# bus_datapath_core

bus_datapath_core, wiring by layer:
Only two layers are drawn.
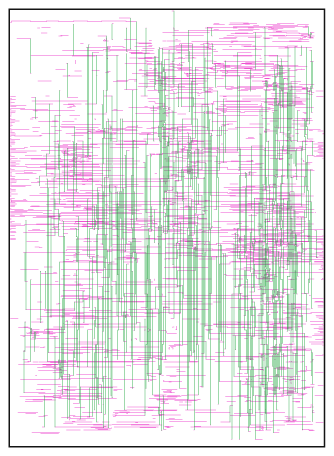

File: src/rtl/bus_datapath_core.sv
// Single-bus CPU datapath: register file, special registers, priority bus mux
// with conflict detection, and an ALU with an iterative shift-add multiplier.
module bus_datapath_core #(
    parameter int DATA_W  = 32,
    parameter int NUM_GPR = 16,
    parameter int IMM_W   = 18
) (
    input  logic                 clk,
    input  logic                 clr,
    input  logic [NUM_GPR+7:0]   src_en,
    input  logic [NUM_GPR+7:0]   dst_en,
    input  logic                 z_in,
    input  logic [2:0]           alu_op,
    input  logic                 mdr_read,
    input  logic [DATA_W-1:0]    mem_data_in,
    input  logic                 inport_strobe,
    input  logic [DATA_W-1:0]    inport_data,
    output logic [DATA_W-1:0]    bus_data,
    output logic [DATA_W-1:0]    mar_out,
    output logic [DATA_W-1:0]    mdr_out,
    output logic [DATA_W-1:0]    outport_out,
    output logic [DATA_W-1:0]    ir_out,
    output logic                 bus_conflict,
    output logic                 bus_err,
    output logic                 mul_busy,
    output logic                 mul_done
);

    localparam int SRC_W = NUM_GPR + 8;
    localparam int POP_W = $clog2(SRC_W + 1);
    localparam int SH_W  = $clog2(DATA_W);
    localparam int CNT_W = $clog2(DATA_W);

    localparam int S_HI  = NUM_GPR + 0;
    localparam int S_LO  = NUM_GPR + 1;
    localparam int S_ZHI = NUM_GPR + 2;
    localparam int S_ZLO = NUM_GPR + 3;
    localparam int S_PC  = NUM_GPR + 4;
    localparam int S_MDR = NUM_GPR + 5;
    localparam int S_IN  = NUM_GPR + 6;
    localparam int S_C   = NUM_GPR + 7;

    localparam int D_PC  = NUM_GPR + 0;
    localparam int D_IR  = NUM_GPR + 1;
    localparam int D_Y   = NUM_GPR + 2;
    localparam int D_HI  = NUM_GPR + 3;
    localparam int D_LO  = NUM_GPR + 4;
    localparam int D_MAR = NUM_GPR + 5;
    localparam int D_MDR = NUM_GPR + 6;
    localparam int D_OUT = NUM_GPR + 7;

    typedef enum logic [2:0] {
        OP_ADD = 3'd0,
        OP_SUB = 3'd1,
        OP_AND = 3'd2,
        OP_OR  = 3'd3,
        OP_SHL = 3'd4,
        OP_SHR = 3'd5,
        OP_NOT = 3'd6,
        OP_MUL = 3'd7
    } alu_op_t;

    typedef enum logic {
        IDLE,
        MUL_RUN
    } mul_state_t;

    logic [DATA_W-1:0] gpr [NUM_GPR];
    logic [DATA_W-1:0] pc_q, ir_q, y_q, hi_q, lo_q, mar_q, mdr_q, inport_q, outport_q;
    logic [DATA_W-1:0] zhi_q, zlo_q;

    logic [DATA_W-1:0] src_val [SRC_W];
    logic [DATA_W-1:0] bus;
    logic              found;
    logic [POP_W-1:0]  pop;

    alu_op_t           op;
    logic [DATA_W:0]   sum, diff;
    logic [DATA_W-1:0] alu_hi, alu_lo;

    mul_state_t          state_q, state_d;
    logic [2*DATA_W-1:0] mul_a_q, acc_q, acc_next;
    logic [DATA_W-1:0]   mul_b_q;
    logic [CNT_W-1:0]    cnt_q;
    logic                mul_start, mul_last, alu_wr, mul_done_q, bus_err_q;

    // Bus sources
    always_comb begin
        for (int unsigned i = 0; i < NUM_GPR; i++) begin
            src_val[i] = gpr[i];
        end
        src_val[S_HI]  = hi_q;
        src_val[S_LO]  = lo_q;
        src_val[S_ZHI] = zhi_q;
        src_val[S_ZLO] = zlo_q;
        src_val[S_PC]  = pc_q;
        src_val[S_MDR] = mdr_q;
        src_val[S_IN]  = inport_q;
        src_val[S_C]   = {{(DATA_W-IMM_W){ir_q[IMM_W-1]}}, ir_q[IMM_W-1:0]};
    end

    // Lowest enabled index wins; the population count flags contention.
    always_comb begin
        bus   = '0;
        found = 1'b0;
        pop   = '0;
        for (int unsigned i = 0; i < SRC_W; i++) begin
            if (src_en[i] && !found) begin
                bus   = src_val[i];
                found = 1'b1;
            end
            pop = pop + POP_W'(src_en[i]);
        end
    end

    assign bus_data     = bus;
    assign bus_conflict = (pop > POP_W'(1));

    // ALU: A = Y, B = bus
    assign op   = alu_op_t'(alu_op);
    assign sum  = {1'b0, y_q} + {1'b0, bus};
    assign diff = {1'b0, y_q} - {1'b0, bus};

    always_comb begin
        alu_hi = '0;
        alu_lo = '0;
        case (op)
            OP_ADD: begin
                alu_lo = sum[DATA_W-1:0];
                alu_hi = {{(DATA_W-1){1'b0}}, sum[DATA_W]};
            end
            OP_SUB: begin
                alu_lo = diff[DATA_W-1:0];
                alu_hi = {{(DATA_W-1){1'b0}}, diff[DATA_W]};
            end
            OP_AND:  alu_lo = y_q & bus;
            OP_OR:   alu_lo = y_q | bus;
            OP_SHL:  alu_lo = y_q << bus[SH_W-1:0];
            OP_SHR:  alu_lo = y_q >> bus[SH_W-1:0];
            OP_NOT:  alu_lo = ~bus;
            default: alu_lo = '0;
        endcase
    end

    assign mul_start = (state_q == IDLE) && z_in && (op == OP_MUL);
    assign alu_wr    = (state_q == IDLE) && z_in && (op != OP_MUL);
    assign mul_last  = (state_q == MUL_RUN) && (cnt_q == '0);
    assign acc_next  = acc_q + (mul_b_q[0] ? mul_a_q : '0);

    always_ff @(posedge clk or negedge clr) begin
        if (!clr) begin
            state_q <= IDLE;
        end else begin
            state_q <= state_d;
        end
    end

    always_comb begin
        state_d = state_q;
        case (state_q)
            IDLE:    if (mul_start) state_d = MUL_RUN;
            MUL_RUN: if (mul_last)  state_d = IDLE;
            default: state_d = IDLE;
        endcase
    end

    // Operands are captured at start, so Y/bus activity during a multiply is harmless.
    always_ff @(posedge clk or negedge clr) begin
        if (!clr) begin
            zhi_q      <= '0;
            zlo_q      <= '0;
            mul_a_q    <= '0;
            mul_b_q    <= '0;
            acc_q      <= '0;
            cnt_q      <= '0;
            mul_done_q <= 1'b0;
        end else begin
            mul_done_q <= mul_last;
            if (alu_wr) begin
                zhi_q <= alu_hi;
                zlo_q <= alu_lo;
            end
            if (mul_start) begin
                mul_a_q <= {{DATA_W{1'b0}}, y_q};
                mul_b_q <= bus;
                acc_q   <= '0;
                cnt_q   <= CNT_W'(DATA_W - 1);
            end else if (state_q == MUL_RUN) begin
                acc_q   <= acc_next;
                mul_a_q <= mul_a_q << 1;
                mul_b_q <= mul_b_q >> 1;
                cnt_q   <= cnt_q - 1'b1;
                if (mul_last) begin
                    {zhi_q, zlo_q} <= acc_next;
                end
            end
        end
    end

    always_ff @(posedge clk or negedge clr) begin
        if (!clr) begin
            for (int unsigned i = 0; i < NUM_GPR; i++) begin
                gpr[i] <= '0;
            end
            pc_q      <= '0;
            ir_q      <= '0;
            y_q       <= '0;
            hi_q      <= '0;
            lo_q      <= '0;
            mar_q     <= '0;
            mdr_q     <= '0;
            inport_q  <= '0;
            outport_q <= '0;
            bus_err_q <= 1'b0;
        end else begin
            for (int unsigned i = 0; i < NUM_GPR; i++) begin
                if (dst_en[i]) gpr[i] <= bus;
            end
            if (dst_en[D_PC])  pc_q      <= bus;
            if (dst_en[D_IR])  ir_q      <= bus;
            if (dst_en[D_Y])   y_q       <= bus;
            if (dst_en[D_HI])  hi_q      <= bus;
            if (dst_en[D_LO])  lo_q      <= bus;
            if (dst_en[D_MAR]) mar_q     <= bus;
            if (dst_en[D_MDR]) mdr_q     <= mdr_read ? mem_data_in : bus;
            if (dst_en[D_OUT]) outport_q <= bus;
            if (inport_strobe) inport_q  <= inport_data;
            bus_err_q <= bus_err_q | bus_conflict;
        end
    end

    assign mar_out     = mar_q;
    assign mdr_out     = mdr_q;
    assign outport_out = outport_q;
    assign ir_out      = ir_q;
    assign bus_err     = bus_err_q;
    assign mul_busy    = (state_q == MUL_RUN);
    assign mul_done    = mul_done_q;

endmodule

File: config.mk
export PLATFORM = sky130hd
export DESIGN_NAME = bus_datapath_core
export DESIGN_NICKNAME = d
export VERILOG_FILES = /design/src/rtl/bus_datapath_core.sv
export SDC_FILE = /design/constraint.sdc
export NUM_CORES = 2
export LEC_CHECK = 0
export ABC_AREA = 1
export CAP_MARGIN = 20
export CORE_ASPECT_RATIO = 1.4
export CORE_MARGIN = 4
export CORE_UTILIZATION = 50
export DETAILED_ROUTE_END_ITERATION = 7
export GPL_TIMING_DRIVEN = 0
export PLACE_DENSITY = 0.68
export SLEW_MARGIN = 10
export SYNTH_ARGS = -nofsm -noshare
export SYNTH_HDL_FRONTEND = slang
export SYNTH_SLANG_ARGS = --single-unit
File: constraint.sdc
create_clock -name clk -period 8.9 [get_ports clk]
set_clock_uncertainty 0.1 [all_clocks]
set_input_delay 0.89 -clock clk [delete_from_list [all_inputs] [get_ports clk]]
set_output_delay 0.89 -clock clk [all_outputs]
set_load 0.005 [all_outputs]
# apu_tok_ocpl_init_flat

**src/rtl/apu_tok_ocpl_if.sv**
```systemverilog
// OCP-lite command port between the APU token producer and the NoC token
// initiator: address/command/data from the master, command accept back.
interface apu_tok_ocpl_if;
  logic [7:0] m_maddr;
  logic [2:0] m_mcmd;
  logic [7:0] m_mdata;
  logic       s_cmdaccept;

  modport master (
    output m_maddr,
    output m_mcmd,
    output m_mdata,
    input  s_cmdaccept
  );

  modport slave (
    input  m_maddr,
    input  m_mcmd,
    input  m_mdata,
    output s_cmdaccept
  );
endinterface

```
**src/rtl/apu_tok_ocpl_init.sv**
```systemverilog
// APU token producer front-end. Token pulses are accumulated in per-channel
// saturating counters. Non-empty channels are served round-robin, one
// OCP-lite WR per grant, and each WR carries a batch of up to MAX_BATCH
// tokens. An idle/flush handshake lets the NoC power controller quiesce the
// block.
module apu_tok_ocpl_init #(
  parameter int         N_CH      = 4,
  parameter int         CNT_W     = 6,
  parameter int         MAX_BATCH = 8,
  parameter logic [7:0] BASE_ADDR = 8'h00
) (
  input  logic            i_apu_x_clk,
  input  logic            i_apu_x_rst,
  input  logic            i_en,
  input  logic [N_CH-1:0] i_tok_prod,
  output logic [N_CH-1:0] o_tok_ovf,
  input  logic            i_tok_ovf_clr,
  apu_tok_ocpl_if.master  apu_init_tok,
  input  logic            i_apu_pwr_tok_idle_req,
  output logic            o_apu_pwr_tok_idle_ack,
  output logic            o_apu_pwr_tok_idle_val
);

  localparam int             CH_W        = (N_CH > 1) ? $clog2(N_CH) : 1;
  localparam logic [CNT_W-1:0] MAX_CNT   = '1;
  localparam logic [CNT_W-1:0] MAX_BATCH_C = CNT_W'(MAX_BATCH);
  localparam logic [2:0]     CMD_IDLE    = 3'b000;
  localparam logic [2:0]     CMD_WR      = 3'b001;

  typedef enum logic [0:0] {
    S_IDLE = 1'b0,
    S_CMD  = 1'b1
  } state_t;

  state_t           r_state;
  state_t           w_state_nxt;
  logic [CNT_W-1:0] r_cnt     [N_CH];
  logic [CNT_W-1:0] w_cnt_nxt [N_CH];
  logic [CH_W-1:0]  r_rr, w_rr_nxt;
  logic [CH_W-1:0]  r_g_ch, w_g_ch_nxt;
  logic [CNT_W-1:0] r_batch, w_batch_nxt;
  logic [7:0]       r_maddr, w_maddr_nxt;
  logic [7:0]       r_mdata, w_mdata_nxt;
  logic [2:0]       r_mcmd, w_mcmd_nxt;
  logic [N_CH-1:0]  r_ovf, w_ovf_set;
  logic             r_ack, r_val;
  logic             w_acc;
  logic             w_found;
  logic [CH_W-1:0]  w_sel;
  logic [CNT_W-1:0] w_sel_cnt, w_batch;
  logic [CNT_W-1:0] w_base;
  logic             w_all_zero;
  int               w_idx;

  // Round-robin search: first non-empty channel at or after the pointer.
  always_comb begin
    w_found = 1'b0;
    w_sel   = '0;
    w_idx   = 0;
    for (int k = 0; k < N_CH; k++) begin
      w_idx = int'(r_rr) + k;
      if (w_idx >= N_CH) begin
        w_idx = w_idx - N_CH;
      end else begin
        w_idx = w_idx;
      end
      if (!w_found && (r_cnt[CH_W'(w_idx)] != '0)) begin
        w_found = 1'b1;
        w_sel   = CH_W'(w_idx);
      end else begin
        w_found = w_found;
      end
    end
    w_sel_cnt = r_cnt[w_sel];
    w_batch   = (w_sel_cnt > MAX_BATCH_C) ? MAX_BATCH_C : w_sel_cnt;
  end

  // FSM state register.
  always_ff @(posedge i_apu_x_clk) begin
    if (i_apu_x_rst) begin
      r_state <= S_IDLE;
    end else begin
      r_state <= w_state_nxt;
    end
  end

  // FSM next state plus next values of the grant and registered bus outputs.
  always_comb begin
    w_state_nxt = r_state;
    w_rr_nxt    = r_rr;
    w_g_ch_nxt  = r_g_ch;
    w_batch_nxt = r_batch;
    w_maddr_nxt = r_maddr;
    w_mdata_nxt = r_mdata;
    w_mcmd_nxt  = r_mcmd;
    w_acc       = 1'b0;
    case (r_state)
      S_IDLE: begin
        if (i_en && !i_apu_pwr_tok_idle_req && w_found) begin
          w_state_nxt = S_CMD;
          w_g_ch_nxt  = w_sel;
          w_batch_nxt = w_batch;
          w_maddr_nxt = BASE_ADDR + 8'(w_sel);
          w_mdata_nxt = 8'(w_batch);
          w_mcmd_nxt  = CMD_WR;
        end else begin
          w_mcmd_nxt  = CMD_IDLE;
        end
      end
      S_CMD: begin
        // The command stays up until accepted, regardless of i_en / idle_req.
        if (apu_init_tok.s_cmdaccept) begin
          w_acc       = 1'b1;
          w_state_nxt = S_IDLE;
          w_rr_nxt    = (r_g_ch == CH_W'(N_CH - 1)) ? '0 : r_g_ch + CH_W'(1);
          w_maddr_nxt = 8'h00;
          w_mdata_nxt = 8'h00;
          w_mcmd_nxt  = CMD_IDLE;
        end else begin
          w_mcmd_nxt  = CMD_WR;
        end
      end
      default: begin
        w_state_nxt = S_IDLE;
        w_mcmd_nxt  = CMD_IDLE;
      end
    endcase
  end

  // Counter update: decrement first, then saturation is judged on the net value.
  always_comb begin
    w_cnt_nxt  = r_cnt;
    w_ovf_set  = '0;
    w_all_zero = 1'b1;
    w_base     = '0;
    for (int c = 0; c < N_CH; c++) begin
      if (w_acc && (r_g_ch == CH_W'(c))) begin
        w_base = r_cnt[c] - r_batch;
      end else begin
        w_base = r_cnt[c];
      end
      if (i_tok_prod[c] && (w_base == MAX_CNT)) begin
        w_cnt_nxt[c] = w_base;
        w_ovf_set[c] = 1'b1;
      end else if (i_tok_prod[c]) begin
        w_cnt_nxt[c] = w_base + CNT_W'(1);
      end else begin
        w_cnt_nxt[c] = w_base;
      end
      if (w_cnt_nxt[c] != '0) begin
        w_all_zero = 1'b0;
      end else begin
        w_all_zero = w_all_zero;
      end
    end
  end

  // Datapath registers: counters, grant latch, bus outputs, sticky flags, idle handshake.
  always_ff @(posedge i_apu_x_clk) begin
    if (i_apu_x_rst) begin
      for (int c = 0; c < N_CH; c++) begin
        r_cnt[c] <= '0;
      end
      r_rr    <= '0;
      r_g_ch  <= '0;
      r_batch <= '0;
      r_maddr <= 8'h00;
      r_mdata <= 8'h00;
      r_mcmd  <= CMD_IDLE;
      r_ovf   <= '0;
      r_ack   <= 1'b0;
      r_val   <= 1'b1;
    end else begin
      r_cnt   <= w_cnt_nxt;
      r_rr    <= w_rr_nxt;
      r_g_ch  <= w_g_ch_nxt;
      r_batch <= w_batch_nxt;
      r_maddr <= w_maddr_nxt;
      r_mdata <= w_mdata_nxt;
      r_mcmd  <= w_mcmd_nxt;
      // A new overflow wins over a simultaneous clear.
      r_ovf   <= (r_ovf & ~{N_CH{i_tok_ovf_clr}}) | w_ovf_set;
      r_ack   <= i_apu_pwr_tok_idle_req & (w_state_nxt == S_IDLE);
      r_val   <= (w_state_nxt == S_IDLE) & w_all_zero;
    end
  end

  assign apu_init_tok.m_maddr = r_maddr;
  assign apu_init_tok.m_mdata = r_mdata;
  assign apu_init_tok.m_mcmd  = r_mcmd;
  assign o_tok_ovf              = r_ovf;
  assign o_apu_pwr_tok_idle_ack = r_ack;
  assign o_apu_pwr_tok_idle_val = r_val;

endmodule

```
**src/flat_wrapper.sv**
```systemverilog
// flat-port wrapper written by rule: the top's interface ports become plain ports
module apu_tok_ocpl_init_flat 
#(
  parameter int         N_CH      = 4,
  parameter int         CNT_W     = 6,
  parameter int         MAX_BATCH = 8,
  parameter logic [7:0] BASE_ADDR = 8'h00
)
  (i_apu_x_clk, i_apu_x_rst, i_en, i_tok_prod, o_tok_ovf, i_tok_ovf_clr, i_apu_pwr_tok_idle_req, o_apu_pwr_tok_idle_ack, o_apu_pwr_tok_idle_val, apu_init_tok_m_maddr, apu_init_tok_m_mcmd, apu_init_tok_m_mdata, apu_init_tok_s_cmdaccept);
  apu_tok_ocpl_if apu_init_tok_i ();
  input  logic i_apu_x_clk;
  input  logic i_apu_x_rst;
  input  logic i_en;
  input  logic [N_CH-1:0] i_tok_prod;
  output logic [N_CH-1:0] o_tok_ovf;
  input  logic i_tok_ovf_clr;
  input  logic i_apu_pwr_tok_idle_req;
  output logic o_apu_pwr_tok_idle_ack;
  output logic o_apu_pwr_tok_idle_val;
  output wire logic [$bits(apu_init_tok_i.m_maddr)-1:0] apu_init_tok_m_maddr;
  output wire logic [$bits(apu_init_tok_i.m_mcmd)-1:0] apu_init_tok_m_mcmd;
  output wire logic [$bits(apu_init_tok_i.m_mdata)-1:0] apu_init_tok_m_mdata;
  input wire logic [$bits(apu_init_tok_i.s_cmdaccept)-1:0] apu_init_tok_s_cmdaccept;
  assign apu_init_tok_m_maddr = apu_init_tok_i.m_maddr;
  assign apu_init_tok_m_mcmd = apu_init_tok_i.m_mcmd;
  assign apu_init_tok_m_mdata = apu_init_tok_i.m_mdata;
  assign apu_init_tok_i.s_cmdaccept = apu_init_tok_s_cmdaccept;
  apu_tok_ocpl_init #(.N_CH(N_CH), .CNT_W(CNT_W), .MAX_BATCH(MAX_BATCH), .BASE_ADDR(BASE_ADDR)) u_core (.i_apu_x_clk(i_apu_x_clk), .i_apu_x_rst(i_apu_x_rst), .i_en(i_en), .i_tok_prod(i_tok_prod), .o_tok_ovf(o_tok_ovf), .i_tok_ovf_clr(i_tok_ovf_clr), .apu_init_tok(apu_init_tok_i), .i_apu_pwr_tok_idle_req(i_apu_pwr_tok_idle_req), .o_apu_pwr_tok_idle_ack(o_apu_pwr_tok_idle_ack), .o_apu_pwr_tok_idle_val(o_apu_pwr_tok_idle_val));
endmodule
```
**config.mk**
```make
export PLATFORM = sky130hd
export DESIGN_NAME = apu_tok_ocpl_init_flat
export DESIGN_NICKNAME = d
export VERILOG_FILES = /design/src/rtl/apu_tok_ocpl_if.sv /design/src/rtl/apu_tok_ocpl_init.sv /design/src/flat_wrapper.sv
export SDC_FILE = /design/constraint.sdc
export NUM_CORES = 1
export LEC_CHECK = 0
export CAP_MARGIN = 20
export CORE_AREA = 10 10 115 117
export DETAILED_ROUTE_END_ITERATION = 7
export DIE_AREA = 0 0 125 127
export PLACE_DENSITY = 0.57
export SLEW_MARGIN = 5
export SYNTH_ARGS = -nofsm -noshare
export SYNTH_HDL_FRONTEND = slang
export SYNTH_SLANG_ARGS = --single-unit
```
**constraint.sdc**
```tcl
create_clock -name i_apu_x_clk -period 4.02 [get_ports i_apu_x_clk]
set_input_delay 0.402 -clock i_apu_x_clk [delete_from_list [all_inputs] [get_ports i_apu_x_clk]]
set_output_delay 0.402 -clock i_apu_x_clk [all_outputs]
set_load 0.03 [all_outputs]
```
# ramif_nibble_responder

**src/rtl/ramif_pkg.sv**
```systemverilog
// ramif_pkg: shared defaults, phase encoding and helpers for the nibble-serial RAM interface
package ramif_pkg;
  localparam int RAM_LOG2_CYCLES_DEF = 2;
  localparam int RAM_PINS_DEF = 4;
  typedef enum logic {PHASE_ADDR = 1'b0, PHASE_DATA = 1'b1} phase_e;
  function automatic logic [15:0] ramif_pattern(input logic [15:0] full);
    return full ^ {full[7:0], full[15:8]} ^ 16'hA5C3;
  endfunction
  function automatic int nib_lsb(input int k, input int pins);
    return k * pins;
  endfunction
endpackage

```
**src/rtl/ramif_resp_mem.sv**
```systemverilog
// ramif_resp_mem: flop word array with one write port and a registered read port
// Ports: clk, rst_n (async, active low, clears rd_word only), wr_en/wr_addr/wr_data
// write port, rd_en/rd_addr read request, rd_word registered read data.
// Only built when RAMIF_RESP_WRPORT_EN is defined.
`ifdef RAMIF_RESP_WRPORT_EN
module ramif_resp_mem #(
  parameter int ADDR_BITS = 6,
  parameter int WORD_BITS = 16
) (
  input  logic                 clk,
  input  logic                 rst_n,
  input  logic                 wr_en,
  input  logic [ADDR_BITS-1:0] wr_addr,
  input  logic [WORD_BITS-1:0] wr_data,
  input  logic                 rd_en,
  input  logic [ADDR_BITS-1:0] rd_addr,
  output logic [WORD_BITS-1:0] rd_word
);
  logic [WORD_BITS-1:0] mem [2**ADDR_BITS];
  // Contents are deliberately not reset; a same-edge read sees the old word.
  always_ff @(posedge clk)
    if (wr_en) mem[wr_addr] <= wr_data;
  always_ff @(posedge clk or negedge rst_n)
    if (!rst_n) rd_word <= '0;
    else if (rd_en) rd_word <= mem[rd_addr];
endmodule
`endif

```
**src/rtl/ramif_nibble_responder.sv**
```systemverilog
// ramif_nibble_responder: target end of the nibble-serial RAM interface
// Ports: clk, rst_n (async, active low), sync (resync to ADDR beat 0),
// addr_bits (address nibble in), data_bits (data nibble out),
// wr_en/wr_addr/wr_data (preload port, used only with RAMIF_RESP_WRPORT_EN),
// phase (0 ADDR, 1 DATA), beat (beat index within the phase).
// RAMIF_RESP_WRPORT_EN defined: words come from a writable flop array.
// Undefined: words come from ramif_pattern of the received address.
module ramif_nibble_responder
  import ramif_pkg::*;
#(
  parameter int RAM_LOG2_CYCLES = RAM_LOG2_CYCLES_DEF,
  parameter int RAM_PINS = RAM_PINS_DEF,
  parameter int MEM_ADDR_BITS = 6,
  localparam int WORD_BITS = RAM_PINS << RAM_LOG2_CYCLES
) (
  input  logic                       clk,
  input  logic                       rst_n,
  input  logic                       sync,
  input  logic [RAM_PINS-1:0]        addr_bits,
  output logic [RAM_PINS-1:0]        data_bits,
  input  logic                       wr_en,
  input  logic [MEM_ADDR_BITS-1:0]   wr_addr,
  input  logic [WORD_BITS-1:0]       wr_data,
  output logic                       phase,
  output logic [RAM_LOG2_CYCLES-1:0] beat
);
  localparam int LW = WORD_BITS - RAM_PINS;
  logic [RAM_LOG2_CYCLES-1:0] beat_q;
  phase_e phase_q;
  logic [LW-1:0] addr_sr;
  logic [WORD_BITS-1:0] full, rd_word;
  logic last, rd_en;
  assign last = &beat_q;
  assign rd_en = !sync && phase_q == PHASE_ADDR && last;
  // The final nibble is used straight off the pins, so it is never stored.
  assign full = {addr_bits, addr_sr};
  always_ff @(posedge clk or negedge rst_n)
    if (!rst_n) begin
      beat_q <= '0;
      phase_q <= PHASE_ADDR;
      addr_sr <= '0;
    end else if (sync) begin
      beat_q <= '0;
      phase_q <= PHASE_ADDR;
      addr_sr <= '0;
    end else begin
      beat_q <= beat_q + 1'b1;
      if (last) phase_q <= phase_q == PHASE_ADDR ? PHASE_DATA : PHASE_ADDR;
      if (phase_q == PHASE_ADDR && !last)
        addr_sr[nib_lsb(int'(beat_q), RAM_PINS) +: RAM_PINS] <= addr_bits;
    end
`ifdef RAMIF_RESP_WRPORT_EN
  logic unused_full;
  assign unused_full = ^full[WORD_BITS-1:MEM_ADDR_BITS];
  ramif_resp_mem #(.ADDR_BITS(MEM_ADDR_BITS), .WORD_BITS(WORD_BITS)) u_mem (
    .clk(clk),
    .rst_n(rst_n),
    .wr_en(wr_en),
    .wr_addr(wr_addr),
    .wr_data(wr_data),
    .rd_en(rd_en),
    .rd_addr(full[MEM_ADDR_BITS-1:0]),
    .rd_word(rd_word)
  );
`else
  logic unused_wr;
  assign unused_wr = ^{wr_en, wr_addr, wr_data};
  // The pattern is defined on 16 bits; other word widths truncate or zero-extend it.
  always_ff @(posedge clk or negedge rst_n)
    if (!rst_n) rd_word <= '0;
    else if (rd_en) rd_word <= WORD_BITS'(ramif_pattern(16'(full)));
`endif
  assign data_bits = phase_q == PHASE_DATA ? rd_word[nib_lsb(int'(beat_q), RAM_PINS) +: RAM_PINS] : '0;
  assign phase = phase_q;
  assign beat = beat_q;
endmodule

```
**config.mk**
```make
export PLATFORM = sky130hd
export DESIGN_NAME = ramif_nibble_responder
export DESIGN_NICKNAME = d
export VERILOG_FILES = /design/src/rtl/ramif_pkg.sv /design/src/rtl/ramif_resp_mem.sv /design/src/rtl/ramif_nibble_responder.sv
export SDC_FILE = /design/constraint.sdc
export NUM_CORES = 1
export LEC_CHECK = 0
export CORE_MARGIN = 10
export CORE_UTILIZATION = 45
export DETAILED_ROUTE_END_ITERATION = 12
export GPL_TIMING_DRIVEN = 0
export PLACE_DENSITY = 0.87
export SETUP_SLACK_MARGIN = 0.5
export SYNTH_ARGS = -nofsm -noshare
export SYNTH_HDL_FRONTEND = slang
export SYNTH_SLANG_ARGS = --single-unit
```
**constraint.sdc**
```tcl
create_clock -name clk -period 3.35 [get_ports clk]
set_input_delay 0.67 -clock clk [delete_from_list [all_inputs] [get_ports clk]]
set_output_delay 0.67 -clock clk [all_outputs]
set_load 0.1 [all_outputs]
```
apu_tok_ocpl_init_flat, I/O nets highlighted:
Bar = 50 um.
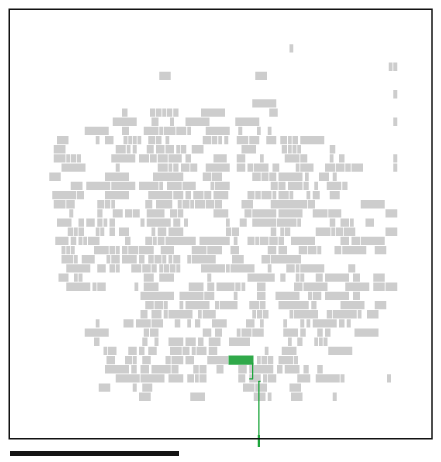
color	port	bits	direction	edge	end cells	wire
green	o_apu_pwr_tok_idle_ack	1	output	south	1	22.6 um
IO Port Bufs: 24
Ports: 35

==> out/qor.txt, apu_tok_ocpl_init_flat <==
Synth Area in XOR/XNOR - 0.0596
Top Layout Cells - 49 x dfxtp_1, 48 x nand2_1, 45 x nor2_1
hold path depth - 1
worst hold path class - flop to flop
Final Skew - 0.00512 ns
Synth top cells by count - 49 x dfxtp_1, 48 x nand2_1, 45 x nor2_1, 28 x ha_1, 25 x a21oi_1
global routing's busiest layer - met2
GRT overflow - 0
final wirelength - 9890 um
ao+oa area frac - 0.188
Finished Layout Cells - 621
TritonCTS clock tree - done
count leader, synth - dfxtp_1
Rel. slew slack - 0.506
count of library flops with an enable pin - 0
ys flop type - dfxtp_1
Flop pwr share - 0.367
non-clk buf share - 0.0616
slowest cell delay on critical path - 0.51 ns
distinct cell type count after synthesis - 61
Cell Area, Synth - 3780 um^2
status - completed
met3 WL - 623 um
DP Wirelength - 7860 um
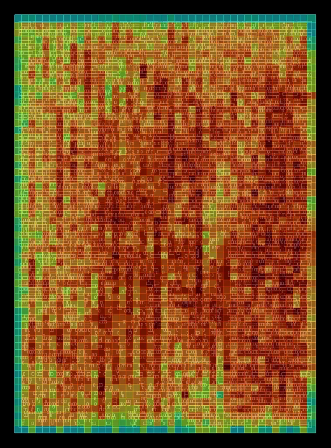
bus_datapath_core: track usage over the die
met3 usage: 0.104
post-route core utilization: 0.587
met2 usage: 0.684
gr usage total: 0.445
DR WL/cell: 27.8 um

## Picture notes: 'wiring by layer' of bus_datapath_core
color	layer	wire length
magenta	metal 3	27.3 mm
green	metal 4	28.5 mm
total number of vias: 61200
final wirelength: 282000 um

==> out/qor.txt, bus_datapath_core <==
asr flop ratio synth - 1.00
hold path depth - 1
Synth Area in XOR/XNOR - 0.00801
Cell Area, Synth - 59100 um^2
Logic pwr share - 0.357
DRT iter0 DRCs - 7495
global routing's busiest layer - met2
flop share of the area - 0.377
CP top delay family - buffers and inverters
RSZ-0062 raised after global routing - true
Ys Warns - 0
status - completed
maximum VDD drop - 0.000195 V
kind of critical path - input port to output pin
met1 Track Usage GR - 0.531
syn nets - 8360
WP data arrival - 7.71 ns
ys flops - 1032
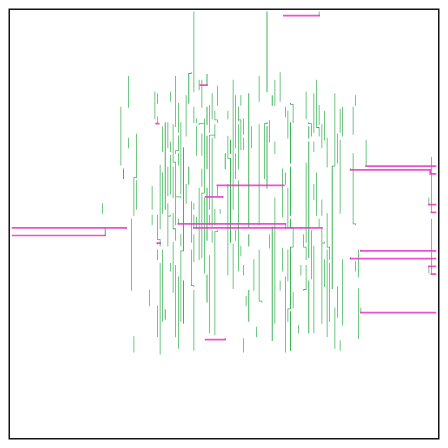
ramif_nibble_responder: wiring by layer
Only two layers are drawn.
color	layer	wire length
green	metal 2	1330 um
magenta	metal 3	176 um
gr usage total: 0.102
DR WL/cell: 15.3 um
total number of vias: 955
final wirelength: 2670 um

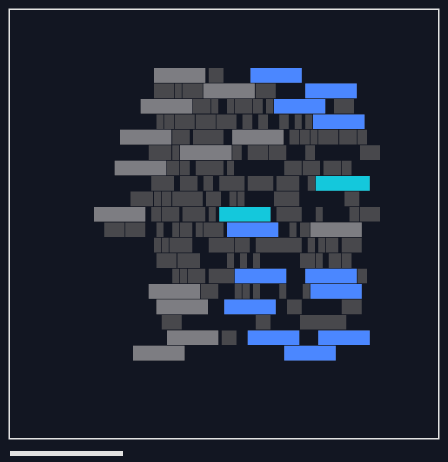
ramif_nibble_responder: where the registers sit
Bar = 20 um. Other sequential cells in the stronger gray, the rest of the logic in the fainter gray.
color	name in the netlist	sequential cells
blue	rd_word	12
cyan	beat	2
P_seq: 0.420 mW
Seq. cell area: 677 um^2
post-route core utilization: 0.519
flop share of the area: 0.435

==> out/qor.txt, ramif_nibble_responder <==
status - completed
slowest cell delay on critical path - 0.53 ns
global routing's busiest layer - met2
yosys cell count - 125
Lkg Pwr - 0.700 nW
Syn Area/Cell - 11.1 um^2
Top Layout Cells - 26 x dfrtp_1, 24 x nand2_1, 8 x clkdlybuf4s50_1
Top Metal Used - met4
Int Pwr - 0.516 mW
Period Utilization, post-route - 0.845
CP top delay family - buffers and inverters
Ports - 37
Area leader share - 0.488
Post-CTS Hold Fix Bufs - 0
Non-clk bufs - 16
worst path bufs/invs - 2
Multi-In Gates - 87
global-route wire length before repair - 4420 um
fa+ha+maj area frac - 0.0452
CP Launch Type - flop
Net count, final - 177
gpl congestion - 0.821
Min-Delay Endpoint - rd_word[6]
post-synth top area cell - dfrtp_1
Inst Count DP - 170
fin crit period - 2.83 ns
IO Port Bufs - 12
clock slew at reported path FFs - 0.14 ns
Slew Viols, Final - 0
kind of critical path - flop to output pin
MUX area fraction - 0.117
initial antenna violation count - 0
RSZ-0062 raised after global routing - true
P_sw - 0.247 mW
worst-path cell chain - buf_2, mux4_2, and2_1, clkbuf_2
cell count after synthesis - 125
share of layout cells above drive strength 1 - 0.191
Area growth syn-to-layout - 12.6%
R2R setup slack - 1.25 ns
Logic pwr share - 0.260
slew at the pin closest to its max-slew limit - 1.17 ns
H-tree lvl count - 1
Final Hold Viols - 0
Initial Util - 0.461
CP Depth - 4

# if_stage_unit_flat

if_stage_unit_flat, the metal 1 layer:
Bar = 20 um. Supply wires on this layer in gray.
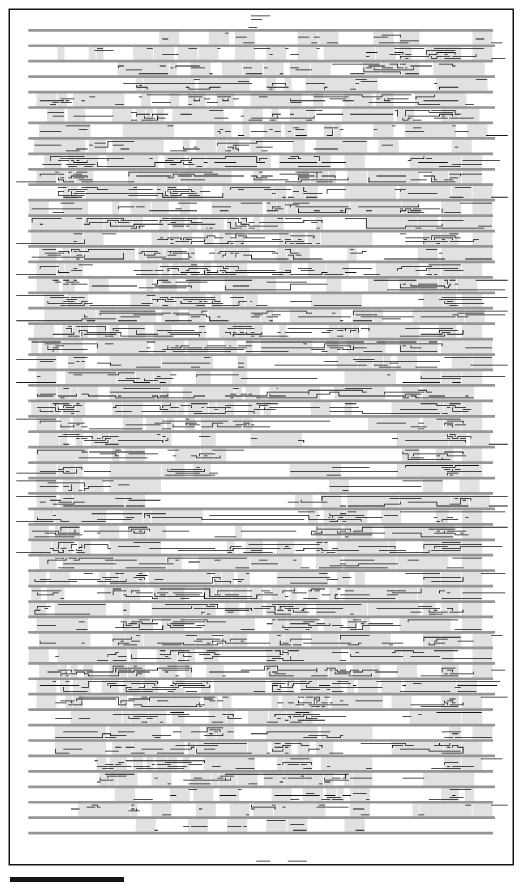

[config.mk]
export PLATFORM = sky130hd
export DESIGN_NAME = if_stage_unit_flat
export DESIGN_NICKNAME = d
export VERILOG_FILES = /design/src/rtl/if_stage_unit_if.sv /design/src/rtl/if_stage_unit.sv /design/src/flat_wrapper.sv
export SDC_FILE = /design/constraint.sdc
export NUM_CORES = 1
export LEC_CHECK = 0
export CAP_MARGIN = 20
export CORE_ASPECT_RATIO = 1.75
export CORE_MARGIN = 3
export CORE_UTILIZATION = 45
export DETAILED_ROUTE_END_ITERATION = 12
export HOLD_SLACK_MARGIN = 0.12
export PLACE_DENSITY_LB_ADDON = 0.25
export RECOVER_POWER = 100
export SETUP_SLACK_MARGIN = 0.4
export SLEW_MARGIN = 20
export SYNTH_ARGS = -nofsm -noshare
export SYNTH_HDL_FRONTEND = slang
export SYNTH_SLANG_ARGS = --single-unit
[constraint.sdc]
create_clock -name clk -period 2.96 [get_ports clk]
set_input_delay 0.592 -clock clk [delete_from_list [all_inputs] [get_ports clk]]
set_output_delay 0.592 -clock clk [all_outputs]
set_load 0.01 [all_outputs]
[src/rtl/if_stage_unit_if.sv]
// Fetch-stage bus: branch redirect and hazard inputs, instruction-memory port,
// and the IF/ID register outputs.
//   master : the fetch unit (drives imem_addr, IF/ID, flush_o, halted, taken_cnt)
//   slave  : the surrounding pipeline / memory (drives pc_src, branch_target,
//            stall, imem_rdata)
interface if_stage_unit_if #(
  parameter int unsigned CNT_W = 16
);
  logic             pc_src;
  logic [31:0]      branch_target;
  logic             stall;
  logic [31:0]      imem_rdata;
  logic [31:0]      imem_addr;
  logic [31:0]      ifid_instr;
  logic [31:0]      ifid_pc4;
  logic             ifid_valid;
  logic             flush_o;
  logic             halted;
  logic [CNT_W-1:0] taken_cnt;

  modport master (
    input  pc_src, branch_target, stall, imem_rdata,
    output imem_addr, ifid_instr, ifid_pc4, ifid_valid, flush_o, halted, taken_cnt
  );

  modport slave (
    output pc_src, branch_target, stall, imem_rdata,
    input  imem_addr, ifid_instr, ifid_pc4, ifid_valid, flush_o, halted, taken_cnt
  );
endinterface

[src/rtl/if_stage_unit.sv]
// Instruction-fetch stage: holds the PC, addresses instruction memory, registers
// the fetched word into IF/ID, redirects on taken branches and stops on HALT.
// Ports:
//   clk, rst_n : rising-edge clock, asynchronous active-low reset
//   bus        : if_stage_unit_if.master (see interface for signal list)
module if_stage_unit #(
  parameter logic [31:0] RESET_PC   = 32'h0000_0000,
  parameter logic [31:0] HALT_INSTR = 32'hFFFF_FFFF,
  parameter logic [31:0] NOP_INSTR  = 32'h0000_0000,
  parameter int unsigned CNT_W      = 16
) (
  input  logic           clk,
  input  logic           rst_n,
  if_stage_unit_if.master bus
);

  typedef enum logic {RUN, HALTED} state_t;

  state_t           state_q, state_n;
  logic [31:0]      pc_q, pc_n;
  logic [31:0]      instr_q, instr_n;
  logic [31:0]      pc4_q, pc4_n;
  logic             valid_q, valid_n;
  logic [CNT_W-1:0] cnt_q, cnt_n;
  logic [31:0]      pc_plus4;

  // PC+4 wraps naturally at 2^32
  assign pc_plus4 = pc_q + 32'd4;

  // State and IF/ID register
  always_ff @(posedge clk or negedge rst_n) begin
    if (!rst_n) begin
      state_q <= RUN;
      pc_q    <= RESET_PC;
      instr_q <= NOP_INSTR;
      pc4_q   <= 32'd0;
      valid_q <= 1'b0;
      cnt_q   <= '0;
    end else begin
      state_q <= state_n;
      pc_q    <= pc_n;
      instr_q <= instr_n;
      pc4_q   <= pc4_n;
      valid_q <= valid_n;
      cnt_q   <= cnt_n;
    end
  end

  // Next-state: branch redirect beats halt, halt beats stall, stall beats fetch
  always_comb begin
    state_n = state_q;
    pc_n    = pc_q;
    instr_n = instr_q;
    pc4_n   = pc4_q;
    valid_n = valid_q;
    cnt_n   = cnt_q;

    if (bus.pc_src) begin
      // Redirect also resumes from HALTED: the branch was in flight before HALT
      pc_n    = {bus.branch_target[31:2], 2'b00};
      instr_n = NOP_INSTR;
      valid_n = 1'b0;
      state_n = RUN;
      if (cnt_q != {CNT_W{1'b1}}) cnt_n = cnt_q + CNT_W'(1);
    end else if (state_q == HALTED) begin
      valid_n = 1'b0;
    end else if (bus.stall) begin
      // hold everything
    end else if (bus.imem_rdata == HALT_INSTR) begin
      instr_n = NOP_INSTR;
      valid_n = 1'b0;
      state_n = HALTED;
    end else begin
      pc_n    = pc_plus4;
      instr_n = bus.imem_rdata;
      pc4_n   = pc_plus4;
      valid_n = 1'b1;
    end
  end

  assign bus.imem_addr  = pc_q;
  assign bus.ifid_instr = instr_q;
  assign bus.ifid_pc4   = pc4_q;
  assign bus.ifid_valid = valid_q;
  assign bus.halted     = (state_q == HALTED);
  assign bus.taken_cnt  = cnt_q;
  // Downstream squash must happen on the same edge as the redirect
  assign bus.flush_o    = bus.pc_src;

endmodule

[src/flat_wrapper.sv]
// flat-port wrapper written by rule: the top's interface ports become plain ports
module if_stage_unit_flat 
#(
  parameter logic [31:0] RESET_PC   = 32'h0000_0000,
  parameter logic [31:0] HALT_INSTR = 32'hFFFF_FFFF,
  parameter logic [31:0] NOP_INSTR  = 32'h0000_0000,
  parameter int unsigned CNT_W      = 16
)
  (clk, rst_n, bus_pc_src, bus_branch_target, bus_stall, bus_imem_rdata, bus_imem_addr, bus_ifid_instr, bus_ifid_pc4, bus_ifid_valid, bus_flush_o, bus_halted, bus_taken_cnt);
  if_stage_unit_if #(.CNT_W(CNT_W)) bus_i ();
  input  logic clk;
  input  logic rst_n;
  input wire logic [$bits(bus_i.pc_src)-1:0] bus_pc_src;
  input wire logic [$bits(bus_i.branch_target)-1:0] bus_branch_target;
  input wire logic [$bits(bus_i.stall)-1:0] bus_stall;
  input wire logic [$bits(bus_i.imem_rdata)-1:0] bus_imem_rdata;
  output wire logic [$bits(bus_i.imem_addr)-1:0] bus_imem_addr;
  output wire logic [$bits(bus_i.ifid_instr)-1:0] bus_ifid_instr;
  output wire logic [$bits(bus_i.ifid_pc4)-1:0] bus_ifid_pc4;
  output wire logic [$bits(bus_i.ifid_valid)-1:0] bus_ifid_valid;
  output wire logic [$bits(bus_i.flush_o)-1:0] bus_flush_o;
  output wire logic [$bits(bus_i.halted)-1:0] bus_halted;
  output wire logic [$bits(bus_i.taken_cnt)-1:0] bus_taken_cnt;
  assign bus_i.pc_src = bus_pc_src;
  assign bus_i.branch_target = bus_branch_target;
  assign bus_i.stall = bus_stall;
  assign bus_i.imem_rdata = bus_imem_rdata;
  assign bus_imem_addr = bus_i.imem_addr;
  assign bus_ifid_instr = bus_i.ifid_instr;
  assign bus_ifid_pc4 = bus_i.ifid_pc4;
  assign bus_ifid_valid = bus_i.ifid_valid;
  assign bus_flush_o = bus_i.flush_o;
  assign bus_halted = bus_i.halted;
  assign bus_taken_cnt = bus_i.taken_cnt;
  if_stage_unit #(.RESET_PC(RESET_PC), .HALT_INSTR(HALT_INSTR), .NOP_INSTR(NOP_INSTR), .CNT_W(CNT_W)) u_core (.clk(clk), .rst_n(rst_n), .bus(bus_i));
endmodule
# reram_wb_bank_ctrl

<file path="src/rtl/reram_wb_bank_ctrl.sv">
// reram_wb_bank_ctrl
// Wishbone classic slave that fans one bus port out to NUM_BANKS ReRAM macros.
// The bank index is decoded from wbs_adr_i[BANK_SEL_LSB +: BW]. Exactly one
// EN/R_WB transaction is issued to that bank, and the bank's func_ack is
// turned into a single-cycle wbs_ack_o.
// Optional build macro: RERAM_WB_TIMEOUT_EN. When it is defined, a bank that
// does not acknowledge within TIMEOUT_CYCLES busy cycles is abandoned, and
// the abandoned transfer is reported with wbs_err_o.
module reram_wb_bank_ctrl #(
  parameter int NUM_BANKS      = 4,
  parameter int BANK_SEL_LSB   = 12,
  parameter int TIMEOUT_CYCLES = 255
) (
  input  logic                    wb_clk_i,
  input  logic                    wb_rst_i,
  input  logic                    wbs_stb_i,
  input  logic                    wbs_cyc_i,
  input  logic                    wbs_we_i,
  input  logic [3:0]              wbs_sel_i,
  input  logic [31:0]             wbs_dat_i,
  input  logic [31:0]             wbs_adr_i,
  output logic                    wbs_ack_o,
  output logic                    wbs_err_o,
  output logic [31:0]             wbs_dat_o,
  output logic [NUM_BANKS-1:0]    en_o,
  output logic                    r_wb_o,
  output logic [31:0]             di_o,
  output logic [31:0]             ad_o,
  output logic [3:0]              sel_o,
  input  logic [32*NUM_BANKS-1:0] do_i,
  input  logic [NUM_BANKS-1:0]    func_ack_i
);

  localparam int BW = $clog2(NUM_BANKS);
  localparam logic [31:0] BANK_MASK = ~(32'(NUM_BANKS - 1) << BANK_SEL_LSB);

  typedef enum logic [1:0] {IDLE, BUSY, RESP} state_t;

  state_t                state_q, state_d;
  logic [BW-1:0]         bank_q, bank_d;
  logic [BW-1:0]         req_bank;
  logic                  ack_q, ack_d;
  logic [31:0]           dat_q, dat_d;
  logic [NUM_BANKS-1:0]  en_q, en_d;
  logic                  r_wb_q, r_wb_d;
  logic [31:0]           di_q, di_d;
  logic [31:0]           ad_q, ad_d;
  logic [3:0]            sel_q, sel_d;
  logic [31:0]           bank_do [NUM_BANKS];

`ifdef RERAM_WB_TIMEOUT_EN
  localparam logic [15:0] TO_LIMIT = 16'(TIMEOUT_CYCLES);
  logic                  err_q, err_d;
  logic [15:0]           cnt_q, cnt_d;
`else
  // Out-of-range timeout settings leave a clearly named marker block in elaboration.
  generate
    if (TIMEOUT_CYCLES < 1 || TIMEOUT_CYCLES > 65535) begin : g_illegal_timeout_cycles
    end
  endgenerate
`endif

  assign req_bank = wbs_adr_i[BANK_SEL_LSB +: BW];

  generate
    for (genvar g = 0; g < NUM_BANKS; g++) begin : g_bank_do
      assign bank_do[g] = do_i[32*g +: 32];
    end
  endgenerate

  // Next-state and next-output logic; every output is registered below.
  always_comb begin
    state_d = state_q;
    bank_d  = bank_q;
    ack_d   = 1'b0;
    dat_d   = dat_q;
    en_d    = en_q;
    r_wb_d  = r_wb_q;
    di_d    = di_q;
    ad_d    = ad_q;
    sel_d   = sel_q;
`ifdef RERAM_WB_TIMEOUT_EN
    err_d   = 1'b0;
    cnt_d   = cnt_q;
`endif
    case (state_q)
      IDLE: begin
        if (wbs_cyc_i && wbs_stb_i) begin
          bank_d  = req_bank;
          r_wb_d  = ~wbs_we_i;
          di_d    = wbs_dat_i;
          ad_d    = wbs_adr_i & BANK_MASK;
          sel_d   = wbs_sel_i;
          en_d    = NUM_BANKS'(1) << req_bank;
`ifdef RERAM_WB_TIMEOUT_EN
          cnt_d   = '0;
`endif
          state_d = BUSY;
        end
      end
      BUSY: begin
        // A master that abandons the cycle gets no response. Only the selected
        // bank's acknowledge is honoured, and an acknowledge beats a timeout.
        if (!wbs_cyc_i) begin
          en_d    = '0;
          state_d = IDLE;
        end else if (func_ack_i[bank_q]) begin
          if (r_wb_q) dat_d = bank_do[bank_q];
          en_d    = '0;
          ack_d   = 1'b1;
          state_d = RESP;
        end
`ifdef RERAM_WB_TIMEOUT_EN
        else begin
          cnt_d = cnt_q + 16'd1;
          if (cnt_d == TO_LIMIT) begin
            en_d    = '0;
            err_d   = 1'b1;
            state_d = RESP;
          end
        end
`endif
      end
      RESP: begin
        state_d = IDLE;
      end
      default: begin
        en_d    = '0;
        state_d = IDLE;
      end
    endcase
  end

  // State and output registers with asynchronous active-low reset.
  always_ff @(posedge wb_clk_i or negedge wb_rst_i) begin
    if (!wb_rst_i) begin
      state_q <= IDLE;
      bank_q  <= '0;
      ack_q   <= 1'b0;
      dat_q   <= '0;
      en_q    <= '0;
      r_wb_q  <= 1'b1;
      di_q    <= '0;
      ad_q    <= '0;
      sel_q   <= '0;
`ifdef RERAM_WB_TIMEOUT_EN
      err_q   <= 1'b0;
      cnt_q   <= '0;
`endif
    end else begin
      state_q <= state_d;
      bank_q  <= bank_d;
      ack_q   <= ack_d;
      dat_q   <= dat_d;
      en_q    <= en_d;
      r_wb_q  <= r_wb_d;
      di_q    <= di_d;
      ad_q    <= ad_d;
      sel_q   <= sel_d;
`ifdef RERAM_WB_TIMEOUT_EN
      err_q   <= err_d;
      cnt_q   <= cnt_d;
`endif
    end
  end

  assign wbs_ack_o = ack_q;
  assign wbs_dat_o = dat_q;
  assign en_o      = en_q;
  assign r_wb_o    = r_wb_q;
  assign di_o      = di_q;
  assign ad_o      = ad_q;
  assign sel_o     = sel_q;
`ifdef RERAM_WB_TIMEOUT_EN
  assign wbs_err_o = err_q;
`else
  assign wbs_err_o = 1'b0;
`endif

endmodule

</file>
<file path="config.mk">
export PLATFORM = sky130hd
export DESIGN_NAME = reram_wb_bank_ctrl
export DESIGN_NICKNAME = d
export VERILOG_FILES = /design/src/rtl/reram_wb_bank_ctrl.sv
export SDC_FILE = /design/constraint.sdc
export NUM_CORES = 1
export LEC_CHECK = 0
export CORE_MARGIN = 2
export CORE_UTILIZATION = 30
export DETAILED_ROUTE_END_ITERATION = 7
export GPL_TIMING_DRIVEN = 0
export PLACE_DENSITY = 0.72
export SYNTH_ARGS = -nofsm -noshare
export SYNTH_HDL_FRONTEND = slang
export SYNTH_SLANG_ARGS = --single-unit
</file>
<file path="constraint.sdc">
create_clock -name wb_clk_i -period 3.7 [get_ports wb_clk_i]
set_clock_uncertainty 0.1 [all_clocks]
set_input_delay 0.37 -clock wb_clk_i [delete_from_list [all_inputs] [get_ports wb_clk_i]]
set_output_delay 0.37 -clock wb_clk_i [all_outputs]
set_load 0.01 [all_outputs]
</file>
# pcileech_pcie_tlp_tx_arb_flat

==> config.mk <==
export PLATFORM = sky130hd
export DESIGN_NAME = pcileech_pcie_tlp_tx_arb_flat
export DESIGN_NICKNAME = d
export VERILOG_FILES = /design/src/rtl/pcileech_pcie_tlp_tx_arb_pkg.sv /design/src/rtl/pcileech_pcie_tlp_tx_arb_if.sv /design/src/rtl/pcileech_rr_pick.sv /design/src/rtl/pcileech_pcie_tlp_tx_arb.sv /design/src/flat_wrapper.sv
export SDC_FILE = /design/constraint.sdc
export NUM_CORES = 1
export LEC_CHECK = 0
export CORE_AREA = 10 10 113 115
export DETAILED_ROUTE_END_ITERATION = 10
export DIE_AREA = 0 0 123 125
export GPL_TIMING_DRIVEN = 0
export PLACE_DENSITY = 0.76
export SKIP_CTS_REPAIR_TIMING = 1
export SYNTH_ARGS = -nofsm -noshare
export SYNTH_HDL_FRONTEND = slang
export SYNTH_SLANG_ARGS = --single-unit
==> constraint.sdc <==
create_clock -name clk_pcie -period 4.51 [get_ports clk_pcie]
set_input_delay 0.902 -clock clk_pcie [delete_from_list [all_inputs] [get_ports clk_pcie]]
set_output_delay 0.902 -clock clk_pcie [all_outputs]
set_load 0.01 [all_outputs]
==> src/rtl/pcileech_pcie_tlp_tx_arb_pkg.sv <==
// Shared types, widths and helpers for the N-source PCIe TLP transmit arbiter.
package pcileech_pcie_tlp_tx_arb_pkg;

   localparam int TLP_DATA_W  = 64;
   localparam int TLP_KEEP_W  = 8;
   localparam int ARB_MAX_SRC = 8;

   typedef enum logic [1:0] {
      ARB_IDLE  = 2'd0,
      ARB_GRANT = 2'd1,
      ARB_DROP  = 2'd2
   } arb_state_e;

   function automatic int rr_wrap_inc(input int idx, input int n);
      int nxt;
      nxt = idx + 1;
      if (nxt >= n) begin
         nxt = 0;
      end else begin
         nxt = idx + 1;
      end
      return nxt;
   endfunction

endpackage

==> src/rtl/pcileech_pcie_tlp_tx_arb_if.sv <==
// Source-side and core-side AXI-stream bundle of the TLP transmit arbiter.
interface pcileech_pcie_tlp_tx_arb_if #(
   parameter int NUM_SRC = 3
) ();
   import pcileech_pcie_tlp_tx_arb_pkg::*;

   logic [NUM_SRC*TLP_DATA_W-1:0] src_data;
   logic [NUM_SRC*TLP_KEEP_W-1:0] src_keep;
   logic [NUM_SRC-1:0]            src_last;
   logic [NUM_SRC-1:0]            src_valid;
   logic [NUM_SRC-1:0]            src_ready;
   logic [TLP_DATA_W-1:0]         tx_data;
   logic [TLP_KEEP_W-1:0]         tx_keep;
   logic                          tx_last;
   logic                          tx_valid;
   logic                          tx_ready;

   modport master (
      input  src_data, src_keep, src_last, src_valid, tx_ready,
      output src_ready, tx_data, tx_keep, tx_last, tx_valid
   );

   modport slave (
      output src_data, src_keep, src_last, src_valid, tx_ready,
      input  src_ready, tx_data, tx_keep, tx_last, tx_valid
   );

endinterface

==> src/rtl/pcileech_rr_pick.sv <==
// Combinational round-robin picker: first valid source at or after ptr, wrapping.
module pcileech_rr_pick
   import pcileech_pcie_tlp_tx_arb_pkg::*;
#(
   parameter int NUM_SRC = 3,
   localparam int SRC_W = $clog2(NUM_SRC)
) (
   input  logic [NUM_SRC-1:0] valid,
   input  logic [SRC_W-1:0]   ptr,
   output logic [SRC_W-1:0]   idx,
   output logic               hit
);

   // scan sources in priority order starting at the pointer
   always_comb begin
      idx = '0;
      hit = 1'b0;
      for (int i = 0; i < NUM_SRC; i++) begin
         automatic int cand = (int'(ptr) + i) % NUM_SRC;
         if (!hit && valid[cand]) begin
            idx = SRC_W'(cand);
            hit = 1'b1;
         end else begin
            idx = idx;
         end
      end
   end

endmodule

==> src/rtl/pcileech_pcie_tlp_tx_arb.sv <==
// Round-robin, packet-atomic TLP transmit arbiter in front of the 7-series s_axis_tx port.
// Optional per-source/drop statistics under `PCILEECH_TLP_TX_ARB_STATS_EN.
module pcileech_pcie_tlp_tx_arb
   import pcileech_pcie_tlp_tx_arb_pkg::*;
#(
   parameter int NUM_SRC    = 3,
   parameter int MIN_BUF_AV = 2,
   localparam int SRC_W     = $clog2(NUM_SRC)
) (
   input  logic                       clk_pcie,
   input  logic                       rst,
   input  logic                       user_lnk_up,
   input  logic [5:0]                 tx_buf_av,
   pcileech_pcie_tlp_tx_arb_if.master bus,
   output logic [SRC_W-1:0]           grant_idx,
   output logic                       busy
`ifdef PCILEECH_TLP_TX_ARB_STATS_EN
   ,
   output logic [NUM_SRC*16-1:0]      stat_pkt_cnt,
   output logic [15:0]                stat_drop_cnt
`endif
);

   arb_state_e               state_q, state_d;
   logic [SRC_W-1:0]         grant_idx_q, grant_idx_d;
   logic [SRC_W-1:0]         rr_ptr_q, rr_ptr_d;
   logic [SRC_W-1:0]         pick_idx_s;
   logic                     pick_hit_s;
   logic                     start_ok_s;
   logic                     cur_valid_s;
   logic                     cur_last_s;
   logic                     tx_beat_s;
   logic                     drop_beat_s;
   logic [TLP_DATA_W-1:0]    tx_data_s;
   logic [TLP_KEEP_W-1:0]    tx_keep_s;
   logic                     tx_last_s;
   logic                     tx_valid_s;
   logic [NUM_SRC-1:0]       src_ready_s;

   pcileech_rr_pick #(.NUM_SRC(NUM_SRC)) u_rr_pick (
      .valid (bus.src_valid),
      .ptr   (rr_ptr_q),
      .idx   (pick_idx_s),
      .hit   (pick_hit_s)
   );

   assign cur_valid_s = bus.src_valid[grant_idx_q];
   assign cur_last_s  = bus.src_last[grant_idx_q];
   assign start_ok_s  = user_lnk_up && (int'(tx_buf_av) >= MIN_BUF_AV) && pick_hit_s;
   assign tx_beat_s   = tx_valid_s && bus.tx_ready;
   assign drop_beat_s = (state_q == ARB_DROP) && cur_valid_s;

   // state, grant and round-robin pointer registers
   always_ff @(posedge clk_pcie) begin
      if (rst) begin
         state_q     <= ARB_IDLE;
         grant_idx_q <= '0;
         rr_ptr_q    <= '0;
      end else begin
         state_q     <= state_d;
         grant_idx_q <= grant_idx_d;
         rr_ptr_q    <= rr_ptr_d;
      end
   end

   // next-state: a completed last beat wins over a simultaneous link drop
   always_comb begin
      state_d     = state_q;
      grant_idx_d = grant_idx_q;
      rr_ptr_d    = rr_ptr_q;
      case (state_q)
         ARB_IDLE: begin
            if (start_ok_s) begin
               state_d     = ARB_GRANT;
               grant_idx_d = pick_idx_s;
            end else begin
               state_d     = ARB_IDLE;
            end
         end
         ARB_GRANT: begin
            if (tx_beat_s && tx_last_s) begin
               state_d  = ARB_IDLE;
               rr_ptr_d = SRC_W'(rr_wrap_inc(int'(grant_idx_q), NUM_SRC));
            end else if (!user_lnk_up) begin
               state_d  = ARB_DROP;
            end else begin
               state_d  = ARB_GRANT;
            end
         end
         ARB_DROP: begin
            if (drop_beat_s && cur_last_s) begin
               state_d = ARB_IDLE;
            end else begin
               state_d = ARB_DROP;
            end
         end
         default: begin
            state_d = ARB_IDLE;
         end
      endcase
   end

   // outputs: core port follows the granted source; DROP sinks it silently
   always_comb begin
      tx_data_s   = '0;
      tx_keep_s   = '0;
      tx_last_s   = 1'b0;
      tx_valid_s  = 1'b0;
      src_ready_s = '0;
      case (state_q)
         ARB_IDLE: begin
            src_ready_s = '0;
         end
         ARB_GRANT: begin
            tx_data_s                = bus.src_data[TLP_DATA_W*int'(grant_idx_q) +: TLP_DATA_W];
            tx_keep_s                = bus.src_keep[TLP_KEEP_W*int'(grant_idx_q) +: TLP_KEEP_W];
            tx_last_s                = cur_last_s;
            tx_valid_s               = cur_valid_s;
            src_ready_s[grant_idx_q] = bus.tx_ready;
         end
         ARB_DROP: begin
            src_ready_s[grant_idx_q] = 1'b1;
         end
         default: begin
            src_ready_s = '0;
         end
      endcase
   end

   assign bus.tx_data   = tx_data_s;
   assign bus.tx_keep   = tx_keep_s;
   assign bus.tx_last   = tx_last_s;
   assign bus.tx_valid  = tx_valid_s;
   assign bus.src_ready = src_ready_s;
   assign grant_idx     = grant_idx_q;
   assign busy          = (state_q != ARB_IDLE);

`ifdef PCILEECH_TLP_TX_ARB_STATS_EN
   logic [NUM_SRC-1:0][15:0] pkt_cnt_q, pkt_cnt_d;
   logic [15:0]              drop_cnt_q, drop_cnt_d;

   // statistics registers
   always_ff @(posedge clk_pcie) begin
      if (rst) begin
         pkt_cnt_q  <= '0;
         drop_cnt_q <= 16'd0;
      end else begin
         pkt_cnt_q  <= pkt_cnt_d;
         drop_cnt_q <= drop_cnt_d;
      end
   end

   // packet counters wrap; the drop counter saturates
   always_comb begin
      pkt_cnt_d  = pkt_cnt_q;
      drop_cnt_d = drop_cnt_q;
      if (tx_beat_s && tx_last_s) begin
         pkt_cnt_d[grant_idx_q] = pkt_cnt_q[grant_idx_q] + 16'd1;
      end else begin
         pkt_cnt_d = pkt_cnt_q;
      end
      if (drop_beat_s && cur_last_s && (drop_cnt_q != 16'hFFFF)) begin
         drop_cnt_d = drop_cnt_q + 16'd1;
      end else begin
         drop_cnt_d = drop_cnt_q;
      end
   end

   assign stat_pkt_cnt  = pkt_cnt_q;
   assign stat_drop_cnt = drop_cnt_q;
`endif

endmodule

==> src/flat_wrapper.sv <==
// flat-port wrapper written by rule: the top's interface ports become plain ports
module pcileech_pcie_tlp_tx_arb_flat import pcileech_pcie_tlp_tx_arb_pkg::*;
#(
   parameter int NUM_SRC    = 3,
   parameter int MIN_BUF_AV = 2,
   localparam int SRC_W     = $clog2(NUM_SRC)
)
  (clk_pcie, rst, user_lnk_up, tx_buf_av, grant_idx, busy, bus_src_data, bus_src_keep, bus_src_last, bus_src_valid, bus_tx_ready, bus_src_ready, bus_tx_data, bus_tx_keep, bus_tx_last, bus_tx_valid);
  pcileech_pcie_tlp_tx_arb_if #(.NUM_SRC(NUM_SRC)) bus_i ();
  input  logic clk_pcie;
  input  logic rst;
  input  logic user_lnk_up;
  input  logic [5:0] tx_buf_av;
  output logic [SRC_W-1:0] grant_idx;
  output logic busy;
  input wire logic [$bits(bus_i.src_data)-1:0] bus_src_data;
  input wire logic [$bits(bus_i.src_keep)-1:0] bus_src_keep;
  input wire logic [$bits(bus_i.src_last)-1:0] bus_src_last;
  input wire logic [$bits(bus_i.src_valid)-1:0] bus_src_valid;
  input wire logic [$bits(bus_i.tx_ready)-1:0] bus_tx_ready;
  output wire logic [$bits(bus_i.src_ready)-1:0] bus_src_ready;
  output wire logic [$bits(bus_i.tx_data)-1:0] bus_tx_data;
  output wire logic [$bits(bus_i.tx_keep)-1:0] bus_tx_keep;
  output wire logic [$bits(bus_i.tx_last)-1:0] bus_tx_last;
  output wire logic [$bits(bus_i.tx_valid)-1:0] bus_tx_valid;
  assign bus_i.src_data = bus_src_data;
  assign bus_i.src_keep = bus_src_keep;
  assign bus_i.src_last = bus_src_last;
  assign bus_i.src_valid = bus_src_valid;
  assign bus_i.tx_ready = bus_tx_ready;
  assign bus_src_ready = bus_i.src_ready;
  assign bus_tx_data = bus_i.tx_data;
  assign bus_tx_keep = bus_i.tx_keep;
  assign bus_tx_last = bus_i.tx_last;
  assign bus_tx_valid = bus_i.tx_valid;
  pcileech_pcie_tlp_tx_arb #(.NUM_SRC(NUM_SRC), .MIN_BUF_AV(MIN_BUF_AV)) u_core (.clk_pcie(clk_pcie), .rst(rst), .user_lnk_up(user_lnk_up), .tx_buf_av(tx_buf_av), .bus(bus_i), .grant_idx(grant_idx), .busy(busy));
endmodule
# queue_dispatcher

`src/rtl/queue_dispatcher.sv`:
```
// Ticket queue with two-teller dispatcher, call handshake and per-teller busy timeout.
// Latency: arrivals, acks and frees take effect on the next clk edge; a call is raised one cycle after the queue and a teller are ready.
// Backpressure: call_valid/call_teller/call_ticket hold until call_ack; an arrival into a full queue is dropped and flagged on reject.
//
// Ports:
//   clk, reset        single clock, asynchronous active-high reset
//   sec_clk           slow square wave; each rising edge is one second
//   arrive            one-cycle pulse, customer takes a ticket
//   teller_done[1:0]  one-cycle pulse per teller, service finished
//   call_ack          announcer accepted the pending call
//   call_valid, call_teller, call_ticket   pending call to a teller
//   next_ticket       ticket number for the next accepted arrival
//   waiting, full, empty, reject           queue occupancy and drop indication
//   teller_busy[1:0], timeout_flag[1:0]    teller state and auto-free pulses
module queue_dispatcher #(
    parameter int QMAX        = 7,
    parameter int TICKET_W    = 4,
    parameter int TIMEOUT_SEC = 30
) (
    input  logic                clk,
    input  logic                reset,
    input  logic                sec_clk,
    input  logic                arrive,
    input  logic [1:0]          teller_done,
    input  logic                call_ack,
    output logic                call_valid,
    output logic                call_teller,
    output logic [TICKET_W-1:0] call_ticket,
    output logic [TICKET_W-1:0] next_ticket,
    output logic [3:0]          waiting,
    output logic                full,
    output logic                empty,
    output logic                reject,
    output logic [1:0]          teller_busy,
    output logic [1:0]          timeout_flag
);

    typedef enum logic {
        IDLE = 1'b0,
        CALL = 1'b1
    } state_t;

    state_t              state;
    state_t              state_nxt;
    logic                start_call;
    logic                sel_teller;
    logic                rr;
    logic                sec_q;
    logic                sec_tick;
    logic                call_acc;
    logic                arr_acc;
    logic [TICKET_W-1:0] head_ticket;
    logic [7:0]          timer [2];

    // One register on sec_clk; the tick is the cycle where it is high but was low last edge.
    assign sec_tick = sec_clk & ~sec_q;

    assign full       = (waiting == 4'(QMAX));
    assign empty      = (waiting == 4'd0);
    assign call_valid = (state == CALL);
    assign call_acc   = (state == CALL) && call_ack;
    // Uses the pre-edge count, so a same-cycle accepted call never makes room for this arrival.
    assign arr_acc    = arrive && !full;

    // Both free: round-robin pointer. One free: busy[0] set means teller 1 is the free one.
    always_comb begin
        sel_teller = teller_busy[0];
        if (teller_busy == 2'b00) begin
            sel_teller = rr;
        end
    end

    always_comb begin
        state_nxt  = state;
        start_call = 1'b0;
        case (state)
            IDLE: begin
                if (!empty && (teller_busy != 2'b11)) begin
                    state_nxt  = CALL;
                    start_call = 1'b1;
                end
            end
            CALL: begin
                if (call_ack) begin
                    state_nxt = IDLE;
                end
            end
            default: state_nxt = IDLE;
        endcase
    end

    always_ff @(posedge clk or posedge reset) begin
        if (reset) begin
            state       <= IDLE;
            call_teller <= 1'b0;
            call_ticket <= '0;
            rr          <= 1'b0;
            sec_q       <= 1'b0;
        end else begin
            state <= state_nxt;
            sec_q <= sec_clk;
            if (start_call) begin
                call_teller <= sel_teller;
                call_ticket <= head_ticket;
            end
            if (call_acc) begin
                rr <= ~call_teller;
            end
        end
    end

    always_ff @(posedge clk or posedge reset) begin
        if (reset) begin
            waiting     <= 4'd0;
            next_ticket <= '0;
            head_ticket <= '0;
            reject      <= 1'b0;
        end else begin
            reject <= arrive && full;
            if (arr_acc) begin
                next_ticket <= next_ticket + 1'b1;
            end
            if (call_acc) begin
                head_ticket <= head_ticket + 1'b1;
            end
            case ({arr_acc, call_acc})
                2'b10:   waiting <= waiting + 4'd1;
                2'b01:   waiting <= waiting - 4'd1;
                default: waiting <= waiting;
            endcase
        end
    end

    // Per-teller busy/timer. A teller being called is never busy, so the ack load
    // cannot collide with done or expiry; done wins over expiry and suppresses the flag.
    always_ff @(posedge clk or posedge reset) begin
        if (reset) begin
            teller_busy  <= 2'b00;
            timeout_flag <= 2'b00;
            for (int i = 0; i < 2; i++) begin
                timer[i] <= 8'd0;
            end
        end else begin
            for (int i = 0; i < 2; i++) begin
                timeout_flag[i] <= 1'b0;
                if (call_acc && (call_teller == 1'(i))) begin
                    teller_busy[i] <= 1'b1;
                    timer[i]       <= 8'(TIMEOUT_SEC);
                end else if (teller_busy[i]) begin
                    if (teller_done[i]) begin
                        teller_busy[i] <= 1'b0;
                        timer[i]       <= 8'd0;
                    end else if (sec_tick) begin
                        if (timer[i] <= 8'd1) begin
                            teller_busy[i]  <= 1'b0;
                            timer[i]        <= 8'd0;
                            timeout_flag[i] <= 1'b1;
                        end else begin
                            timer[i] <= timer[i] - 8'd1;
                        end
                    end
                end
            end
        end
    end

endmodule

```
`config.mk`:
```
export PLATFORM = sky130hd
export DESIGN_NAME = queue_dispatcher
export DESIGN_NICKNAME = d
export VERILOG_FILES = /design/src/rtl/queue_dispatcher.sv
export SDC_FILE = /design/constraint.sdc
export NUM_CORES = 1
export LEC_CHECK = 0
export ABC_AREA = 1
export CORE_UTILIZATION = 55
export DETAILED_ROUTE_END_ITERATION = 8
export PLACE_DENSITY_LB_ADDON = 0.1
export SYNTH_ARGS = -nofsm -noshare
export SYNTH_HDL_FRONTEND = slang
export SYNTH_SLANG_ARGS = --single-unit
export TNS_END_PERCENT = 30
```
`constraint.sdc`:
```
create_clock -name clk -period 2.3 [get_ports clk]
set_input_delay 0.23 -clock clk [delete_from_list [all_inputs] [get_ports clk]]
set_output_delay 0.23 -clock clk [all_outputs]
set_load 0.01 [all_outputs]
```
pcileech_pcie_tlp_tx_arb_flat, the metal 1 layer:
Bar = 20 um. Supply wires on this layer in gray.
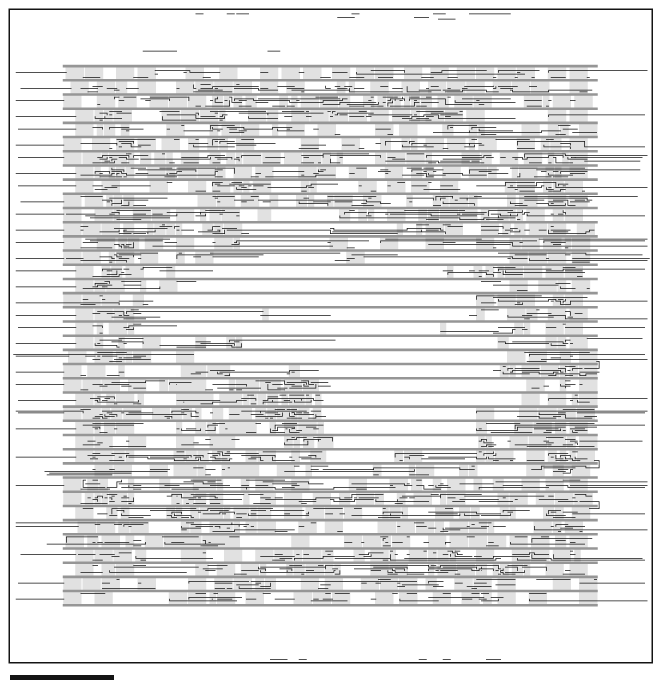
share of all routed wire	37%
main direction	horizontal
longest straight run	34.5 um
nets with wire on the layer	853
wire length on this layer	6170 um
final wirelength: 16600 um
total number of vias: 4092
met1 Track Usage GR: 0.203

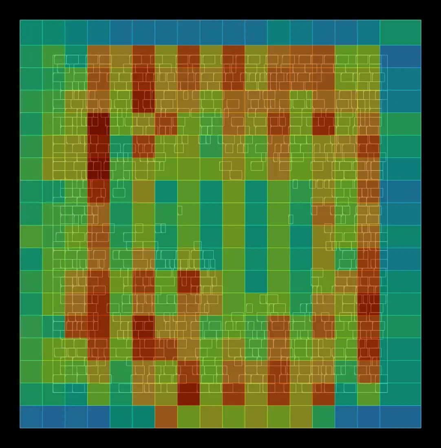
pcileech_pcie_tlp_tx_arb_flat: track usage over the die
met2 usage: 0.364
met3 usage: 0.0648
post-route core utilization: 0.557
DR WL/cell: 19.4 um
gr usage total: 0.196

==> out/qor.txt, pcileech_pcie_tlp_tx_arb_flat <==
status - completed
design area - 5900 um^2
cts bufs inserted - 3
Logic pwr share - 0.787
Final ANT Viol Nets - 0
slowest stage cell, crit path - clkdlybuf4s50_1
final setup margin - 0.908 ns
Final Skew - 0.00209 ns
WP data required - 3.61 ns
final setup fails - 0
RR Startpoint - u_core.rr_ptr_q[0]
clock slew at reported path FFs - 0.04 ns
Flop pwr share - 0.087
Clock Latency Late Sink - 0.23 ns
non-clk buf share - 0.552
Die Area - 15400 um^2
CP Depth - 7
r2r endpoint - u_core.state_q[0]
TritonCTS clock tree - done
Die W - 123 um
MI comb area - 2280 um^2
Root Driver - clkbuf_8
Initial Util - 0.244
Lkg Pwr - 2.04 nW
vias per cell - 4.78
syn nets - 642
Tap Count - 140
crit path from - u_core.grant_idx[1]
yosys simple share - 0.353
Synth top cells by count - 79 x nand2_1, 78 x o21ai_0, 77 x mux2i_1, 75 x and2_1, 18 x clkbuf_1
registers - 6
DP Wirelength - 14400 um
IO Port Bufs - 310
slew at the pin closest to its max-slew limit - 0.596 ns
Non-clk bufs - 345
Critical Path End - bus_tx_keep[1]
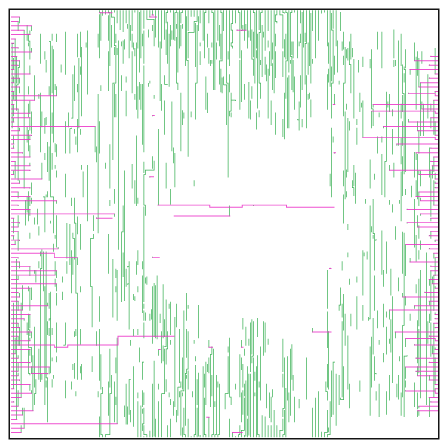
reram_wb_bank_ctrl: wiring by layer
Only two layers are drawn.
color	layer	wire length
magenta	metal 3	1080 um
green	metal 2	7330 um
final wirelength: 14000 um
DR WL/cell: 16.9 um
total number of vias: 3740
gr usage total: 0.162

==> out/qor.txt, reram_wb_bank_ctrl <==
status - completed
Synth Area in XOR/XNOR - 0
DP Wirelength - 11400 um
Final ANT Viol Nets - 0
clock buffers - 11
CP Launch Type - input port
Top Layout Cells - 307 x clkdlybuf4s50_1, 107 x dfrtp_1, 68 x mux2_2
Tap Count - 220
cell count after synthesis - 284
Cell Pwr Density - 559 nW/um^2
Max Buffers Root-to-Sink - 2
dominant logic cell type in the layout - clkdlybuf4s50_1
asr flop ratio synth - 1.00
ys flop type - dfrtp_1
Cell Area, Synth - 5000 um^2
Non-clk invs - 1
die y size - 133 um
Clock Latency Late Sink - 0.35 ns
pin count of the biggest net entering global routing - 58
P_sw - 1.38 mW
MI comb area - 2150 um^2
slowest cell delay on critical path - 0.63 ns
H-tree lvl count - 3
Worst Min Path Start - wbs_dat_o[8]
Core Box Area - 16500 um^2
met3 WL - 1080 um
Area growth syn-to-layout - 73.9%
YS chip area - 5000 um^2
Flop pwr share - 0.367
Peak Freq - 420 MHz
cts repair resizes - 0
non-clk buf share - 0.376
MUX area fraction - 0.407
drt drc - 0
largest class - buffers
count leader, synth - dfrtp_1
distinct cell type count after synthesis - 27
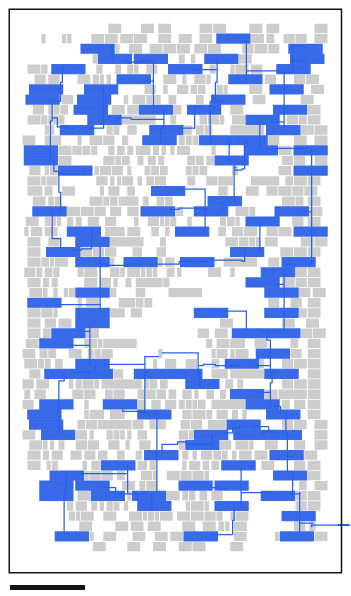
if_stage_unit_flat: I/O nets highlighted
Bar = 20 um.
color	port	bits	direction	edge	end cells	wire
blue	rst_n	1	input	east	110	843 um
IO Port Bufs: 176
Ports: 183

Notes on 'the metal 1 layer' of if_stage_unit_flat above:
main direction	horizontal
wire length on this layer	5630 um
nets with wire on the layer	656
share of all routed wire	38%
longest straight run	38.0 um
total number of vias: 4700
final wirelength: 15000 um
met1 Track Usage GR: 0.255

==> out/qor.txt, if_stage_unit_flat <==
Net count, final - 764
CP top delay family - buffers and inverters
Non-clk invs - 6
gpl congestion - 0.870
status - completed
CP Depth - 2
worst path bufs/invs - 2
Period Utilization, post-route - 0.888
Multi-In Gates - 373
slew at the pin closest to its max-slew limit - 1.20 ns
initial antenna violation count - 0
pin count of the biggest net entering global routing - 50
registers - 110
largest class - flip-flops and latches
yosys cell count - 526
GRT overflow - 0
YS chip area - 5370 um^2
non-clk buf share - 0.246
Area leader share - 0.513
total of max-cap violations - 0
vias per cell - 5.64
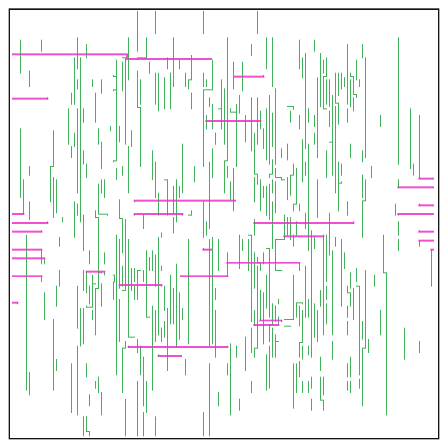
queue_dispatcher: wiring by layer
Only two layers are drawn.
color	layer	wire length
green	metal 2	1820 um
magenta	metal 3	192 um
final wirelength: 4150 um
total number of vias: 1793

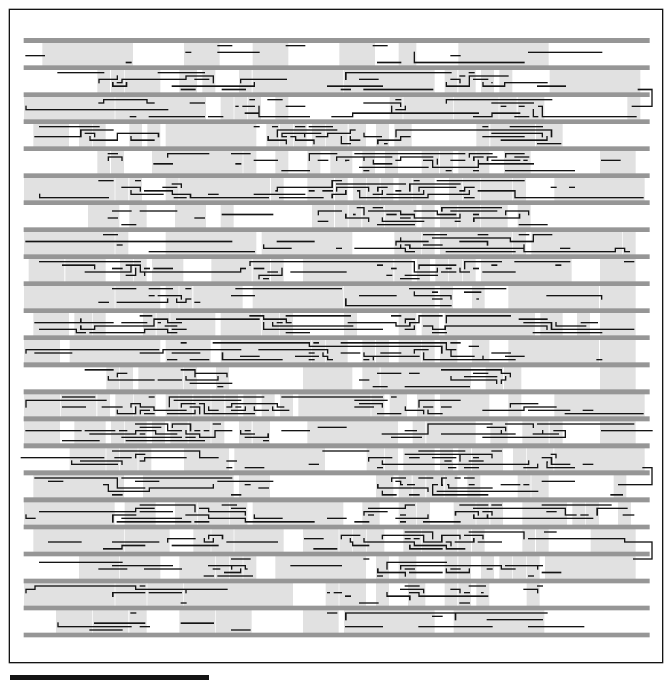
queue_dispatcher: the metal 1 layer
Bar = 20 um. Supply wires on this layer in gray.
share of all routed wire	50%
nets with wire on the layer	289
wire length on this layer	2070 um
main direction	horizontal
met1 Track Usage GR: 0.294

==> out/qor.txt, queue_dispatcher <==
MUX area fraction - 0.0101
met3 usage - 0.0417
Largest logic family - simple AND/OR/NAND/NOR gates
post-CTS setup buffer count - 0
flop share of the area - 0.383
slowest cell delay on critical path - 0.48 ns
Flop pwr share - 0.371
slew at the pin closest to its max-slew limit - 0.500 ns
Ys Warns - 0
Final Skew - 0.0112 ns
Cell Area, Synth - 2230 um^2
met1 wire length - 2070 um
post-synth top area cell - dfrtp_1
total clock sinks - 41
IO Port Bufs - 27
Non-clk invs - 45
cts repair resizes - 0
Largest Register - timer
RSZ-0062 raised after global routing - false
number of flip-flops in the largest register - 16
share of power burned in the clock network - 0.177
Syn Area/Cell - 8.28 um^2
met3 WL - 191 um
gpl congestion - 0.921
DRT iter0 DRCs - 114
Clock buf/inv share - 0.0434
Top Layout Cells - 59 x nand2_1, 41 x dfrtp_1, 35 x inv_1
Worst setup EP type - flop
Seq. cell area - 1030 um^2
YS chip area - 2230 um^2
asr flop ratio synth - 1.00
Finished Layout Cells - 353
Non-clk bufs - 28
Ports - 28
Reg2Reg Depth - 10
Area growth syn-to-layout - 20.4%
Final Power - 3.43 mW
post-route core utilization - 0.711
WP data arrival - 2.17 ns
ao+oa area frac - 0.0618
Final ANT Viol Nets - 0
kind of critical path - flop to flop
status - completed
MI comb area - 1030 um^2


==> notes/layouts.md <==
Pictures saved along the way, in no particular order.

The metal 1 layer.
Plate I
Bar = 20 um. Supply wires on this layer in gray.
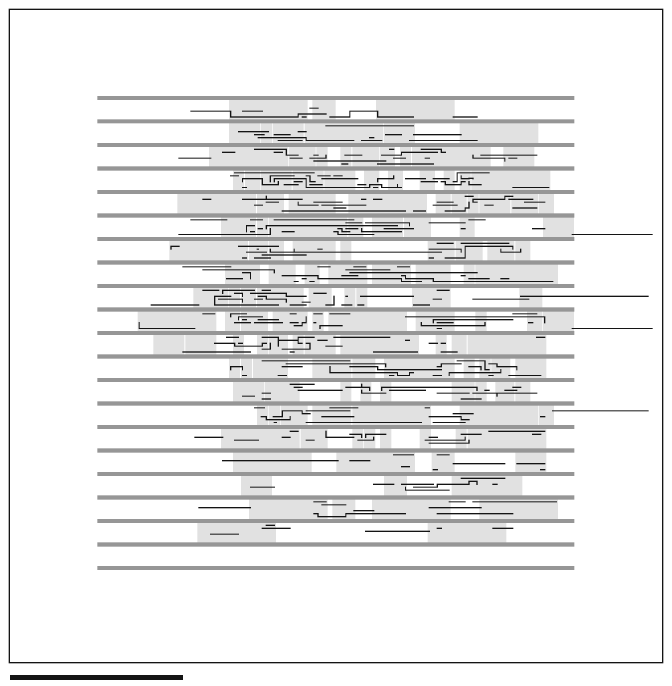
Plate II
Bar = 100 um. Supply wires on this layer in gray.
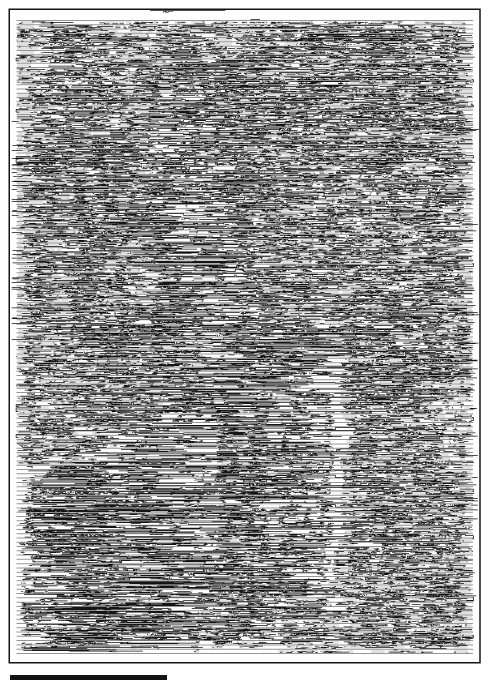
Plate III
Bar = 50 um. Supply wires on this layer in gray.
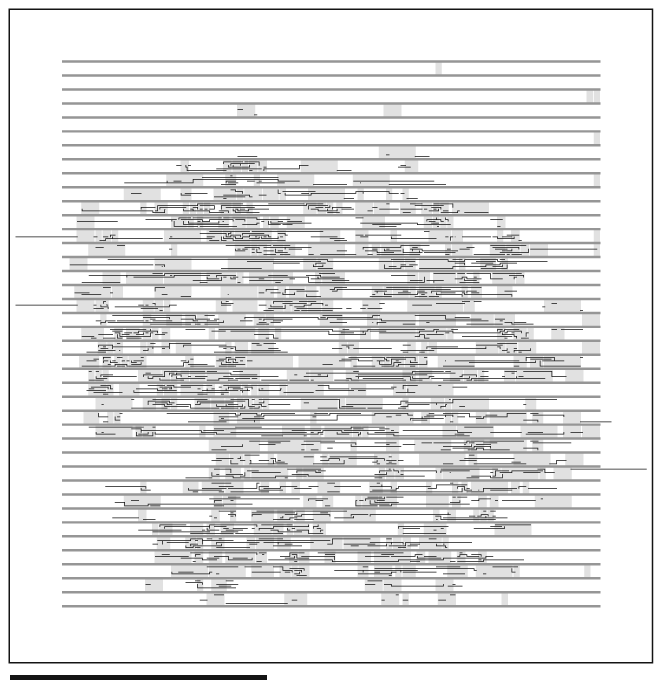
Plate IV
Bar = 50 um. Supply wires on this layer in gray.
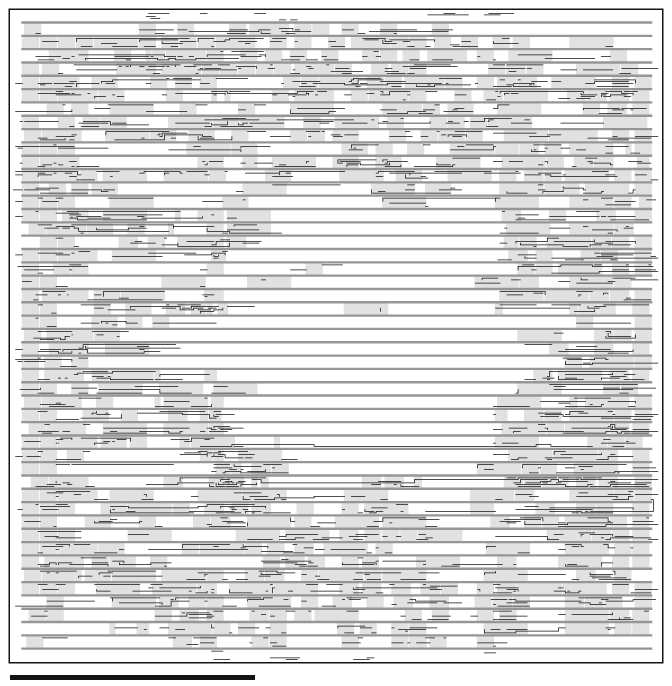
Plate II comes from bus_datapath_core.
Plate IV comes from reram_wb_bank_ctrl.
Plate I comes from ramif_nibble_responder.
Plate III comes from apu_tok_ocpl_init_flat.

Key to Plate III:
nets with wire on the layer	472
wire length on this layer	4530 um


## Gallery

Track usage over the die.
image #1
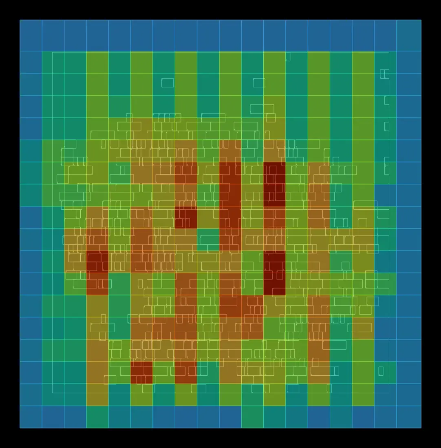
image #2
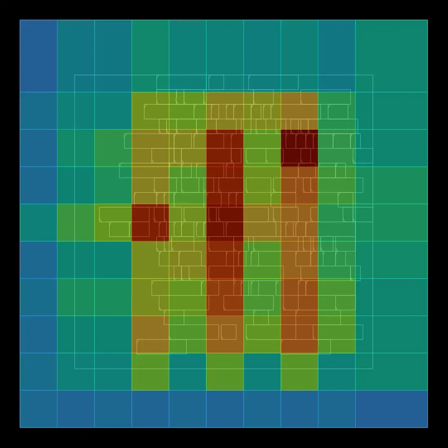
image #3
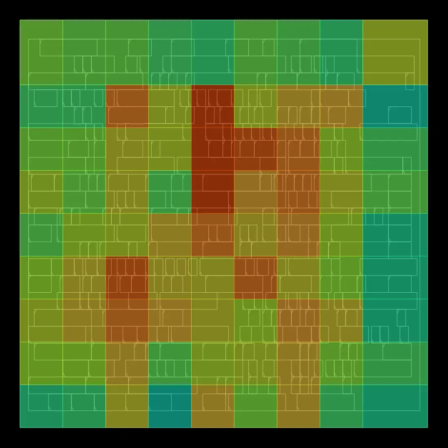
image #4
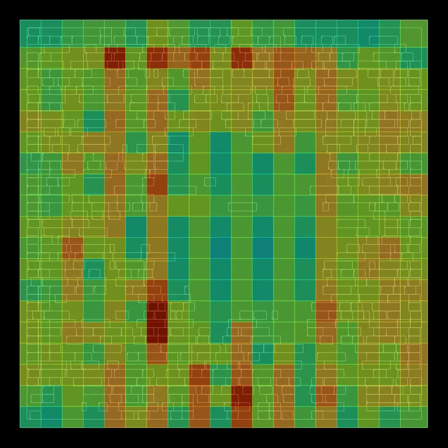
image #5
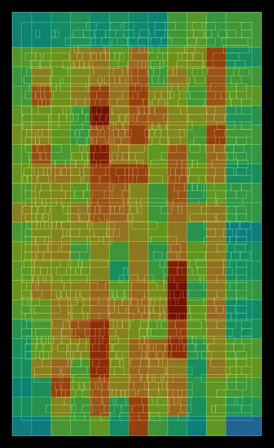
reram_wb_bank_ctrl is image #4.
ramif_nibble_responder is image #2.
queue_dispatcher is image #3.
if_stage_unit_flat is image #5.
apu_tok_ocpl_init_flat is image #1.

No activity file was given, so power comes from the tool's default toggle rates.
